# cmp2_stream_monitor

cmp2_stream_monitor, clock nets:
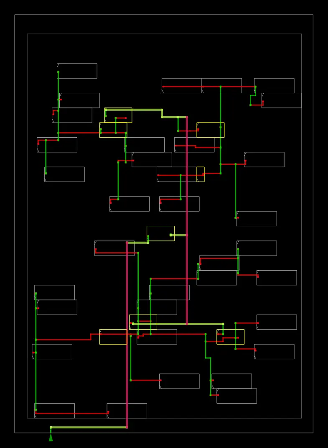

[src/rtl/cmp2_stream_monitor_pkg.sv]
// ---------------------------------------------------------------------------
// cmp2_stream_monitor_pkg
// Shared types for the 2-bit comparator stream monitor:
//   run_state_t : run-detector FSM state (IDLE / RUN / HIT)
//   cmp_t       : encoded outcome of one A/B comparison
//   RUN_CNT_W   : width of the run-length counter (holds RUN_LEN up to 15)
//   encode_cmp  : folds the comparator's one-hot flags into a cmp_t
// ---------------------------------------------------------------------------
package cmp2_stream_monitor_pkg;

    typedef enum logic [1:0] {
        IDLE = 2'd0,
        RUN  = 2'd1,
        HIT  = 2'd2
    } run_state_t;

    typedef enum logic [1:0] {
        CMP_LT = 2'd0,
        CMP_EQ = 2'd1,
        CMP_GT = 2'd2
    } cmp_t;

    localparam int RUN_CNT_W = 4;

    // lt is implied when neither gt nor eq is set.
    function automatic cmp_t encode_cmp(input logic gt, input logic eq);
        if (gt)      return CMP_GT;
        else if (eq) return CMP_EQ;
        else         return CMP_LT;
    endfunction

endpackage

[src/rtl/cmp2_core.sv]
// ---------------------------------------------------------------------------
// cmp2_core
// Purely combinational unsigned 2-bit magnitude comparator.
// Ports:
//   A, B : 2-bit operands
//   gt   : A > B
//   eq   : A == B
//   lt   : A < B      (exactly one of gt/eq/lt is high)
// ---------------------------------------------------------------------------
module cmp2_core (
    input  logic [1:0] A,
    input  logic [1:0] B,
    output logic       gt,
    output logic       eq,
    output logic       lt
);

    always_comb begin
        // NOTE: every output gets a default first so no path leaves it
        // unassigned; a missing default would infer a latch.
        gt = 1'b0;
        eq = 1'b0;
        lt = 1'b0;
        if (A > B)       gt = 1'b1;
        else if (A == B) eq = 1'b1;
        else             lt = 1'b1;
    end

endmodule

[src/rtl/cmp2_stream_monitor.sv]
// ---------------------------------------------------------------------------
// cmp2_stream_monitor
// Accepts valid-qualified 2-bit A/B pairs, registers the comparison flags,
// keeps saturating per-outcome counters and pulses run_detect when A>B holds
// for RUN_LEN consecutive accepted samples.
// Parameters:
//   CNT_W   : event counter width (2..16)
//   RUN_LEN : consecutive A>B samples that complete a run (1..15)
// Ports:
//   clk, rst             : clock, synchronous active-high reset
//   in_valid, A, B       : sample qualifier and operands
//   clear                : zero counters and abandon any partial run
//   A_great_B/A_equal_B/A_less_B : flags of the last accepted sample
//   out_valid            : one cycle after each accepted sample
//   gt_count/eq_count/lt_count   : saturating outcome counters
//   run_detect           : one-cycle pulse with out_valid of the run's last sample
// ---------------------------------------------------------------------------
module cmp2_stream_monitor
    import cmp2_stream_monitor_pkg::*;
#(
    parameter int CNT_W   = 8,
    parameter int RUN_LEN = 3
) (
    input  logic             clk,
    input  logic             rst,
    input  logic             in_valid,
    input  logic [1:0]       A,
    input  logic [1:0]       B,
    input  logic             clear,
    output logic             A_great_B,
    output logic             A_equal_B,
    output logic             A_less_B,
    output logic             out_valid,
    output logic [CNT_W-1:0] gt_count,
    output logic [CNT_W-1:0] eq_count,
    output logic [CNT_W-1:0] lt_count,
    output logic             run_detect
);

    localparam logic [CNT_W-1:0]     CNT_MAX    = '1;
    localparam logic [CNT_W-1:0]     CNT_ONE    = CNT_W'(1);
    localparam logic [RUN_CNT_W-1:0] RUN_TARGET = RUN_CNT_W'(RUN_LEN);
    localparam logic [RUN_CNT_W-1:0] RUN_ONE    = RUN_CNT_W'(1);

    logic                 cmp_gt;
    logic                 cmp_eq;
    logic                 cmp_lt;
    cmp_t                 outcome;
    run_state_t           state;
    logic [RUN_CNT_W-1:0] run_cnt;

    cmp2_core u_core (
        .A  (A),
        .B  (B),
        .gt (cmp_gt),
        .eq (cmp_eq),
        .lt (cmp_lt)
    );

    assign outcome = encode_cmp(cmp_gt, cmp_eq);

    // NOTE: all state (flags, counters, FSM) is reset here, inside the
    // clocked block, so reset is synchronous and overrides clear/in_valid.
    always_ff @(posedge clk) begin
        if (rst) begin
            A_great_B  <= 1'b0;
            A_equal_B  <= 1'b0;
            A_less_B   <= 1'b0;
            out_valid  <= 1'b0;
            run_detect <= 1'b0;
            gt_count   <= '0;
            eq_count   <= '0;
            lt_count   <= '0;
            state      <= IDLE;
            run_cnt    <= '0;
        end else begin
            // NOTE: non-blocking assignments so every register samples the
            // pre-edge values, independent of statement order.
            out_valid  <= in_valid;
            run_detect <= 1'b0;

            // Flags register on every accepted sample, even alongside clear.
            if (in_valid) begin
                A_great_B <= cmp_gt;
                A_equal_B <= cmp_eq;
                A_less_B  <= cmp_lt;
            end

            if (clear) begin
                // A sample arriving with clear is deliberately not counted
                // and cannot start a run.
                gt_count <= '0;
                eq_count <= '0;
                lt_count <= '0;
                state    <= IDLE;
                run_cnt  <= '0;
            end else if (in_valid) begin
                case (outcome)
                    CMP_GT:  if (gt_count != CNT_MAX) gt_count <= gt_count + CNT_ONE;
                    CMP_EQ:  if (eq_count != CNT_MAX) eq_count <= eq_count + CNT_ONE;
                    default: if (lt_count != CNT_MAX) lt_count <= lt_count + CNT_ONE;
                endcase

                if (outcome == CMP_GT) begin
                    case (state)
                        IDLE: begin
                            if (RUN_TARGET == RUN_ONE) begin
                                state      <= HIT;
                                run_cnt    <= RUN_ONE;
                                run_detect <= 1'b1;
                            end else begin
                                state   <= RUN;
                                run_cnt <= RUN_ONE;
                            end
                        end
                        RUN: begin
                            run_cnt <= run_cnt + RUN_ONE;
                            if (run_cnt + RUN_ONE == RUN_TARGET) begin
                                state      <= HIT;
                                run_detect <= 1'b1;
                            end
                        end
                        HIT: begin
                            // Run already reported; hold until broken.
                        end
                        default: begin
                            state   <= IDLE;
                            run_cnt <= '0;
                        end
                    endcase
                end else begin
                    state   <= IDLE;
                    run_cnt <= '0;
                end
            end
        end
    end

endmodule

[config.mk]
export PLATFORM = sky130hd
export DESIGN_NAME = cmp2_stream_monitor
export DESIGN_NICKNAME = d
export VERILOG_FILES = /design/src/rtl/cmp2_stream_monitor_pkg.sv /design/src/rtl/cmp2_core.sv /design/src/rtl/cmp2_stream_monitor.sv
export SDC_FILE = /design/constraint.sdc
export NUM_CORES = 1
export LEC_CHECK = 0
export CAP_MARGIN = 20
export CORE_AREA = 2 2 53 75
export DETAILED_ROUTE_END_ITERATION = 10
export DIE_AREA = 0 0 55 77
export GPL_TIMING_DRIVEN = 0
export PLACE_DENSITY = 0.73
export SLEW_MARGIN = 0
export SYNTH_ARGS = -nofsm -noshare
export SYNTH_HDL_FRONTEND = slang
export SYNTH_HIERARCHICAL = 1
export SYNTH_SLANG_ARGS = --single-unit
[constraint.sdc]
create_clock -name clk -period 2.72 [get_ports clk]
set_input_delay 0.544 -clock clk [delete_from_list [all_inputs] [get_ports clk]]
set_output_delay 0.544 -clock clk [all_outputs]
set_load 0.03 [all_outputs]
# uart_tx_encoder

--- config.mk ---
export PLATFORM = sky130hd
export DESIGN_NAME = uart_tx_encoder
export DESIGN_NICKNAME = d
export VERILOG_FILES = /design/src/rtl/uart_tx_encoder.sv
export SDC_FILE = /design/constraint.sdc
export NUM_CORES = 1
export LEC_CHECK = 0
export CAP_MARGIN = 10
export CORE_UTILIZATION = 45
export DETAILED_ROUTE_END_ITERATION = 6
export MAX_ROUTING_LAYER = met4
export PLACE_DENSITY = 0.73
export SYNTH_ARGS = -nofsm -noshare
export SYNTH_HDL_FRONTEND = slang
export SYNTH_SLANG_ARGS = --single-unit
--- constraint.sdc ---
create_clock -name clk -period 1.76 [get_ports clk]
set_clock_uncertainty 0.05 [all_clocks]
set_input_delay 0.44 -clock clk [delete_from_list [all_inputs] [get_ports clk]]
set_output_delay 0.44 -clock clk [all_outputs]
set_load 0.02 [all_outputs]
--- src/rtl/uart_tx_encoder.sv ---
// Frame encoder for the UART return path: header, response code, data bytes MSB
// first and an XOR checksum, handed byte by byte to the UART TX core.
module uart_tx_encoder #(
  parameter int unsigned UART_NUM_DATA = 8,
  parameter int unsigned CMDLENGTH     = 4,
  parameter int unsigned DATA_WIDTH    = 16,
  parameter logic [UART_NUM_DATA-1:0] HEADER = 8'h5A
) (
  input  logic                     clk,
  input  logic                     rst,
  input  logic                     sys_locked,
  input  logic [CMDLENGTH-1:0]     frame_code,
  input  logic [DATA_WIDTH-1:0]    frame_data,
  input  logic                     frame_vld,
  output logic                     frame_rdy,
  output logic [UART_NUM_DATA-1:0] uart_wdata,
  output logic                     uart_tx_vld,
  input  logic                     uart_tx_rdy,
  output logic                     busy,
  output logic                     frame_done
);

  localparam int unsigned NB    = DATA_WIDTH / UART_NUM_DATA;
  localparam int unsigned IDX_W = (NB > 1) ? $clog2(NB) : 1;

  typedef enum logic [2:0] {
    S_IDLE,
    S_HDR,
    S_CODE,
    S_DATA,
    S_CSUM
  } state_e;

  state_e                   state_q, state_d;
  logic [IDX_W-1:0]         idx_q, idx_d;
  logic [UART_NUM_DATA-1:0] csum_q, csum_d;
  logic [CMDLENGTH-1:0]     code_q, code_d;
  logic [DATA_WIDTH-1:0]    data_q, data_d;
  logic                     done_q, done_d;

  logic                     abort;
  logic                     byte_acc;
  logic [UART_NUM_DATA-1:0] cur_byte;

  // Unlock behaves exactly like reset so a partial frame is never resumed.
  assign abort = rst | ~sys_locked;

  // Outputs decode registered state only; frame_rdy is the sole exception.
  assign frame_rdy   = (state_q == S_IDLE) & sys_locked & ~rst;
  assign busy        = (state_q != S_IDLE);
  assign uart_tx_vld = (state_q != S_IDLE);
  assign uart_wdata  = cur_byte;
  assign frame_done  = done_q;
  assign byte_acc    = uart_tx_vld & uart_tx_rdy;

  // Data register shifts left per accepted byte, so the top byte is always current.
  always_comb begin
    cur_byte = '0;
    case (state_q)
      S_HDR:   cur_byte = HEADER;
      S_CODE:  cur_byte = UART_NUM_DATA'(code_q);
      S_DATA:  cur_byte = data_q[DATA_WIDTH-1 -: UART_NUM_DATA];
      S_CSUM:  cur_byte = csum_q;
      default: cur_byte = '0;
    endcase
  end

  always_comb begin
    state_d = state_q;
    idx_d   = idx_q;
    csum_d  = csum_q;
    code_d  = code_q;
    data_d  = data_q;
    done_d  = 1'b0;
    case (state_q)
      S_IDLE: begin
        if (frame_vld && frame_rdy) begin
          code_d  = frame_code;
          data_d  = frame_data;
          csum_d  = '0;
          idx_d   = '0;
          state_d = S_HDR;
        end
      end
      S_HDR: begin
        if (byte_acc) state_d = S_CODE;
      end
      S_CODE: begin
        if (byte_acc) begin
          csum_d  = csum_q ^ cur_byte;
          state_d = S_DATA;
        end
      end
      S_DATA: begin
        if (byte_acc) begin
          csum_d = csum_q ^ cur_byte;
          data_d = data_q << UART_NUM_DATA;
          if (idx_q == IDX_W'(NB - 1)) begin
            state_d = S_CSUM;
          end else begin
            idx_d = idx_q + IDX_W'(1);
          end
        end
      end
      S_CSUM: begin
        if (byte_acc) begin
          done_d  = 1'b1;
          state_d = S_IDLE;
        end
      end
      default: state_d = S_IDLE;
    endcase
  end

  always_ff @(posedge clk) begin
    if (abort) begin
      state_q <= S_IDLE;
      idx_q   <= '0;
      csum_q  <= '0;
      code_q  <= '0;
      data_q  <= '0;
      done_q  <= 1'b0;
    end else begin
      state_q <= state_d;
      idx_q   <= idx_d;
      csum_q  <= csum_d;
      code_q  <= code_d;
      data_q  <= data_d;
      done_q  <= done_d;
    end
  end

endmodule

cmp2_stream_monitor, port wiring:
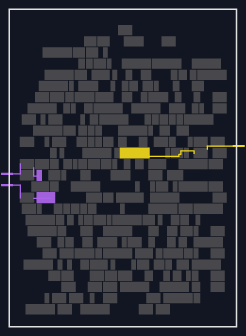
| colour | port | bits | direction | edge | end cells | buffers | wire |
|---|---|---|---|---|---|---|---|
| purple | `A` | 2 | input | west | 2 | 2 | 17.2 microns |
| yellow | `out_valid` | 1 | output | east | 1 | 1 | 20.6 microns |

About 'clock nets' of cmp2_stream_monitor:
Skew-Pair Late Insertion Delay: 290 ps
sequential cell count: 35
CTS Sinks: 35
# clk buffers: 8

==> impl_metrics.json, cmp2_stream_monitor <==
{
  "outcome": "finished, final reports clean",
  "synthMuxAreaShare_pct": 3.45,
  "rows": 26,
  "cts_tree": "yes",
  "nets": 252,
  "dieHeight_microns": 77,
  "hold_path_class": "register to register",
  "topCellsByArea": "dfxtp_1 (40%), xor2_1 (5.5%), ha_1 (5.0%)",
  "syn-instance-count": 195,
  "top_layer": "met4",
  "placed_cells": 272,
  "report.final.slew_viol_count": 0,
  "yosysUniqueCellTypes": 46,
  "setup_viol": 0,
  "ys_sh_xor_pct": 6.04,
  "post_cts_resized": 0,
  "yosysTopAreaCellShare_pct": 40.3,
  "syn2layout_area_growth_pct": 29.5,
  "chipArea_sq_um": 4240,
  "required_ps": 2910,
  "wl_met3_microns": 138,
  "reg_top3": "eq_count: 8 flops, gt_count: 8 flops, lt_count: 8 flops",
  "gp_congestion": 0.794,
  "netlist_top_cells_count": "dfxtp_1 (35), nor2_1 (22), o21ai_0 (13), a21oi_1 (11), xor2_1 (11)",
  "synthArstFlopShare_pct": 0,
  "hold_depth": 2,
  "clock_skew_ps": 3.42,
  "wire_per_inst_microns": 13.0,
  "cts.clk_slew.worst_paths_ps": 70,
  "grt_pass1_vias": 1447,
  "worst_slew_pin_slew_ps": 549,
  "pre_cts_ws_ps": -157,
  "setup-tns-final_ps": 0,
  "num_vias": 1553,
  "gr-max-usage-layer": "met2",
  "top_logic_kind": "simple AND/OR/NAND/NOR gates",
  "most-common-layout-cells": "dfxtp_1 (35), clkdlybuf4s50_1 (35), nor2_1 (22), o21ai_0 (13)",
  "warnings": 27,
  "crit_family": "simple AND/OR/NAND/NOR gates",
  "io_buffer_count": 35
}
==> cmp2_stream_monitor: where the power goes <==
part,leakage (uW),internal (uW),switching [uW]
clock,0.0000515,231,184
combinational,0.000497,50.2,60.7
sequential,0.000283,520,6.77
==> cmp2_stream_monitor: area by class of cell <==
class                   instances  area, sq um
well taps                      42         52.6
clock buffers                   8          100
multi-input cells             149          986
plain buffers                   7         47.5
flip-flops and latches         35          701
fillers                       327         1330
repair buffers                 35          350
inverters                       4         15.0
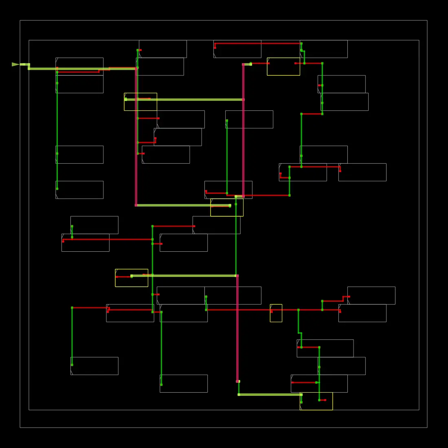
uart_tx_encoder: clock nets
sequential cell count: 33
Clk. pwr: 524 uW
# clk buffers: 5
Skew-Pair Late Insertion Delay: 290 ps

==> impl_metrics.json, uart_tx_encoder <==
{
  "outcome": "finished, violations left",
  "violations": "negative setup slack",
  "ir_drop_mv": 0.354,
  "top_logic_kind": "AND-OR/OR-AND gates",
  "inv_count": 4,
  "power_uw": 1560,
  "largest_cell_class": "combinational gates",
  "placed_cells": 287,
  "crit_start": "state_q[2]",
  "top_layer": "met4",
  "hp-start": "data_q[5]",
  "grt_use_met2_pct": 43.8,
  "nonClkBufAreaFrac_pct": 25.3,
  "setup-tns-final_ps": -608,
  "crit_fanout": 7,
  "report.final.slew_viol_count": 0,
  "fp.dieW_microns": 62.9,
  "hold_depth": 2,
  "p_int_uw": 1160,
  "grt_usage_pct": 26.0,
  "setup_ws_ps": -71.1,
  "yosys.stat.seqShare_pct": 39.6,
  "syn_nets": 221,
  "crit_end": "uart_wdata[6]",
  "drc": 0,
  "cts_root_buffer": "clkbuf_8",
  "antenna-diode-count": 0,
  "routed-wl-met2_microns": 2410,
  "drt-met1-wl_microns": 1940,
  "combPwrFrac_pct": 16.4,
  "top_power_group": "sequential cells",
  "syn-instance-count": 196,
  "ys_sh_xor_pct": 0,
  "gp_congestion": 0.818,
  "synthMuxAreaShare_pct": 7.87,
  "gr-max-usage-layer": "met2",
  "grt_overflow": 0,
  "n_all_buffers": 69,
  "clkPwrFrac_pct": 33.7,
  "topCellsByArea": "dfxtp_1 (40%), a21oi_1 (9.3%), mux2i_1 (7.2%)",
  "cts_tree": "yes",
  "holdPathEnd": "data_q[5]",
  "dp_hpwl_microns": 3140,
  "cts.clk_slew.worst_paths_ps": 60,
  "crit_type": "register to output port",
  "pg_seq_uw": 777,
  "ys_area_sq_um": 1670,
  "regArea_sq_um": 672,
  "reg2reg_depth": 4,
  "setup_viol": 11,
  "synthArstFlopShare_pct": 0,
  "r2r_slack_ps": 50,
  "yosysTopAreaCellShare_pct": 39.6,
  "h-tree-depth": 2,
  "top_cell": "dfxtp_1",
  "p_per_area_nw_per_um2": 632,
  "seq_share_pct": 27.3,
  "comb_area_sq_um": 1020,
  "fillers": 264,
  "maxCapViolations": 0,
  "fmax_mhz": 546,
  "grt_use_met3_pct": 8.03,
  "grt_pass1_vias": 1734,
  "compound_area_share_pct": 25.6,
  "vias_per_cell": 5.92,
  "cts_buffer_depth": 2
}
-- uart_tx_encoder: kinds of logic after synthesis --
| group | after synthesis |
|---|---|
| AND/OR/NAND/NOR | 59 |
| AND-OR/OR-AND | 68 |
| multiplexers | 13 |
| buffers and inverters | 23 |
| flip-flops | 33 |
-- uart_tx_encoder: registers in the layout (all words and copies together) (netlist names) --
name        flops
data_q         16
idx_q           1
code_q          4
frame_done      1
state_q         3
csum_q          8
-- uart_tx_encoder: worst max-delay path, stage by stage (launching register included) --
cell     delay [ps]
dfxtp_4         390
and2b_2         280
a21oi_1         170
o21ai_2          60
buf_4           150

==> notes/layouts.md <==
Pictures saved along the way, in no particular order.

Cells by drive strength.
Bar = 20 microns.
(a)
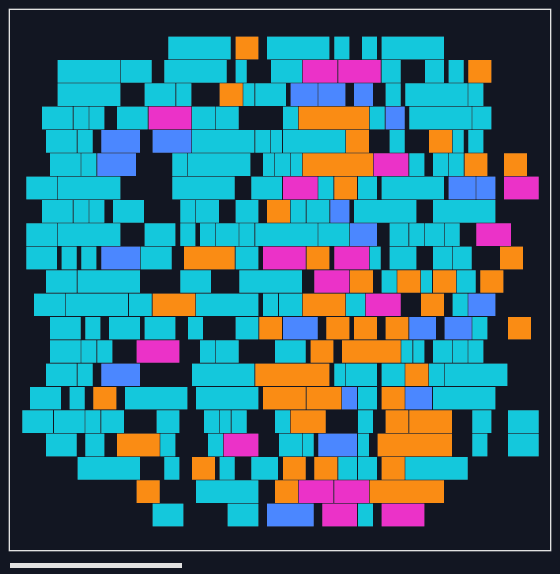
(b)
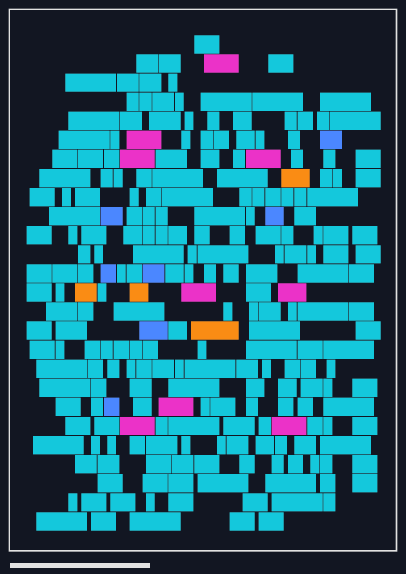
cmp2_stream_monitor is (b).
uart_tx_encoder is (a).

Key to (a):
| colour | size | cells | share |
|---|---|---|---|
| orange | _3 and _4 cells | 46 | 18% |
| blue | _2 cells | 21 | 8.3% |
| magenta | _6 and larger | 17 | 6.7% |
| cyan | _0 and _1 cells | 169 | 67% |


# sync_fifo_reader_flat

sync_fifo_reader_flat, cells by drive strength:
Bar = 50 microns.
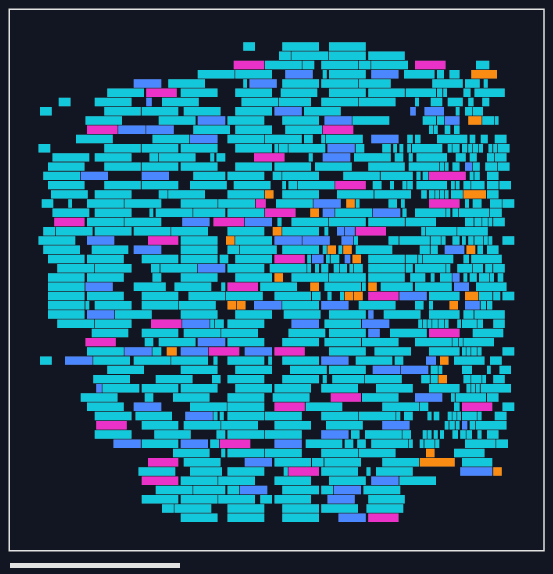

$ cat config.mk
export PLATFORM = sky130hd
export DESIGN_NAME = sync_fifo_reader_flat
export DESIGN_NICKNAME = d
export VERILOG_FILES = /design/src/rtl/sync_fifo_reader_pkg.sv /design/src/rtl/sync_fifo_reader_if.sv /design/src/rtl/sync_fifo_ram.sv /design/src/rtl/sync_fifo_reader.sv /design/src/flat_wrapper.sv
export SDC_FILE = /design/constraint.sdc
export NUM_CORES = 1
export LEC_CHECK = 0
export CAP_MARGIN = 10
export CORE_AREA = 8 8 149 151
export DETAILED_ROUTE_END_ITERATION = 7
export DIE_AREA = 0 0 157 159
export GPL_ROUTABILITY_DRIVEN = 0
export PLACE_DENSITY = 0.78
export RECOVER_POWER = 50
export SLEW_MARGIN = 30
export SYNTH_ARGS = -nofsm -noshare
export SYNTH_HDL_FRONTEND = slang
export SYNTH_HIERARCHICAL = 1
export SYNTH_SLANG_ARGS = --single-unit
export TNS_END_PERCENT = 50
$ cat constraint.sdc
create_clock -name clk_i -period 6.1 [get_ports clk_i]
set_input_delay 1.22 -clock clk_i [delete_from_list [all_inputs] [get_ports clk_i]]
set_output_delay 1.22 -clock clk_i [all_outputs]
set_load 0.02 [all_outputs]
$ cat src/rtl/sync_fifo_reader_pkg.sv
// Shared sizing helpers for the chien_forney symbol buffer FIFO.
package sync_fifo_reader_pkg;

  localparam int DEF_ADDR_WIDTH = 4;
  localparam int DEF_DATA_WIDTH = 16;

  function automatic int fifo_depth(input int addr_width);
    return 1 << addr_width;
  endfunction

  // One extra bit so a completely full FIFO is distinguishable from empty.
  function automatic int fifo_cnt_w(input int addr_width);
    return addr_width + 1;
  endfunction

endpackage

$ cat src/rtl/sync_fifo_reader_if.sv
// Push/pop handshake bundle of the symbol buffer; slave is the FIFO, master the environment.
interface sync_fifo_reader_if #(
  parameter int ADDR_WIDTH = 4,
  parameter int DATA_WIDTH = 16
);
  logic                  flush_i;
  logic                  push_valid_i;
  logic                  push_ready_o;
  logic [DATA_WIDTH-1:0] push_data_i;
  logic                  pop_valid_o;
  logic                  pop_ready_i;
  logic [DATA_WIDTH-1:0] pop_data_o;
  logic [ADDR_WIDTH:0]   count_o;
  logic                  full_o;
  logic                  empty_o;

  modport slave (
    input  flush_i, push_valid_i, push_data_i, pop_ready_i,
    output push_ready_o, pop_valid_o, pop_data_o, count_o, full_o, empty_o
  );

  modport master (
    output flush_i, push_valid_i, push_data_i, pop_ready_i,
    input  push_ready_o, pop_valid_o, pop_data_o, count_o, full_o, empty_o
  );
endinterface

$ cat src/rtl/sync_fifo_ram.sv
// Symbol storage array: registered write, combinational read, no reset on contents.
module sync_fifo_ram #(
  parameter int ADDR_WIDTH = 4,
  parameter int DATA_WIDTH = 16
) (
  input  logic                  clk_i,
  input  logic                  wr_en,
  input  logic [ADDR_WIDTH-1:0] addr_in,
  input  logic [DATA_WIDTH-1:0] data_in,
  input  logic [ADDR_WIDTH-1:0] addr_out,
  output logic [DATA_WIDTH-1:0] data_out
);
  logic [DATA_WIDTH-1:0] mem [1 << ADDR_WIDTH];

  always_ff @(posedge clk_i) begin
    if (wr_en) mem[addr_in] <= data_in;
  end

  assign data_out = mem[addr_out];
endmodule

$ cat src/rtl/sync_fifo_reader.sv
// Read-side controller for the symbol buffer: pointers, occupancy and a registered
// prefetch stage in front of the combinational-read RAM.
module sync_fifo_reader
  import sync_fifo_reader_pkg::*;
#(
  parameter int ADDR_WIDTH = DEF_ADDR_WIDTH,
  parameter int DATA_WIDTH = DEF_DATA_WIDTH
) (
  input logic               clk_i,
  input logic               rst_ni,
  sync_fifo_reader_if.slave bus
);
  localparam int DEPTH = fifo_depth(ADDR_WIDTH);
  localparam int CNT_W = fifo_cnt_w(ADDR_WIDTH);

  logic [ADDR_WIDTH-1:0] wr_ptr;
  logic [ADDR_WIDTH-1:0] rd_ptr;
  logic [CNT_W-1:0]      ram_cnt;
  logic [CNT_W-1:0]      count;
  logic [DATA_WIDTH-1:0] pop_data_p1;
  logic                  vld_p1;
  logic [DATA_WIDTH-1:0] ram_rdata;
  logic                  full;
  logic                  push_accept;
  logic                  pop_accept;
  logic                  load;

  assign full        = (count == CNT_W'(DEPTH));
  assign push_accept = bus.push_valid_i && !full;
  assign pop_accept  = vld_p1 && bus.pop_ready_i;
  // Refill the output register whenever it is free or being emptied this cycle.
  assign load        = (ram_cnt != '0) && (!vld_p1 || bus.pop_ready_i);

  sync_fifo_ram #(
    .ADDR_WIDTH(ADDR_WIDTH),
    .DATA_WIDTH(DATA_WIDTH)
  ) u_storage (
    .clk_i    (clk_i),
    .wr_en    (push_accept && !bus.flush_i),
    .addr_in  (wr_ptr),
    .data_in  (bus.push_data_i),
    .addr_out (rd_ptr),
    .data_out (ram_rdata)
  );

  // Stage p1: prefetched output word and occupancy bookkeeping
  always_ff @(posedge clk_i or negedge rst_ni) begin
    if (!rst_ni) begin
      wr_ptr      <= '0;
      rd_ptr      <= '0;
      ram_cnt     <= '0;
      count       <= '0;
      vld_p1      <= 1'b0;
      pop_data_p1 <= '0;
    end else if (bus.flush_i) begin
      wr_ptr      <= '0;
      rd_ptr      <= '0;
      ram_cnt     <= '0;
      count       <= '0;
      vld_p1      <= 1'b0;
      pop_data_p1 <= '0;
    end else begin
      if (push_accept) wr_ptr <= wr_ptr + ADDR_WIDTH'(1);
      if (load) begin
        rd_ptr      <= rd_ptr + ADDR_WIDTH'(1);
        pop_data_p1 <= ram_rdata;
        vld_p1      <= 1'b1;
      end else if (pop_accept) begin
        vld_p1      <= 1'b0;
      end
      case ({push_accept, load})
        2'b10:   ram_cnt <= ram_cnt + CNT_W'(1);
        2'b01:   ram_cnt <= ram_cnt - CNT_W'(1);
        default: ram_cnt <= ram_cnt;
      endcase
      case ({push_accept, pop_accept})
        2'b10:   count <= count + CNT_W'(1);
        2'b01:   count <= count - CNT_W'(1);
        default: count <= count;
      endcase
    end
  end

  assign bus.push_ready_o = !full;
  assign bus.pop_valid_o  = vld_p1;
  assign bus.pop_data_o   = pop_data_p1;
  assign bus.count_o      = count;
  assign bus.full_o       = full;
  assign bus.empty_o      = (count == '0);
endmodule

$ cat src/flat_wrapper.sv
// flat-port wrapper written by rule: the top's interface ports become plain ports
module sync_fifo_reader_flat import sync_fifo_reader_pkg::*;
#(
  parameter int ADDR_WIDTH = DEF_ADDR_WIDTH,
  parameter int DATA_WIDTH = DEF_DATA_WIDTH
)
  (clk_i, rst_ni, bus_flush_i, bus_push_valid_i, bus_push_data_i, bus_pop_ready_i, bus_push_ready_o, bus_pop_valid_o, bus_pop_data_o, bus_count_o, bus_full_o, bus_empty_o);
  sync_fifo_reader_if #(.ADDR_WIDTH(ADDR_WIDTH), .DATA_WIDTH(DATA_WIDTH)) bus_i ();
  input logic clk_i;
  input logic rst_ni;
  input wire logic [$bits(bus_i.flush_i)-1:0] bus_flush_i;
  input wire logic [$bits(bus_i.push_valid_i)-1:0] bus_push_valid_i;
  input wire logic [$bits(bus_i.push_data_i)-1:0] bus_push_data_i;
  input wire logic [$bits(bus_i.pop_ready_i)-1:0] bus_pop_ready_i;
  output wire logic [$bits(bus_i.push_ready_o)-1:0] bus_push_ready_o;
  output wire logic [$bits(bus_i.pop_valid_o)-1:0] bus_pop_valid_o;
  output wire logic [$bits(bus_i.pop_data_o)-1:0] bus_pop_data_o;
  output wire logic [$bits(bus_i.count_o)-1:0] bus_count_o;
  output wire logic [$bits(bus_i.full_o)-1:0] bus_full_o;
  output wire logic [$bits(bus_i.empty_o)-1:0] bus_empty_o;
  assign bus_i.flush_i = bus_flush_i;
  assign bus_i.push_valid_i = bus_push_valid_i;
  assign bus_i.push_data_i = bus_push_data_i;
  assign bus_i.pop_ready_i = bus_pop_ready_i;
  assign bus_push_ready_o = bus_i.push_ready_o;
  assign bus_pop_valid_o = bus_i.pop_valid_o;
  assign bus_pop_data_o = bus_i.pop_data_o;
  assign bus_count_o = bus_i.count_o;
  assign bus_full_o = bus_i.full_o;
  assign bus_empty_o = bus_i.empty_o;
  sync_fifo_reader #(.ADDR_WIDTH(ADDR_WIDTH), .DATA_WIDTH(DATA_WIDTH)) u_core (.clk_i(clk_i), .rst_ni(rst_ni), .bus(bus_i));
endmodule
# seq_arr_mul

## src/rtl/seq_arr_mul.sv

```systemverilog
// Iterative shift-and-add multiplier, one multiplier bit per clock, behind valid/ready.
// Supports unsigned or two's-complement operands selected at accept time.
module seq_arr_mul #(
    parameter int unsigned WIDTH = 8
) (
    input  logic                 clk,
    input  logic                 rst,
    input  logic                 in_valid,
    output logic                 in_ready,
    input  logic [WIDTH-1:0]     a,
    input  logic [WIDTH-1:0]     b,
    input  logic                 is_signed,
    output logic                 out_valid,
    input  logic                 out_ready,
    output logic [2*WIDTH-1:0]   out,
    output logic                 busy
);

    localparam int unsigned PW = 2 * WIDTH;
    localparam int unsigned CW = $clog2(WIDTH);

    // One-hot so that every status output is a single register bit
    localparam logic [2:0] S_IDLE = 3'b001;
    localparam logic [2:0] S_CALC = 3'b010;
    localparam logic [2:0] S_DONE = 3'b100;

    logic [2:0]       state_q,  state_d;
    logic [PW-1:0]    acc_q,    acc_d;
    logic [PW-1:0]    mcand_q,  mcand_d;
    logic [WIDTH-1:0] mplier_q, mplier_d;
    logic             sgn_q,    sgn_d;
    logic [CW-1:0]    cnt_q,    cnt_d;
    logic [PW-1:0]    out_q,    out_d;

    logic [PW-1:0]    addend;
    logic [PW-1:0]    acc_sum;
    logic             last_bit;

    // Next-state and datapath
    always_comb begin
        state_d  = state_q;
        acc_d    = acc_q;
        mcand_d  = mcand_q;
        mplier_d = mplier_q;
        sgn_d    = sgn_q;
        cnt_d    = cnt_q;
        out_d    = out_q;

        addend   = mplier_q[0] ? mcand_q : '0;
        last_bit = (cnt_q == CW'(WIDTH - 1));
        // Top multiplier bit carries negative weight in signed mode
        acc_sum  = (sgn_q && last_bit) ? (acc_q - addend) : (acc_q + addend);

        case (state_q)
            S_IDLE: begin
                if (in_valid) begin
                    sgn_d    = is_signed;
                    mcand_d  = {{WIDTH{is_signed & a[WIDTH-1]}}, a};
                    mplier_d = b;
                    acc_d    = '0;
                    cnt_d    = '0;
                    if ((a == '0) || (b == '0)) begin
                        state_d = S_DONE;
                        out_d   = '0;
                    end else begin
                        state_d = S_CALC;
                    end
                end
            end
            S_CALC: begin
                acc_d    = acc_sum;
                mcand_d  = mcand_q << 1;
                mplier_d = mplier_q >> 1;
                cnt_d    = cnt_q + CW'(1);
                if (last_bit) begin
                    state_d = S_DONE;
                    out_d   = acc_sum;
                    cnt_d   = '0;
                end
            end
            S_DONE: begin
                if (out_ready) begin
                    state_d = S_IDLE;
                end
            end
            default: begin
                state_d = S_IDLE;
            end
        endcase
    end

    always_ff @(posedge clk or posedge rst) begin
        if (rst) begin
            state_q  <= S_IDLE;
            acc_q    <= '0;
            mcand_q  <= '0;
            mplier_q <= '0;
            sgn_q    <= 1'b0;
            cnt_q    <= '0;
            out_q    <= '0;
        end else begin
            state_q  <= state_d;
            acc_q    <= acc_d;
            mcand_q  <= mcand_d;
            mplier_q <= mplier_d;
            sgn_q    <= sgn_d;
            cnt_q    <= cnt_d;
            out_q    <= out_d;
        end
    end

    assign in_ready  = state_q[0];
    assign out_valid = state_q[2];
    assign busy      = ~state_q[0];
    assign out       = out_q;

endmodule

```

## config.mk

```make
export PLATFORM = sky130hd
export DESIGN_NAME = seq_arr_mul
export DESIGN_NICKNAME = d
export VERILOG_FILES = /design/src/rtl/seq_arr_mul.sv
export SDC_FILE = /design/constraint.sdc
export NUM_CORES = 1
export LEC_CHECK = 0
export CORE_MARGIN = 2
export CORE_UTILIZATION = 35
export CTS_CLUSTER_SIZE = 30
export DETAILED_ROUTE_END_ITERATION = 8
export SLEW_MARGIN = 25
export SYNTH_ARGS = -nofsm -noshare
export SYNTH_HDL_FRONTEND = slang
export SYNTH_SLANG_ARGS = --single-unit
```

## constraint.sdc

```tcl
create_clock -name clk -period 7.32 [get_ports clk]
set_clock_uncertainty 0.1 [all_clocks]
set_input_delay 1.464 -clock clk [delete_from_list [all_inputs] [get_ports clk]]
set_output_delay 1.464 -clock clk [all_outputs]
set_load 0.1 [all_outputs]
```

# uart_tx_arbiter

`config.mk`:
```
export PLATFORM = sky130hd
export DESIGN_NAME = uart_tx_arbiter
export DESIGN_NICKNAME = d
export VERILOG_FILES = /design/src/rtl/uart_pkg.sv /design/src/rtl/rr_pick.sv /design/src/rtl/uart_tx_arbiter.sv
export SDC_FILE = /design/constraint.sdc
export NUM_CORES = 1
export LEC_CHECK = 0
export ABC_AREA = 1
export CAP_MARGIN = 15
export CORE_MARGIN = 2
export CORE_UTILIZATION = 41
export DETAILED_ROUTE_END_ITERATION = 7
export PLACE_DENSITY = 0.82
export REMOVE_ABC_BUFFERS = 1
export SLEW_MARGIN = 10
export SYNTH_ARGS = -nofsm -noshare
export SYNTH_HDL_FRONTEND = slang
export SYNTH_SLANG_ARGS = --single-unit
```
`constraint.sdc`:
```
create_clock -name clk -period 2 [get_ports clk]
set_clock_uncertainty 0.05 [all_clocks]
set_input_delay 0.2 -clock clk [delete_from_list [all_inputs] [get_ports clk]]
set_output_delay 0.2 -clock clk [all_outputs]
set_load 0.03 [all_outputs]
```
`src/rtl/uart_pkg.sv`:
```
// uart_pkg: shared definitions for the UART transmit arbiter.
//   uart_arb_state_t           - arbiter FSM state encoding
//   UART_ARB_GAP_CYCLES_DEF    - default idle clocks after each byte
//   UART_ARB_START_TIMEOUT_DEF - default clocks to wait for the UART to go busy
//   ASCII_CR / ASCII_LF        - line-ending bytes used by message generators
package uart_pkg;

    typedef enum logic [2:0] {
        ARB_IDLE      = 3'd0,
        ARB_START     = 3'd1,
        ARB_WAIT_BUSY = 3'd2,
        ARB_WAIT_DONE = 3'd3,
        ARB_GAP       = 3'd4
    } uart_arb_state_t;

    localparam int UART_ARB_GAP_CYCLES_DEF    = 0;
    localparam int UART_ARB_START_TIMEOUT_DEF = 16;

    localparam logic [7:0] ASCII_CR = 8'd13;
    localparam logic [7:0] ASCII_LF = 8'd10;

endpackage

```
`src/rtl/rr_pick.sv`:
```
// rr_pick: combinational round-robin winner selection.
//   req - request vector (N bits)
//   ptr - highest-priority index; search starts here and wraps N-1 -> 0
//   gnt - one-hot winner, all zero when no request is set
//   idx - binary index of the winner, 0 when no request is set
module rr_pick #(
    parameter int N  = 4,
    parameter int IW = 2
) (
    input  logic [N-1:0]  req,
    input  logic [IW-1:0] ptr,
    output logic [N-1:0]  gnt,
    output logic [IW-1:0] idx
);

    logic [IW:0]   sum;
    logic [IW-1:0] cand;

    // Walk offsets from farthest to nearest so the nearest requester at or
    // after ptr is the last one written and therefore wins.
    always_comb begin
        gnt  = '0;
        idx  = '0;
        sum  = '0;
        cand = '0;
        for (int off = N - 1; off >= 0; off--) begin
            sum = {1'b0, ptr} + (IW + 1)'(off);
            if (sum >= (IW + 1)'(N)) begin
                sum = sum - (IW + 1)'(N);
            end
            cand = sum[IW-1:0];
            if (req[cand]) begin
                gnt       = '0;
                gnt[cand] = 1'b1;
                idx       = cand;
            end
        end
    end

endmodule

```
`src/rtl/uart_tx_arbiter.sv`:
```
// uart_tx_arbiter: shares one UART transmitter between NUM_REQ byte sources.
// Round-robin arbitration of valid/ready byte requests, one-cycle transmit
// strobe per accepted byte, completion tracking via is_transmitting, optional
// idle gap after each byte and a start timeout if the UART never goes busy.
//
// Handshake: a byte moves on a clock edge where req_valid[i] & req_ready[i];
// req_ready is combinational, one-hot, and only offered in IDLE while the UART
// is not busy. Sources hold valid/data until accepted; dropping valid first
// simply withdraws the request.
//
// Optional build macro UART_TX_ARB_LOCK_EN: accepting a byte with req_last=0
// locks arbitration to that source until its req_last=1 byte is accepted, so
// multi-byte messages stay contiguous. Without it req_last is ignored.
//
// Ports:
//   clk, reset_n     - clock, asynchronous active-low reset
//   req_valid/ready  - per-source handshake (NUM_REQ bits)
//   req_data         - source i byte at [8i+7:8i]
//   req_last         - last byte of a message (lock build only)
//   transmit         - one-cycle start strobe to the UART
//   tx_byte          - registered byte, held until the next accept
//   is_transmitting  - UART busy flag
//   grant_id         - source index of the current/last byte
//   busy             - high whenever the FSM is not IDLE
//   start_err        - one-cycle pulse when the UART failed to start
//   state_dbg        - current FSM state
module uart_tx_arbiter
    import uart_pkg::*;
#(
    parameter int NUM_REQ       = 4,
    parameter int GAP_CYCLES    = UART_ARB_GAP_CYCLES_DEF,
    parameter int START_TIMEOUT = UART_ARB_START_TIMEOUT_DEF
) (
    input  logic                       clk,
    input  logic                       reset_n,
    input  logic [NUM_REQ-1:0]         req_valid,
    input  logic [8*NUM_REQ-1:0]       req_data,
    input  logic [NUM_REQ-1:0]         req_last,
    output logic [NUM_REQ-1:0]         req_ready,
    output logic                       transmit,
    output logic [7:0]                 tx_byte,
    input  logic                       is_transmitting,
    output logic [$clog2(NUM_REQ)-1:0] grant_id,
    output logic                       busy,
    output logic                       start_err,
    output logic [2:0]                 state_dbg
);

    localparam int IW = $clog2(NUM_REQ);
    localparam int TW = $clog2(START_TIMEOUT + 1);
    localparam int GW = (GAP_CYCLES > 0) ? $clog2(GAP_CYCLES + 1) : 1;

    uart_arb_state_t state_q, state_d;
    logic [7:0]      tx_byte_q, tx_byte_d;
    logic [IW-1:0]   grant_id_q, grant_id_d;
    logic [IW-1:0]   rr_ptr_q, rr_ptr_d;
    logic [TW-1:0]   to_cnt_q, to_cnt_d;
    logic [GW-1:0]   gap_cnt_q, gap_cnt_d;

    logic [NUM_REQ-1:0] arb_req;
    logic [NUM_REQ-1:0] win_gnt;
    logic [IW-1:0]      win_idx;
    logic [IW-1:0]      rr_next;
    logic               can_accept;
    logic               accept;
    logic               start_err_c;

`ifdef UART_TX_ARB_LOCK_EN
    logic lock_q, lock_d;

    // While locked only the owning source (the last granted one) competes.
    always_comb begin
        arb_req = req_valid;
        if (lock_q) begin
            arb_req = req_valid & ({{(NUM_REQ-1){1'b0}}, 1'b1} << grant_id_q);
        end
    end
`else
    logic unused_req_last;
    assign unused_req_last = ^req_last;
    assign arb_req         = req_valid;
`endif

    rr_pick #(
        .N  (NUM_REQ),
        .IW (IW)
    ) u_rr_pick (
        .req (arb_req),
        .ptr (rr_ptr_q),
        .gnt (win_gnt),
        .idx (win_idx)
    );

    assign can_accept = (state_q == ARB_IDLE) && !is_transmitting;
    assign req_ready  = can_accept ? win_gnt : '0;
    assign accept     = can_accept && (|arb_req);
    assign rr_next    = (win_idx == IW'(NUM_REQ - 1)) ? '0 : win_idx + IW'(1);

    always_comb begin
        state_d     = state_q;
        tx_byte_d   = tx_byte_q;
        grant_id_d  = grant_id_q;
        rr_ptr_d    = rr_ptr_q;
        to_cnt_d    = to_cnt_q;
        gap_cnt_d   = gap_cnt_q;
        start_err_c = 1'b0;
`ifdef UART_TX_ARB_LOCK_EN
        lock_d      = lock_q;
`endif
        case (state_q)
            ARB_IDLE: begin
                if (accept) begin
                    tx_byte_d  = req_data[{win_idx, 3'b000} +: 8];
                    grant_id_d = win_idx;
                    state_d    = ARB_START;
`ifdef UART_TX_ARB_LOCK_EN
                    // Pointer only moves past a source once its message ends.
                    if (req_last[win_idx]) begin
                        lock_d   = 1'b0;
                        rr_ptr_d = rr_next;
                    end else begin
                        lock_d   = 1'b1;
                    end
`else
                    rr_ptr_d   = rr_next;
`endif
                end
            end
            ARB_START: begin
                to_cnt_d = '0;
                state_d  = ARB_WAIT_BUSY;
            end
            ARB_WAIT_BUSY: begin
                if (is_transmitting) begin
                    state_d = ARB_WAIT_DONE;
                end else if (to_cnt_q == TW'(START_TIMEOUT - 1)) begin
                    // UART never started: drop the byte, no retry.
                    start_err_c = 1'b1;
                    gap_cnt_d   = '0;
                    state_d     = (GAP_CYCLES > 0) ? ARB_GAP : ARB_IDLE;
                end else begin
                    to_cnt_d = to_cnt_q + TW'(1);
                end
            end
            ARB_WAIT_DONE: begin
                if (!is_transmitting) begin
                    gap_cnt_d = '0;
                    state_d   = (GAP_CYCLES > 0) ? ARB_GAP : ARB_IDLE;
                end
            end
            ARB_GAP: begin
                if (gap_cnt_q == GW'(GAP_CYCLES - 1)) begin
                    state_d = ARB_IDLE;
                end else begin
                    gap_cnt_d = gap_cnt_q + GW'(1);
                end
            end
            default: begin
                state_d = ARB_IDLE;
            end
        endcase
    end

    always_ff @(posedge clk or negedge reset_n) begin
        if (!reset_n) begin
            state_q    <= ARB_IDLE;
            tx_byte_q  <= '0;
            grant_id_q <= '0;
            rr_ptr_q   <= '0;
            to_cnt_q   <= '0;
            gap_cnt_q  <= '0;
`ifdef UART_TX_ARB_LOCK_EN
            lock_q     <= 1'b0;
`endif
        end else begin
            state_q    <= state_d;
            tx_byte_q  <= tx_byte_d;
            grant_id_q <= grant_id_d;
            rr_ptr_q   <= rr_ptr_d;
            to_cnt_q   <= to_cnt_d;
            gap_cnt_q  <= gap_cnt_d;
`ifdef UART_TX_ARB_LOCK_EN
            lock_q     <= lock_d;
`endif
        end
    end

    assign transmit  = (state_q == ARB_START);
    assign tx_byte   = tx_byte_q;
    assign grant_id  = grant_id_q;
    assign busy      = (state_q != ARB_IDLE);
    assign start_err = start_err_c;
    assign state_dbg = state_q;

endmodule

```
# reg_file_alu_pipe

`src/rtl/reg_file_alu_pkg.sv`:
```
// Shared types for the register-file/ALU datapath: ALU op codes and the NZCV flag bundle.
package reg_file_alu_pkg;

  localparam int unsigned ALU_OP_W = 3;

  localparam logic [ALU_OP_W-1:0] OP_ADD = 3'd0;
  localparam logic [ALU_OP_W-1:0] OP_SUB = 3'd1;
  localparam logic [ALU_OP_W-1:0] OP_AND = 3'd2;
  localparam logic [ALU_OP_W-1:0] OP_OR  = 3'd3;
  localparam logic [ALU_OP_W-1:0] OP_XOR = 3'd4;
  localparam logic [ALU_OP_W-1:0] OP_ADC = 3'd5;
  localparam logic [ALU_OP_W-1:0] OP_SHL = 3'd6;
  localparam logic [ALU_OP_W-1:0] OP_SHR = 3'd7;

  typedef enum logic [ALU_OP_W-1:0] {
    ALU_ADD = OP_ADD,
    ALU_SUB = OP_SUB,
    ALU_AND = OP_AND,
    ALU_OR  = OP_OR,
    ALU_XOR = OP_XOR,
    ALU_ADC = OP_ADC,
    ALU_SHL = OP_SHL,
    ALU_SHR = OP_SHR
  } alu_op_t;

  typedef struct packed {
    logic n;
    logic z;
    logic c;
    logic v;
  } flags_t;

endpackage : reg_file_alu_pkg

```
`src/rtl/alu_flags.sv`:
```
// Combinational ALU: eight operations producing a DATA_W result and NZCV flags.
module alu_flags
  import reg_file_alu_pkg::*;
#(
  parameter int DATA_W = 8
) (
  input  logic [DATA_W-1:0] a,
  input  logic [DATA_W-1:0] b,
  input  logic              cin,
  input  alu_op_t           op,
  output logic [DATA_W-1:0] y,
  output flags_t            fl
);

  localparam int MSB = DATA_W - 1;

  logic [DATA_W:0] sum;
  logic            carry;
  logic            ovf;

  // NOTE: every variable written here gets a default first, so no path can infer a latch.
  always_comb begin
    sum   = '0;
    y     = '0;
    carry = 1'b0;
    ovf   = 1'b0;
    case (op)
      ALU_ADD: begin
        sum   = {1'b0, a} + {1'b0, b};
        y     = sum[MSB:0];
        carry = sum[DATA_W];
        ovf   = (a[MSB] == b[MSB]) && (y[MSB] != a[MSB]);
      end
      ALU_SUB: begin
        // Two's-complement subtract; carry out of 1 means no borrow.
        sum   = {1'b0, a} + {1'b0, ~b} + {{DATA_W{1'b0}}, 1'b1};
        y     = sum[MSB:0];
        carry = sum[DATA_W];
        ovf   = (a[MSB] != b[MSB]) && (y[MSB] != a[MSB]);
      end
      ALU_AND: y = a & b;
      ALU_OR:  y = a | b;
      ALU_XOR: y = a ^ b;
      ALU_ADC: begin
        sum   = {1'b0, a} + {1'b0, b} + {{DATA_W{1'b0}}, cin};
        y     = sum[MSB:0];
        carry = sum[DATA_W];
        ovf   = (a[MSB] == b[MSB]) && (y[MSB] != a[MSB]);
      end
      ALU_SHL: begin
        y     = {a[MSB-1:0], 1'b0};
        carry = a[MSB];
      end
      ALU_SHR: begin
        y     = {1'b0, a[MSB:1]};
        carry = a[0];
      end
      default: y = '0;
    endcase
  end

  assign fl.n = y[MSB];
  assign fl.z = (y == '0);
  assign fl.c = carry;
  assign fl.v = ovf;

endmodule : alu_flags

```
`src/rtl/reg_file_alu_pipe.sv`:
```
// Register file + ALU with one registered output stage (valid/ready) and operand forwarding
// around it; architectural registers and flags update only when the output stage retires.
module reg_file_alu_pipe
  import reg_file_alu_pkg::*;
#(
  parameter  int DATA_W   = 8,
  parameter  int NUM_REGS = 16,
  localparam int ADDR_W   = $clog2(NUM_REGS)
) (
  input  logic              clk,
  input  logic              reset,
  input  logic              in_valid,
  output logic              in_ready,
  input  logic [ADDR_W-1:0] ra1,
  input  logic [ADDR_W-1:0] ra2,
  input  logic [ADDR_W-1:0] wa,
  input  logic [DATA_W-1:0] imm,
  input  logic              alu_src,
  input  alu_op_t           alu_op,
  input  logic              reg_write,
  input  logic              flag_write,
  output logic              out_valid,
  input  logic              out_ready,
  output logic [DATA_W-1:0] result,
  output logic [ADDR_W-1:0] out_wa,
  output flags_t            flags
);

  logic [DATA_W-1:0] regs_q [NUM_REGS];
  flags_t            flags_q, flags_d;

  logic              out_valid_q, out_valid_d;
  logic [DATA_W-1:0] result_q, result_d;
  logic [ADDR_W-1:0] out_wa_q, out_wa_d;
  logic              out_rw_q, out_rw_d;
  logic              out_fw_q, out_fw_d;
  flags_t            out_flags_q, out_flags_d;

  logic              accept;
  logic              retire;
  logic [DATA_W-1:0] src_a;
  logic [DATA_W-1:0] reg_b;
  logic [DATA_W-1:0] src_b;
  logic              carry_in;
  logic [DATA_W-1:0] alu_y;
  flags_t            alu_fl;

  assign in_ready = !out_valid_q || out_ready;
  assign accept   = in_valid && in_ready;
  assign retire   = out_valid_q && out_ready;

  // The output-stage op is architecturally older than the one being accepted, so its
  // pending register/flag writes take priority over the stored values.
  assign src_a    = (out_valid_q && out_rw_q && (out_wa_q == ra1)) ? result_q : regs_q[ra1];
  assign reg_b    = (out_valid_q && out_rw_q && (out_wa_q == ra2)) ? result_q : regs_q[ra2];
  assign src_b    = alu_src ? imm : reg_b;
  assign carry_in = (out_valid_q && out_fw_q) ? out_flags_q.c : flags_q.c;

  alu_flags #(
    .DATA_W (DATA_W)
  ) u_alu (
    .a   (src_a),
    .b   (src_b),
    .cin (carry_in),
    .op  (alu_op),
    .y   (alu_y),
    .fl  (alu_fl)
  );

  always_comb begin
    out_valid_d = out_valid_q;
    result_d    = result_q;
    out_wa_d    = out_wa_q;
    out_rw_d    = out_rw_q;
    out_fw_d    = out_fw_q;
    out_flags_d = out_flags_q;
    if (accept) begin
      out_valid_d = 1'b1;
      result_d    = alu_y;
      out_wa_d    = wa;
      out_rw_d    = reg_write;
      out_fw_d    = flag_write;
      out_flags_d = alu_fl;
    end else if (retire) begin
      out_valid_d = 1'b0;
    end
  end

  assign flags_d = (retire && out_fw_q) ? out_flags_q : flags_q;

  // NOTE: state registers use non-blocking assignments so every flop samples pre-edge values.
  always_ff @(posedge clk or posedge reset) begin
    if (reset) begin
      out_valid_q <= 1'b0;
      result_q    <= '0;
      out_wa_q    <= '0;
      out_rw_q    <= 1'b0;
      out_fw_q    <= 1'b0;
      out_flags_q <= '0;
      flags_q     <= '0;
    end else begin
      out_valid_q <= out_valid_d;
      result_q    <= result_d;
      out_wa_q    <= out_wa_d;
      out_rw_q    <= out_rw_d;
      out_fw_q    <= out_fw_d;
      out_flags_q <= out_flags_d;
      flags_q     <= flags_d;
    end
  end

  // NOTE: the register array is reset as well, since a cleared register file is architectural state.
  always_ff @(posedge clk or posedge reset) begin
    if (reset) begin
      for (int i = 0; i < NUM_REGS; i++) begin
        regs_q[i] <= '0;
      end
    end else if (retire && out_rw_q) begin
      regs_q[out_wa_q] <= result_q;
    end
  end

  assign out_valid = out_valid_q;
  assign result    = result_q;
  assign out_wa    = out_wa_q;
  assign flags     = flags_q;

endmodule : reg_file_alu_pipe

```
`config.mk`:
```
export PLATFORM = sky130hd
export DESIGN_NAME = reg_file_alu_pipe
export DESIGN_NICKNAME = d
export VERILOG_FILES = /design/src/rtl/reg_file_alu_pkg.sv /design/src/rtl/alu_flags.sv /design/src/rtl/reg_file_alu_pipe.sv
export SDC_FILE = /design/constraint.sdc
export NUM_CORES = 1
export LEC_CHECK = 0
export CAP_MARGIN = 20
export CORE_MARGIN = 3
export CORE_UTILIZATION = 66
export DETAILED_ROUTE_END_ITERATION = 6
export HOLD_SLACK_MARGIN = 0.1
export PLACE_DENSITY = 0.87
export SLEW_MARGIN = 10
export SYNTH_ARGS = -nofsm -noshare
export SYNTH_HDL_FRONTEND = slang
export SYNTH_SLANG_ARGS = --single-unit
```
`constraint.sdc`:
```
create_clock -name clk -period 14.74 [get_ports clk]
set_clock_uncertainty 0.05 [all_clocks]
set_input_delay 2.211 -clock clk [delete_from_list [all_inputs] [get_ports clk]]
set_output_delay 2.211 -clock clk [all_outputs]
set_load 0.005 [all_outputs]
```
uart_tx_arbiter, clock nets:
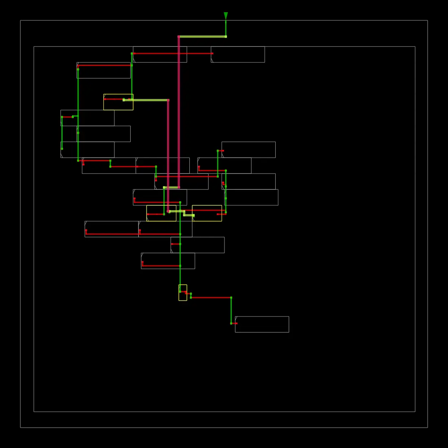
Clk. pwr: 270 uW
Skew-Pair Late Insertion Delay: 260 ps
cts bufs inserted: 3

==> impl_metrics.json, uart_tx_arbiter <==
{
  "ys_seq_elements": 19,
  "setup_ws_ps": -123,
  "drive_above_1_share_pct": 24.6,
  "crit_slowest_cell": "dfrtp_1",
  "maxCapViolations": 0,
  "ys_area_sq_um": 1770,
  "wire_per_inst_microns": 13.5,
  "use_met1_pct": 24.9,
  "compound_area_share_pct": 10.2,
  "outcome": "finished, violations left",
  "layout.cells.non_filler": 404,
  "grt_use_met3_pct": 2.33,
  "comb_cells": 192,
  "chipArea_sq_um": 4870,
  "hold_viol_final": 0,
  "io_buffer_count": 57,
  "violations": "negative setup slack",
  "place_area_sq_um": 2520,
  "seq_power_share_pct": 11.8,
  "crit_type": "register to output port",
  "yosysUniqueCellTypes": 29,
  "antenna_found_initial": 0,
  "num_vias": 2055,
  "crit_path_frequent_cell": "nand2_2",
  "enable_flop_cells": 0,
  "setup_viol": 12,
  "report.final.slew_viol_count": 0,
  "r2r-end": "tx_byte[4]",
  "regArea_sq_um": 475,
  "p_per_area_nw_per_um2": 1960,
  "cts_root_buffer": "clkbuf_8",
  "fmax_mhz": 471,
  "drtIter0Drc": 62,
  "fillers": 314,
  "rsz0062_at_grt": "true",
  "required_ps": 1750,
  "wl_met3_microns": 220,
  "fp.dieW_microns": 69.8,
  "topCellsByArea": "dfrtp_1 (27%), nand2_1 (15%), ha_1 (9.2%)"
}
-- uart_tx_arbiter: layout by cell type, fill, tap and decap left out, drive strengths merged, types with 2 or more instances in the layout --
cell            n
nand2          88
dfrtp          19
ha             13
a21oi           9
nand3          38
o21ai          14
clkbuf          6
nor2           10
inv            46
nand3b          8
clkdlybuf4s50  51
o211ai          2
buf            37
-- uart_tx_arbiter: registers in the layout, indices dropped and copies added, names as in the netlist --
signal     count
tx_byte        8
state_dbg      2
rr_ptr_q       2
grant_id       2
to_cnt_q       5
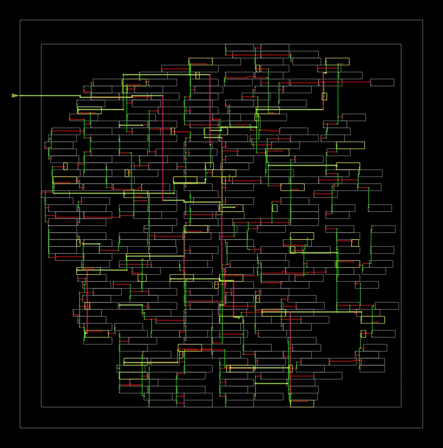
sync_fifo_reader_flat: clock nets
clk_skew: 13.5 ps
CTS Sinks: 291
cts bufs inserted: 29
Skew-Pair Late Insertion Delay: 550 ps
# clk buffers: 33

Notes on 'cells by drive strength' of sync_fifo_reader_flat above:
| colour | size | cells | share |
|---|---|---|---|
| orange | _3 and _4 cells | 27 | 3.8% |
| cyan | _0 and _1 cells | 574 | 81% |
| magenta | _6 and larger | 32 | 4.5% |
| blue | _2 cells | 75 | 11% |

==> impl_metrics.json, sync_fifo_reader_flat <==
{
  "syn_nets": 648,
  "synthMuxAreaShare_pct": 13.3,
  "report.final.slew_viol_count": 74,
  "yosysUniqueCellTypes": 49,
  "critPathBufInv": 3,
  "postCtsSetupRepairBufs": 0,
  "ir_drop_mv": 0.263,
  "cts_root_buffer": "clkbuf_16",
  "fp.dieW_microns": 157,
  "crit_family": "simple AND/OR/NAND/NOR gates",
  "nets": 713,
  "r2r-end": "u_core/u_storage/mem[1][6]",
  "h-tree-depth": 1,
  "dieHeight_microns": 159,
  "timing.hold.ws_ps": 525,
  "fin_util_pct": 67.0,
  "dr.pass1.iters": 5,
  "grt_use_met3_pct": 3.26,
  "maxCapViolations": 2,
  "path_cells": "dlygate4sd3_1 -> clkbuf_1 -> inv_1 -> and2_1 -> or3b_2 -> nor2_2",
  "synthFlopType": "edfxtp_1",
  "fp_util_pct": 58.6,
  "outcome": "finished, violations left",
  "synthArstFlopShare_pct": 12.0,
  "hold_path_class": "register to register",
  "enable_flop_cells": 256,
  "required_ps": 6260,
  "syn_avg_cell_area_sq_um": 18.7,
  "most-common-layout-cells": "edfxtp_1 (256), nand2_1 (63), mux4_2 (54), dfrtp_1 (33), a22oi_1 (32)",
  "pre_cts_ws_ps": 1680,
  "wl_microns": 24200,
  "wl_met3_microns": 1970,
  "coreArea_sq_um": 19800,
  "top_cell": "edfxtp_1",
  "setup_viol": 0,
  "use_met1_pct": 25.7,
  "layout.cells.non_filler": 978,
  "crit_slowest_cell": "nor2_2",
  "yosysTopAreaCellShare_pct": 66.1,
  "r2r_slack_ps": 2810,
  "gr-max-usage-layer": "met2",
  "worst_path_largest_cell_delay_ps": 770,
  "yosys_cells": 621,
  "grt_use_met2_pct": 32.7,
  "num_vias": 6052,
  "timing.rr.start": "u_core/bus.count_o[1]",
  "regMostFlops": "u_core/u_storage/mem",
  "crit_path_end_kind": "register",
  "antenna_left": 0,
  "grt_pass1_vias": 6340,
  "rsz0062_at_grt": "false",
  "violations": "max-capacitance violations, max-slew violations",
  "grt_overflow": 0,
  "crit_end": "u_core/u_storage/mem[1][6]",
  "grt_max_degree": 68,
  "hold_viol_final": 0,
  "routed-wl-met2_microns": 12200,
  "finalCriticalPeriod_ps": 4150,
  "crit_type": "input port to register",
  "rows": 52,
  "vias_per_cell": 6.19,
  "compound_area_share_pct": 4.26
}
==> sync_fifo_reader_flat: final cells by class <==
type,count,area [sq um]
clock inverters,20,149
repair buffers,67,608
clock buffers,33,741
well taps,270,338
fillers,1292,6540
flip-flops and latches,291,8570
inverters,3,11.3
multi-input cells,294,2890
==> sync_fifo_reader_flat: power by group <==
group          internal [uW]  leakage [uW]  switching [uW]  total (uW)
logic                    640       0.00123             687        1330
clock network            951      0.000437             701        1650
registers               2270       0.00277             154        2430
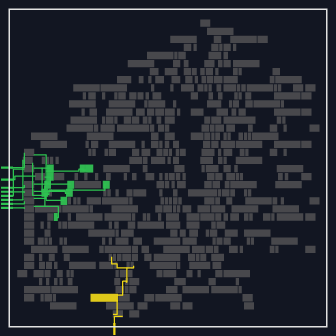
seq_arr_mul: port wiring
| colour | port | bits | direction | edge | end cells | buffers | wire |
|---|---|---|---|---|---|---|---|
| green | `a` | 8 | input | west | 11 | 8 | 212 microns |
| yellow | `out_valid` | 1 | output | south | 1 | 1 | 36.6 microns |
# IOs: 40
number of buffers added on ports: 39

==> impl_metrics.json, seq_arr_mul <==
{
  "clock_latency_ps": 350,
  "pre_cts_ws_ps": 3450,
  "finalCriticalPeriod_ps": 3900,
  "wire_per_inst_microns": 14.5,
  "path_cells": "ha_1 -> ha_1 -> and2_1 -> a21oi_1 -> nor2_1 -> a311o_1 -> ha_1 -> a2111oi_4 -> a211oi_1 -> o2111a_1 -> or4_1 -> o211ai_1",
  "ys_area_sq_um": 3670,
  "outcome": "finished, final reports clean",
  "chipArea_sq_um": 11300,
  "yosysTopAreaCell": "dfrtp_1",
  "nets": 494,
  "crit_slowest_cell": "or4_1",
  "r2r_slack_ps": 3420,
  "rows": 37,
  "fin_util_pct": 43.4,
  "regArea_sq_um": 1580,
  "crit_end": "out[13]",
  "report.final.slew_viol_count": 0,
  "crit_type": "register to register",
  "coreArea_sq_um": 10300,
  "hold_viol_final": 0,
  "placed_cells": 579,
  "yosys.stat.seqShare_pct": 42.9,
  "crit_family": "AND-OR/OR-AND gates",
  "gp_congestion": 0.806,
  "worst_slew_pin_slew_ps": 981,
  "flops": 63
}
[seq_arr_mul: cells by family (layout without fill, tap and decap cells)]
logic type | after synthesis | count (layout) | share of synthesized area (%)
and+or+nand+nor | 164 | 164 | 19.5
muxes | 2 | 2 | 0.613
buffers and inverters | 25 | 71 | 2.55
xor gates and xnor gates | 19 | 19 | 4.53
AOI/OAI and AO/OA | 121 | 121 | 23.2
adders and majority gates | 19 | 19 | 6.68
DFF | 63 | 63 | 42.9
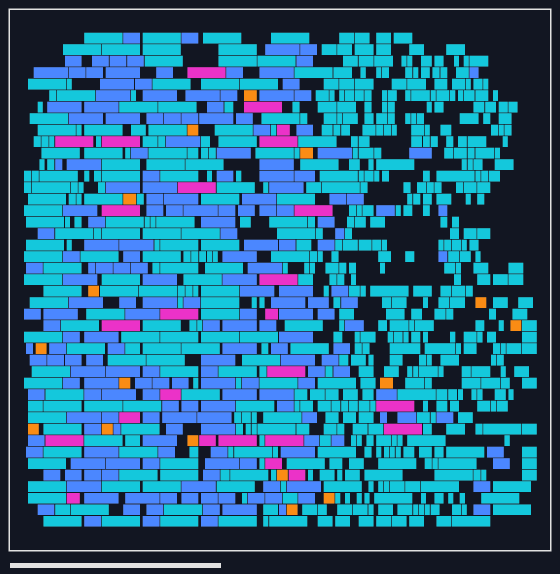
reg_file_alu_pipe: cells by drive strength
Bar = 50 microns.
| colour | size | cells | share |
|---|---|---|---|
| orange | _3 and _4 cells | 16 | 1.8% |
| blue | _2 cells | 212 | 24% |
| magenta | _6 and larger | 25 | 2.9% |
| cyan | _0 and _1 cells | 613 | 71% |

==> impl_metrics.json, reg_file_alu_pipe <==
{
  "dp_hpwl_microns": 19200,
  "grt_max_degree": 77,
  "yosys_warnings": 0,
  "comb_share_pct": 51.6,
  "syn_avg_cell_area_sq_um": 11.6,
  "r2r-end": "out_flags_q[2]",
  "p_per_area_nw_per_um2": 145,
  "combPwrFrac_pct": 34.0,
  "yosysTopAreaCellShare_pct": 38.4,
  "flops": 150,
  "outcome": "finished, final reports clean",
  "syn2layout_area_growth_pct": 10.6,
  "syn-cell-area_sq_um": 9770,
  "crit_fanout": 15,
  "holdPathEnd": "flags[3]",
  "synthFlopType": "dfrtp_1"
}
[reg_file_alu_pipe: stage by stage]
| stage | utilization (%) | setup slack, ps | std cells |
|---|---|---|---|
| after CTS | 75.8 | 7640 | 1043 |
| after floorplan | - | 8040 | 844 |
| after global placement | 72.0 | 7370 | 1011 |
| final | 76.0 | 7540 | 1046 |
| after detailed placement | 72.0 | 7270 | 1011 |
| after global routing | 76.0 | 7240 | 1046 |
[reg_file_alu_pipe: flip-flops by register name (all words and copies together) (netlist names)]
signal and count:
regs_q 128, result 8, flags 4, out_wa 4
out_flags_q 3, out_fw_q 1, out_rw_q 1, out_valid 1

==> layout pictures side by side <==
Wiring by layer.
image #1
Bar = 20 microns.
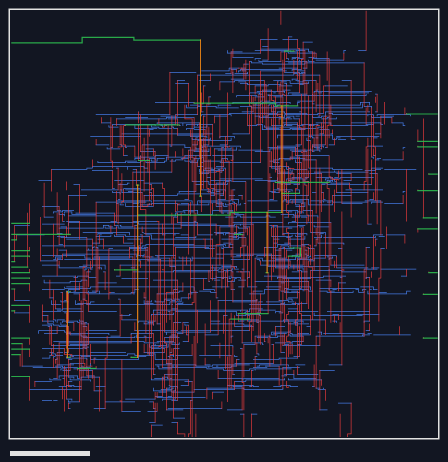
image #2
Bar = 20 microns.
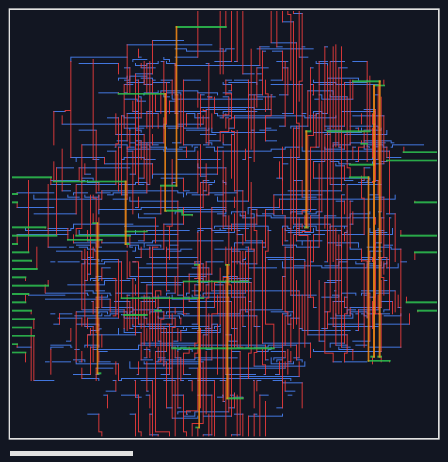
image #3
Bar = 50 microns.
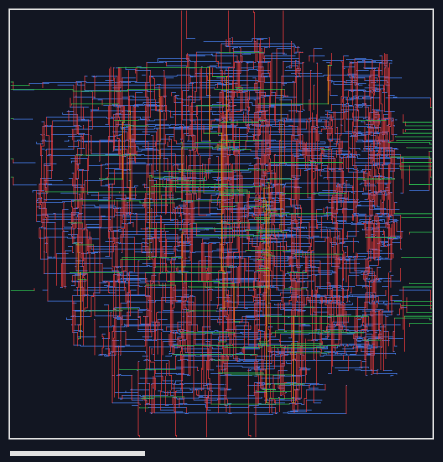
image #4
Bar = 50 microns.
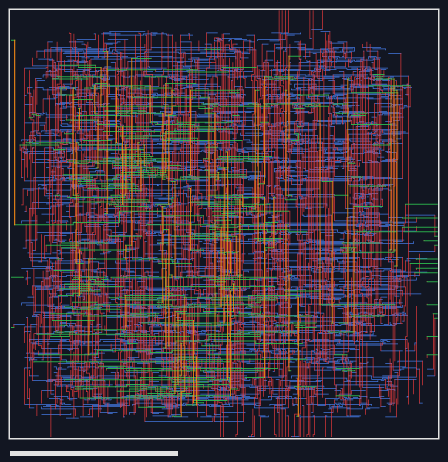
- image #1 = seq_arr_mul
- image #4 = reg_file_alu_pipe
- image #2 = uart_tx_arbiter
- image #3 = sync_fifo_reader_flat

Key to image #2:
| colour | layer | wire length |
|---|---|---|
| green | metal 3 | 220 microns |
| blue | metal 1 | 2160 microns |
| orange | metal 4 | 263 microns |
| red | metal 2 | 2820 microns |



==> notes/layouts.md <==
Pictures saved along the way, in no particular order.

Register map, names as in the netlist.
Plate I
Bar = 20 microns. Other sequential cells in the stronger grey, the rest of the logic in the fainter grey.
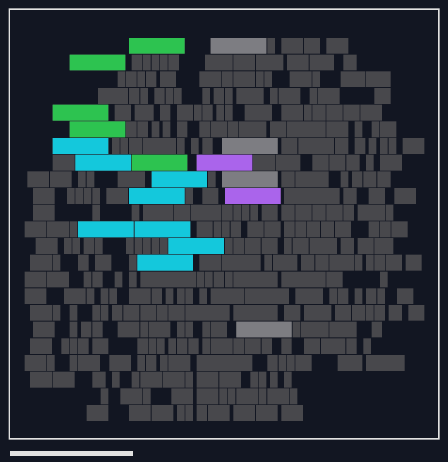
Plate II
Bar = 50 microns. Other sequential cells in the stronger grey, the rest of the logic in the fainter grey.
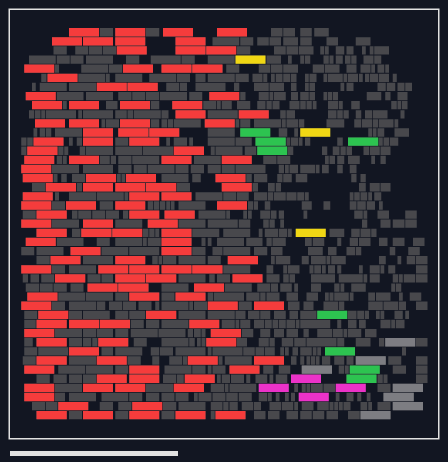
Plate III
Bar = 50 microns. Other sequential cells in the stronger grey, the rest of the logic in the fainter grey.
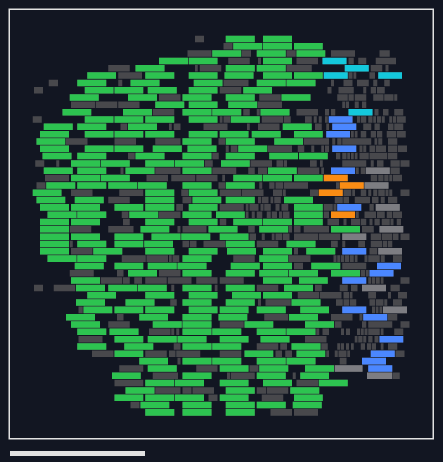
Plate IV
Bar = 20 microns. Other sequential cells in the stronger grey, the rest of the logic in the fainter grey.
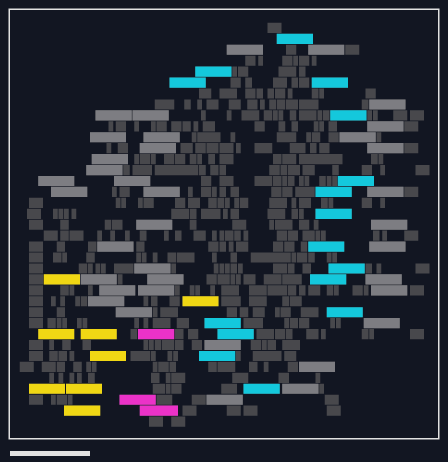
Plate V
Bar = 20 microns. Other sequential cells in the stronger grey, the rest of the logic in the fainter grey.
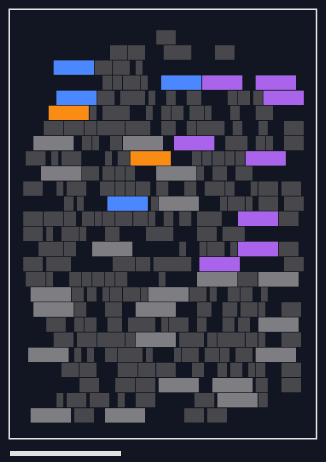
Plate VI
Bar = 20 microns. Other sequential cells in the stronger grey, the rest of the logic in the fainter grey.
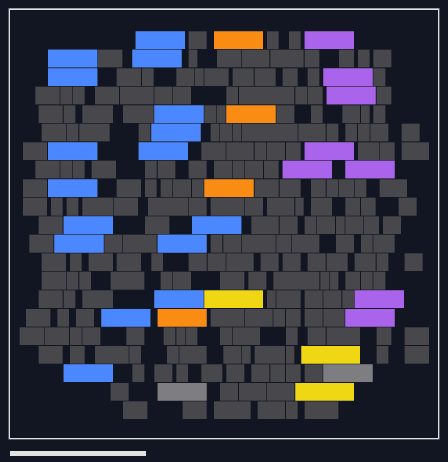
| from | picture |
|---|---|
| uart_tx_arbiter | Plate I |
| sync_fifo_reader_flat | Plate III |
| seq_arr_mul | Plate IV |
| reg_file_alu_pipe | Plate II |
| uart_tx_encoder | Plate VI |
| cmp2_stream_monitor | Plate V |
- fewest sequential cells: Plate I
- most sequential cells: Plate III

Key to Plate IV:
| colour | signal | flops |
|---|---|---|
| magenta | `state_q` | 3 |
| cyan | `acc_q` | 16 |
| yellow | `mplier_q` | 8 |


==> gallery <==
Port wiring.
panel A
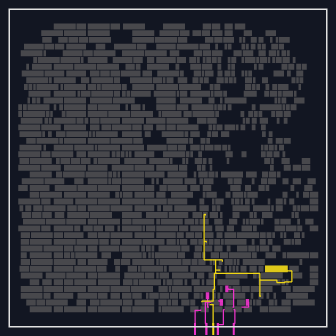
panel B
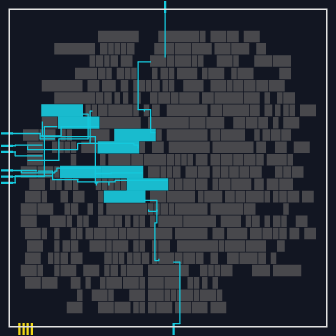
panel C
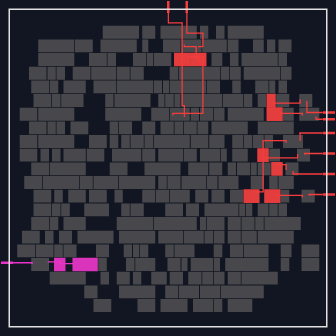
panel D
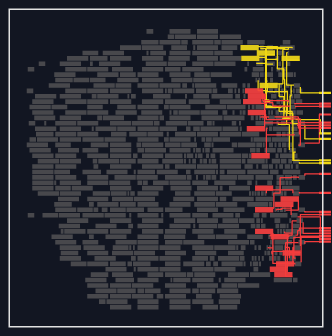
reg_file_alu_pipe -> panel A
uart_tx_arbiter -> panel B
sync_fifo_reader_flat -> panel D
uart_tx_encoder -> panel C

Power is estimated from default activity; no workload was simulated.
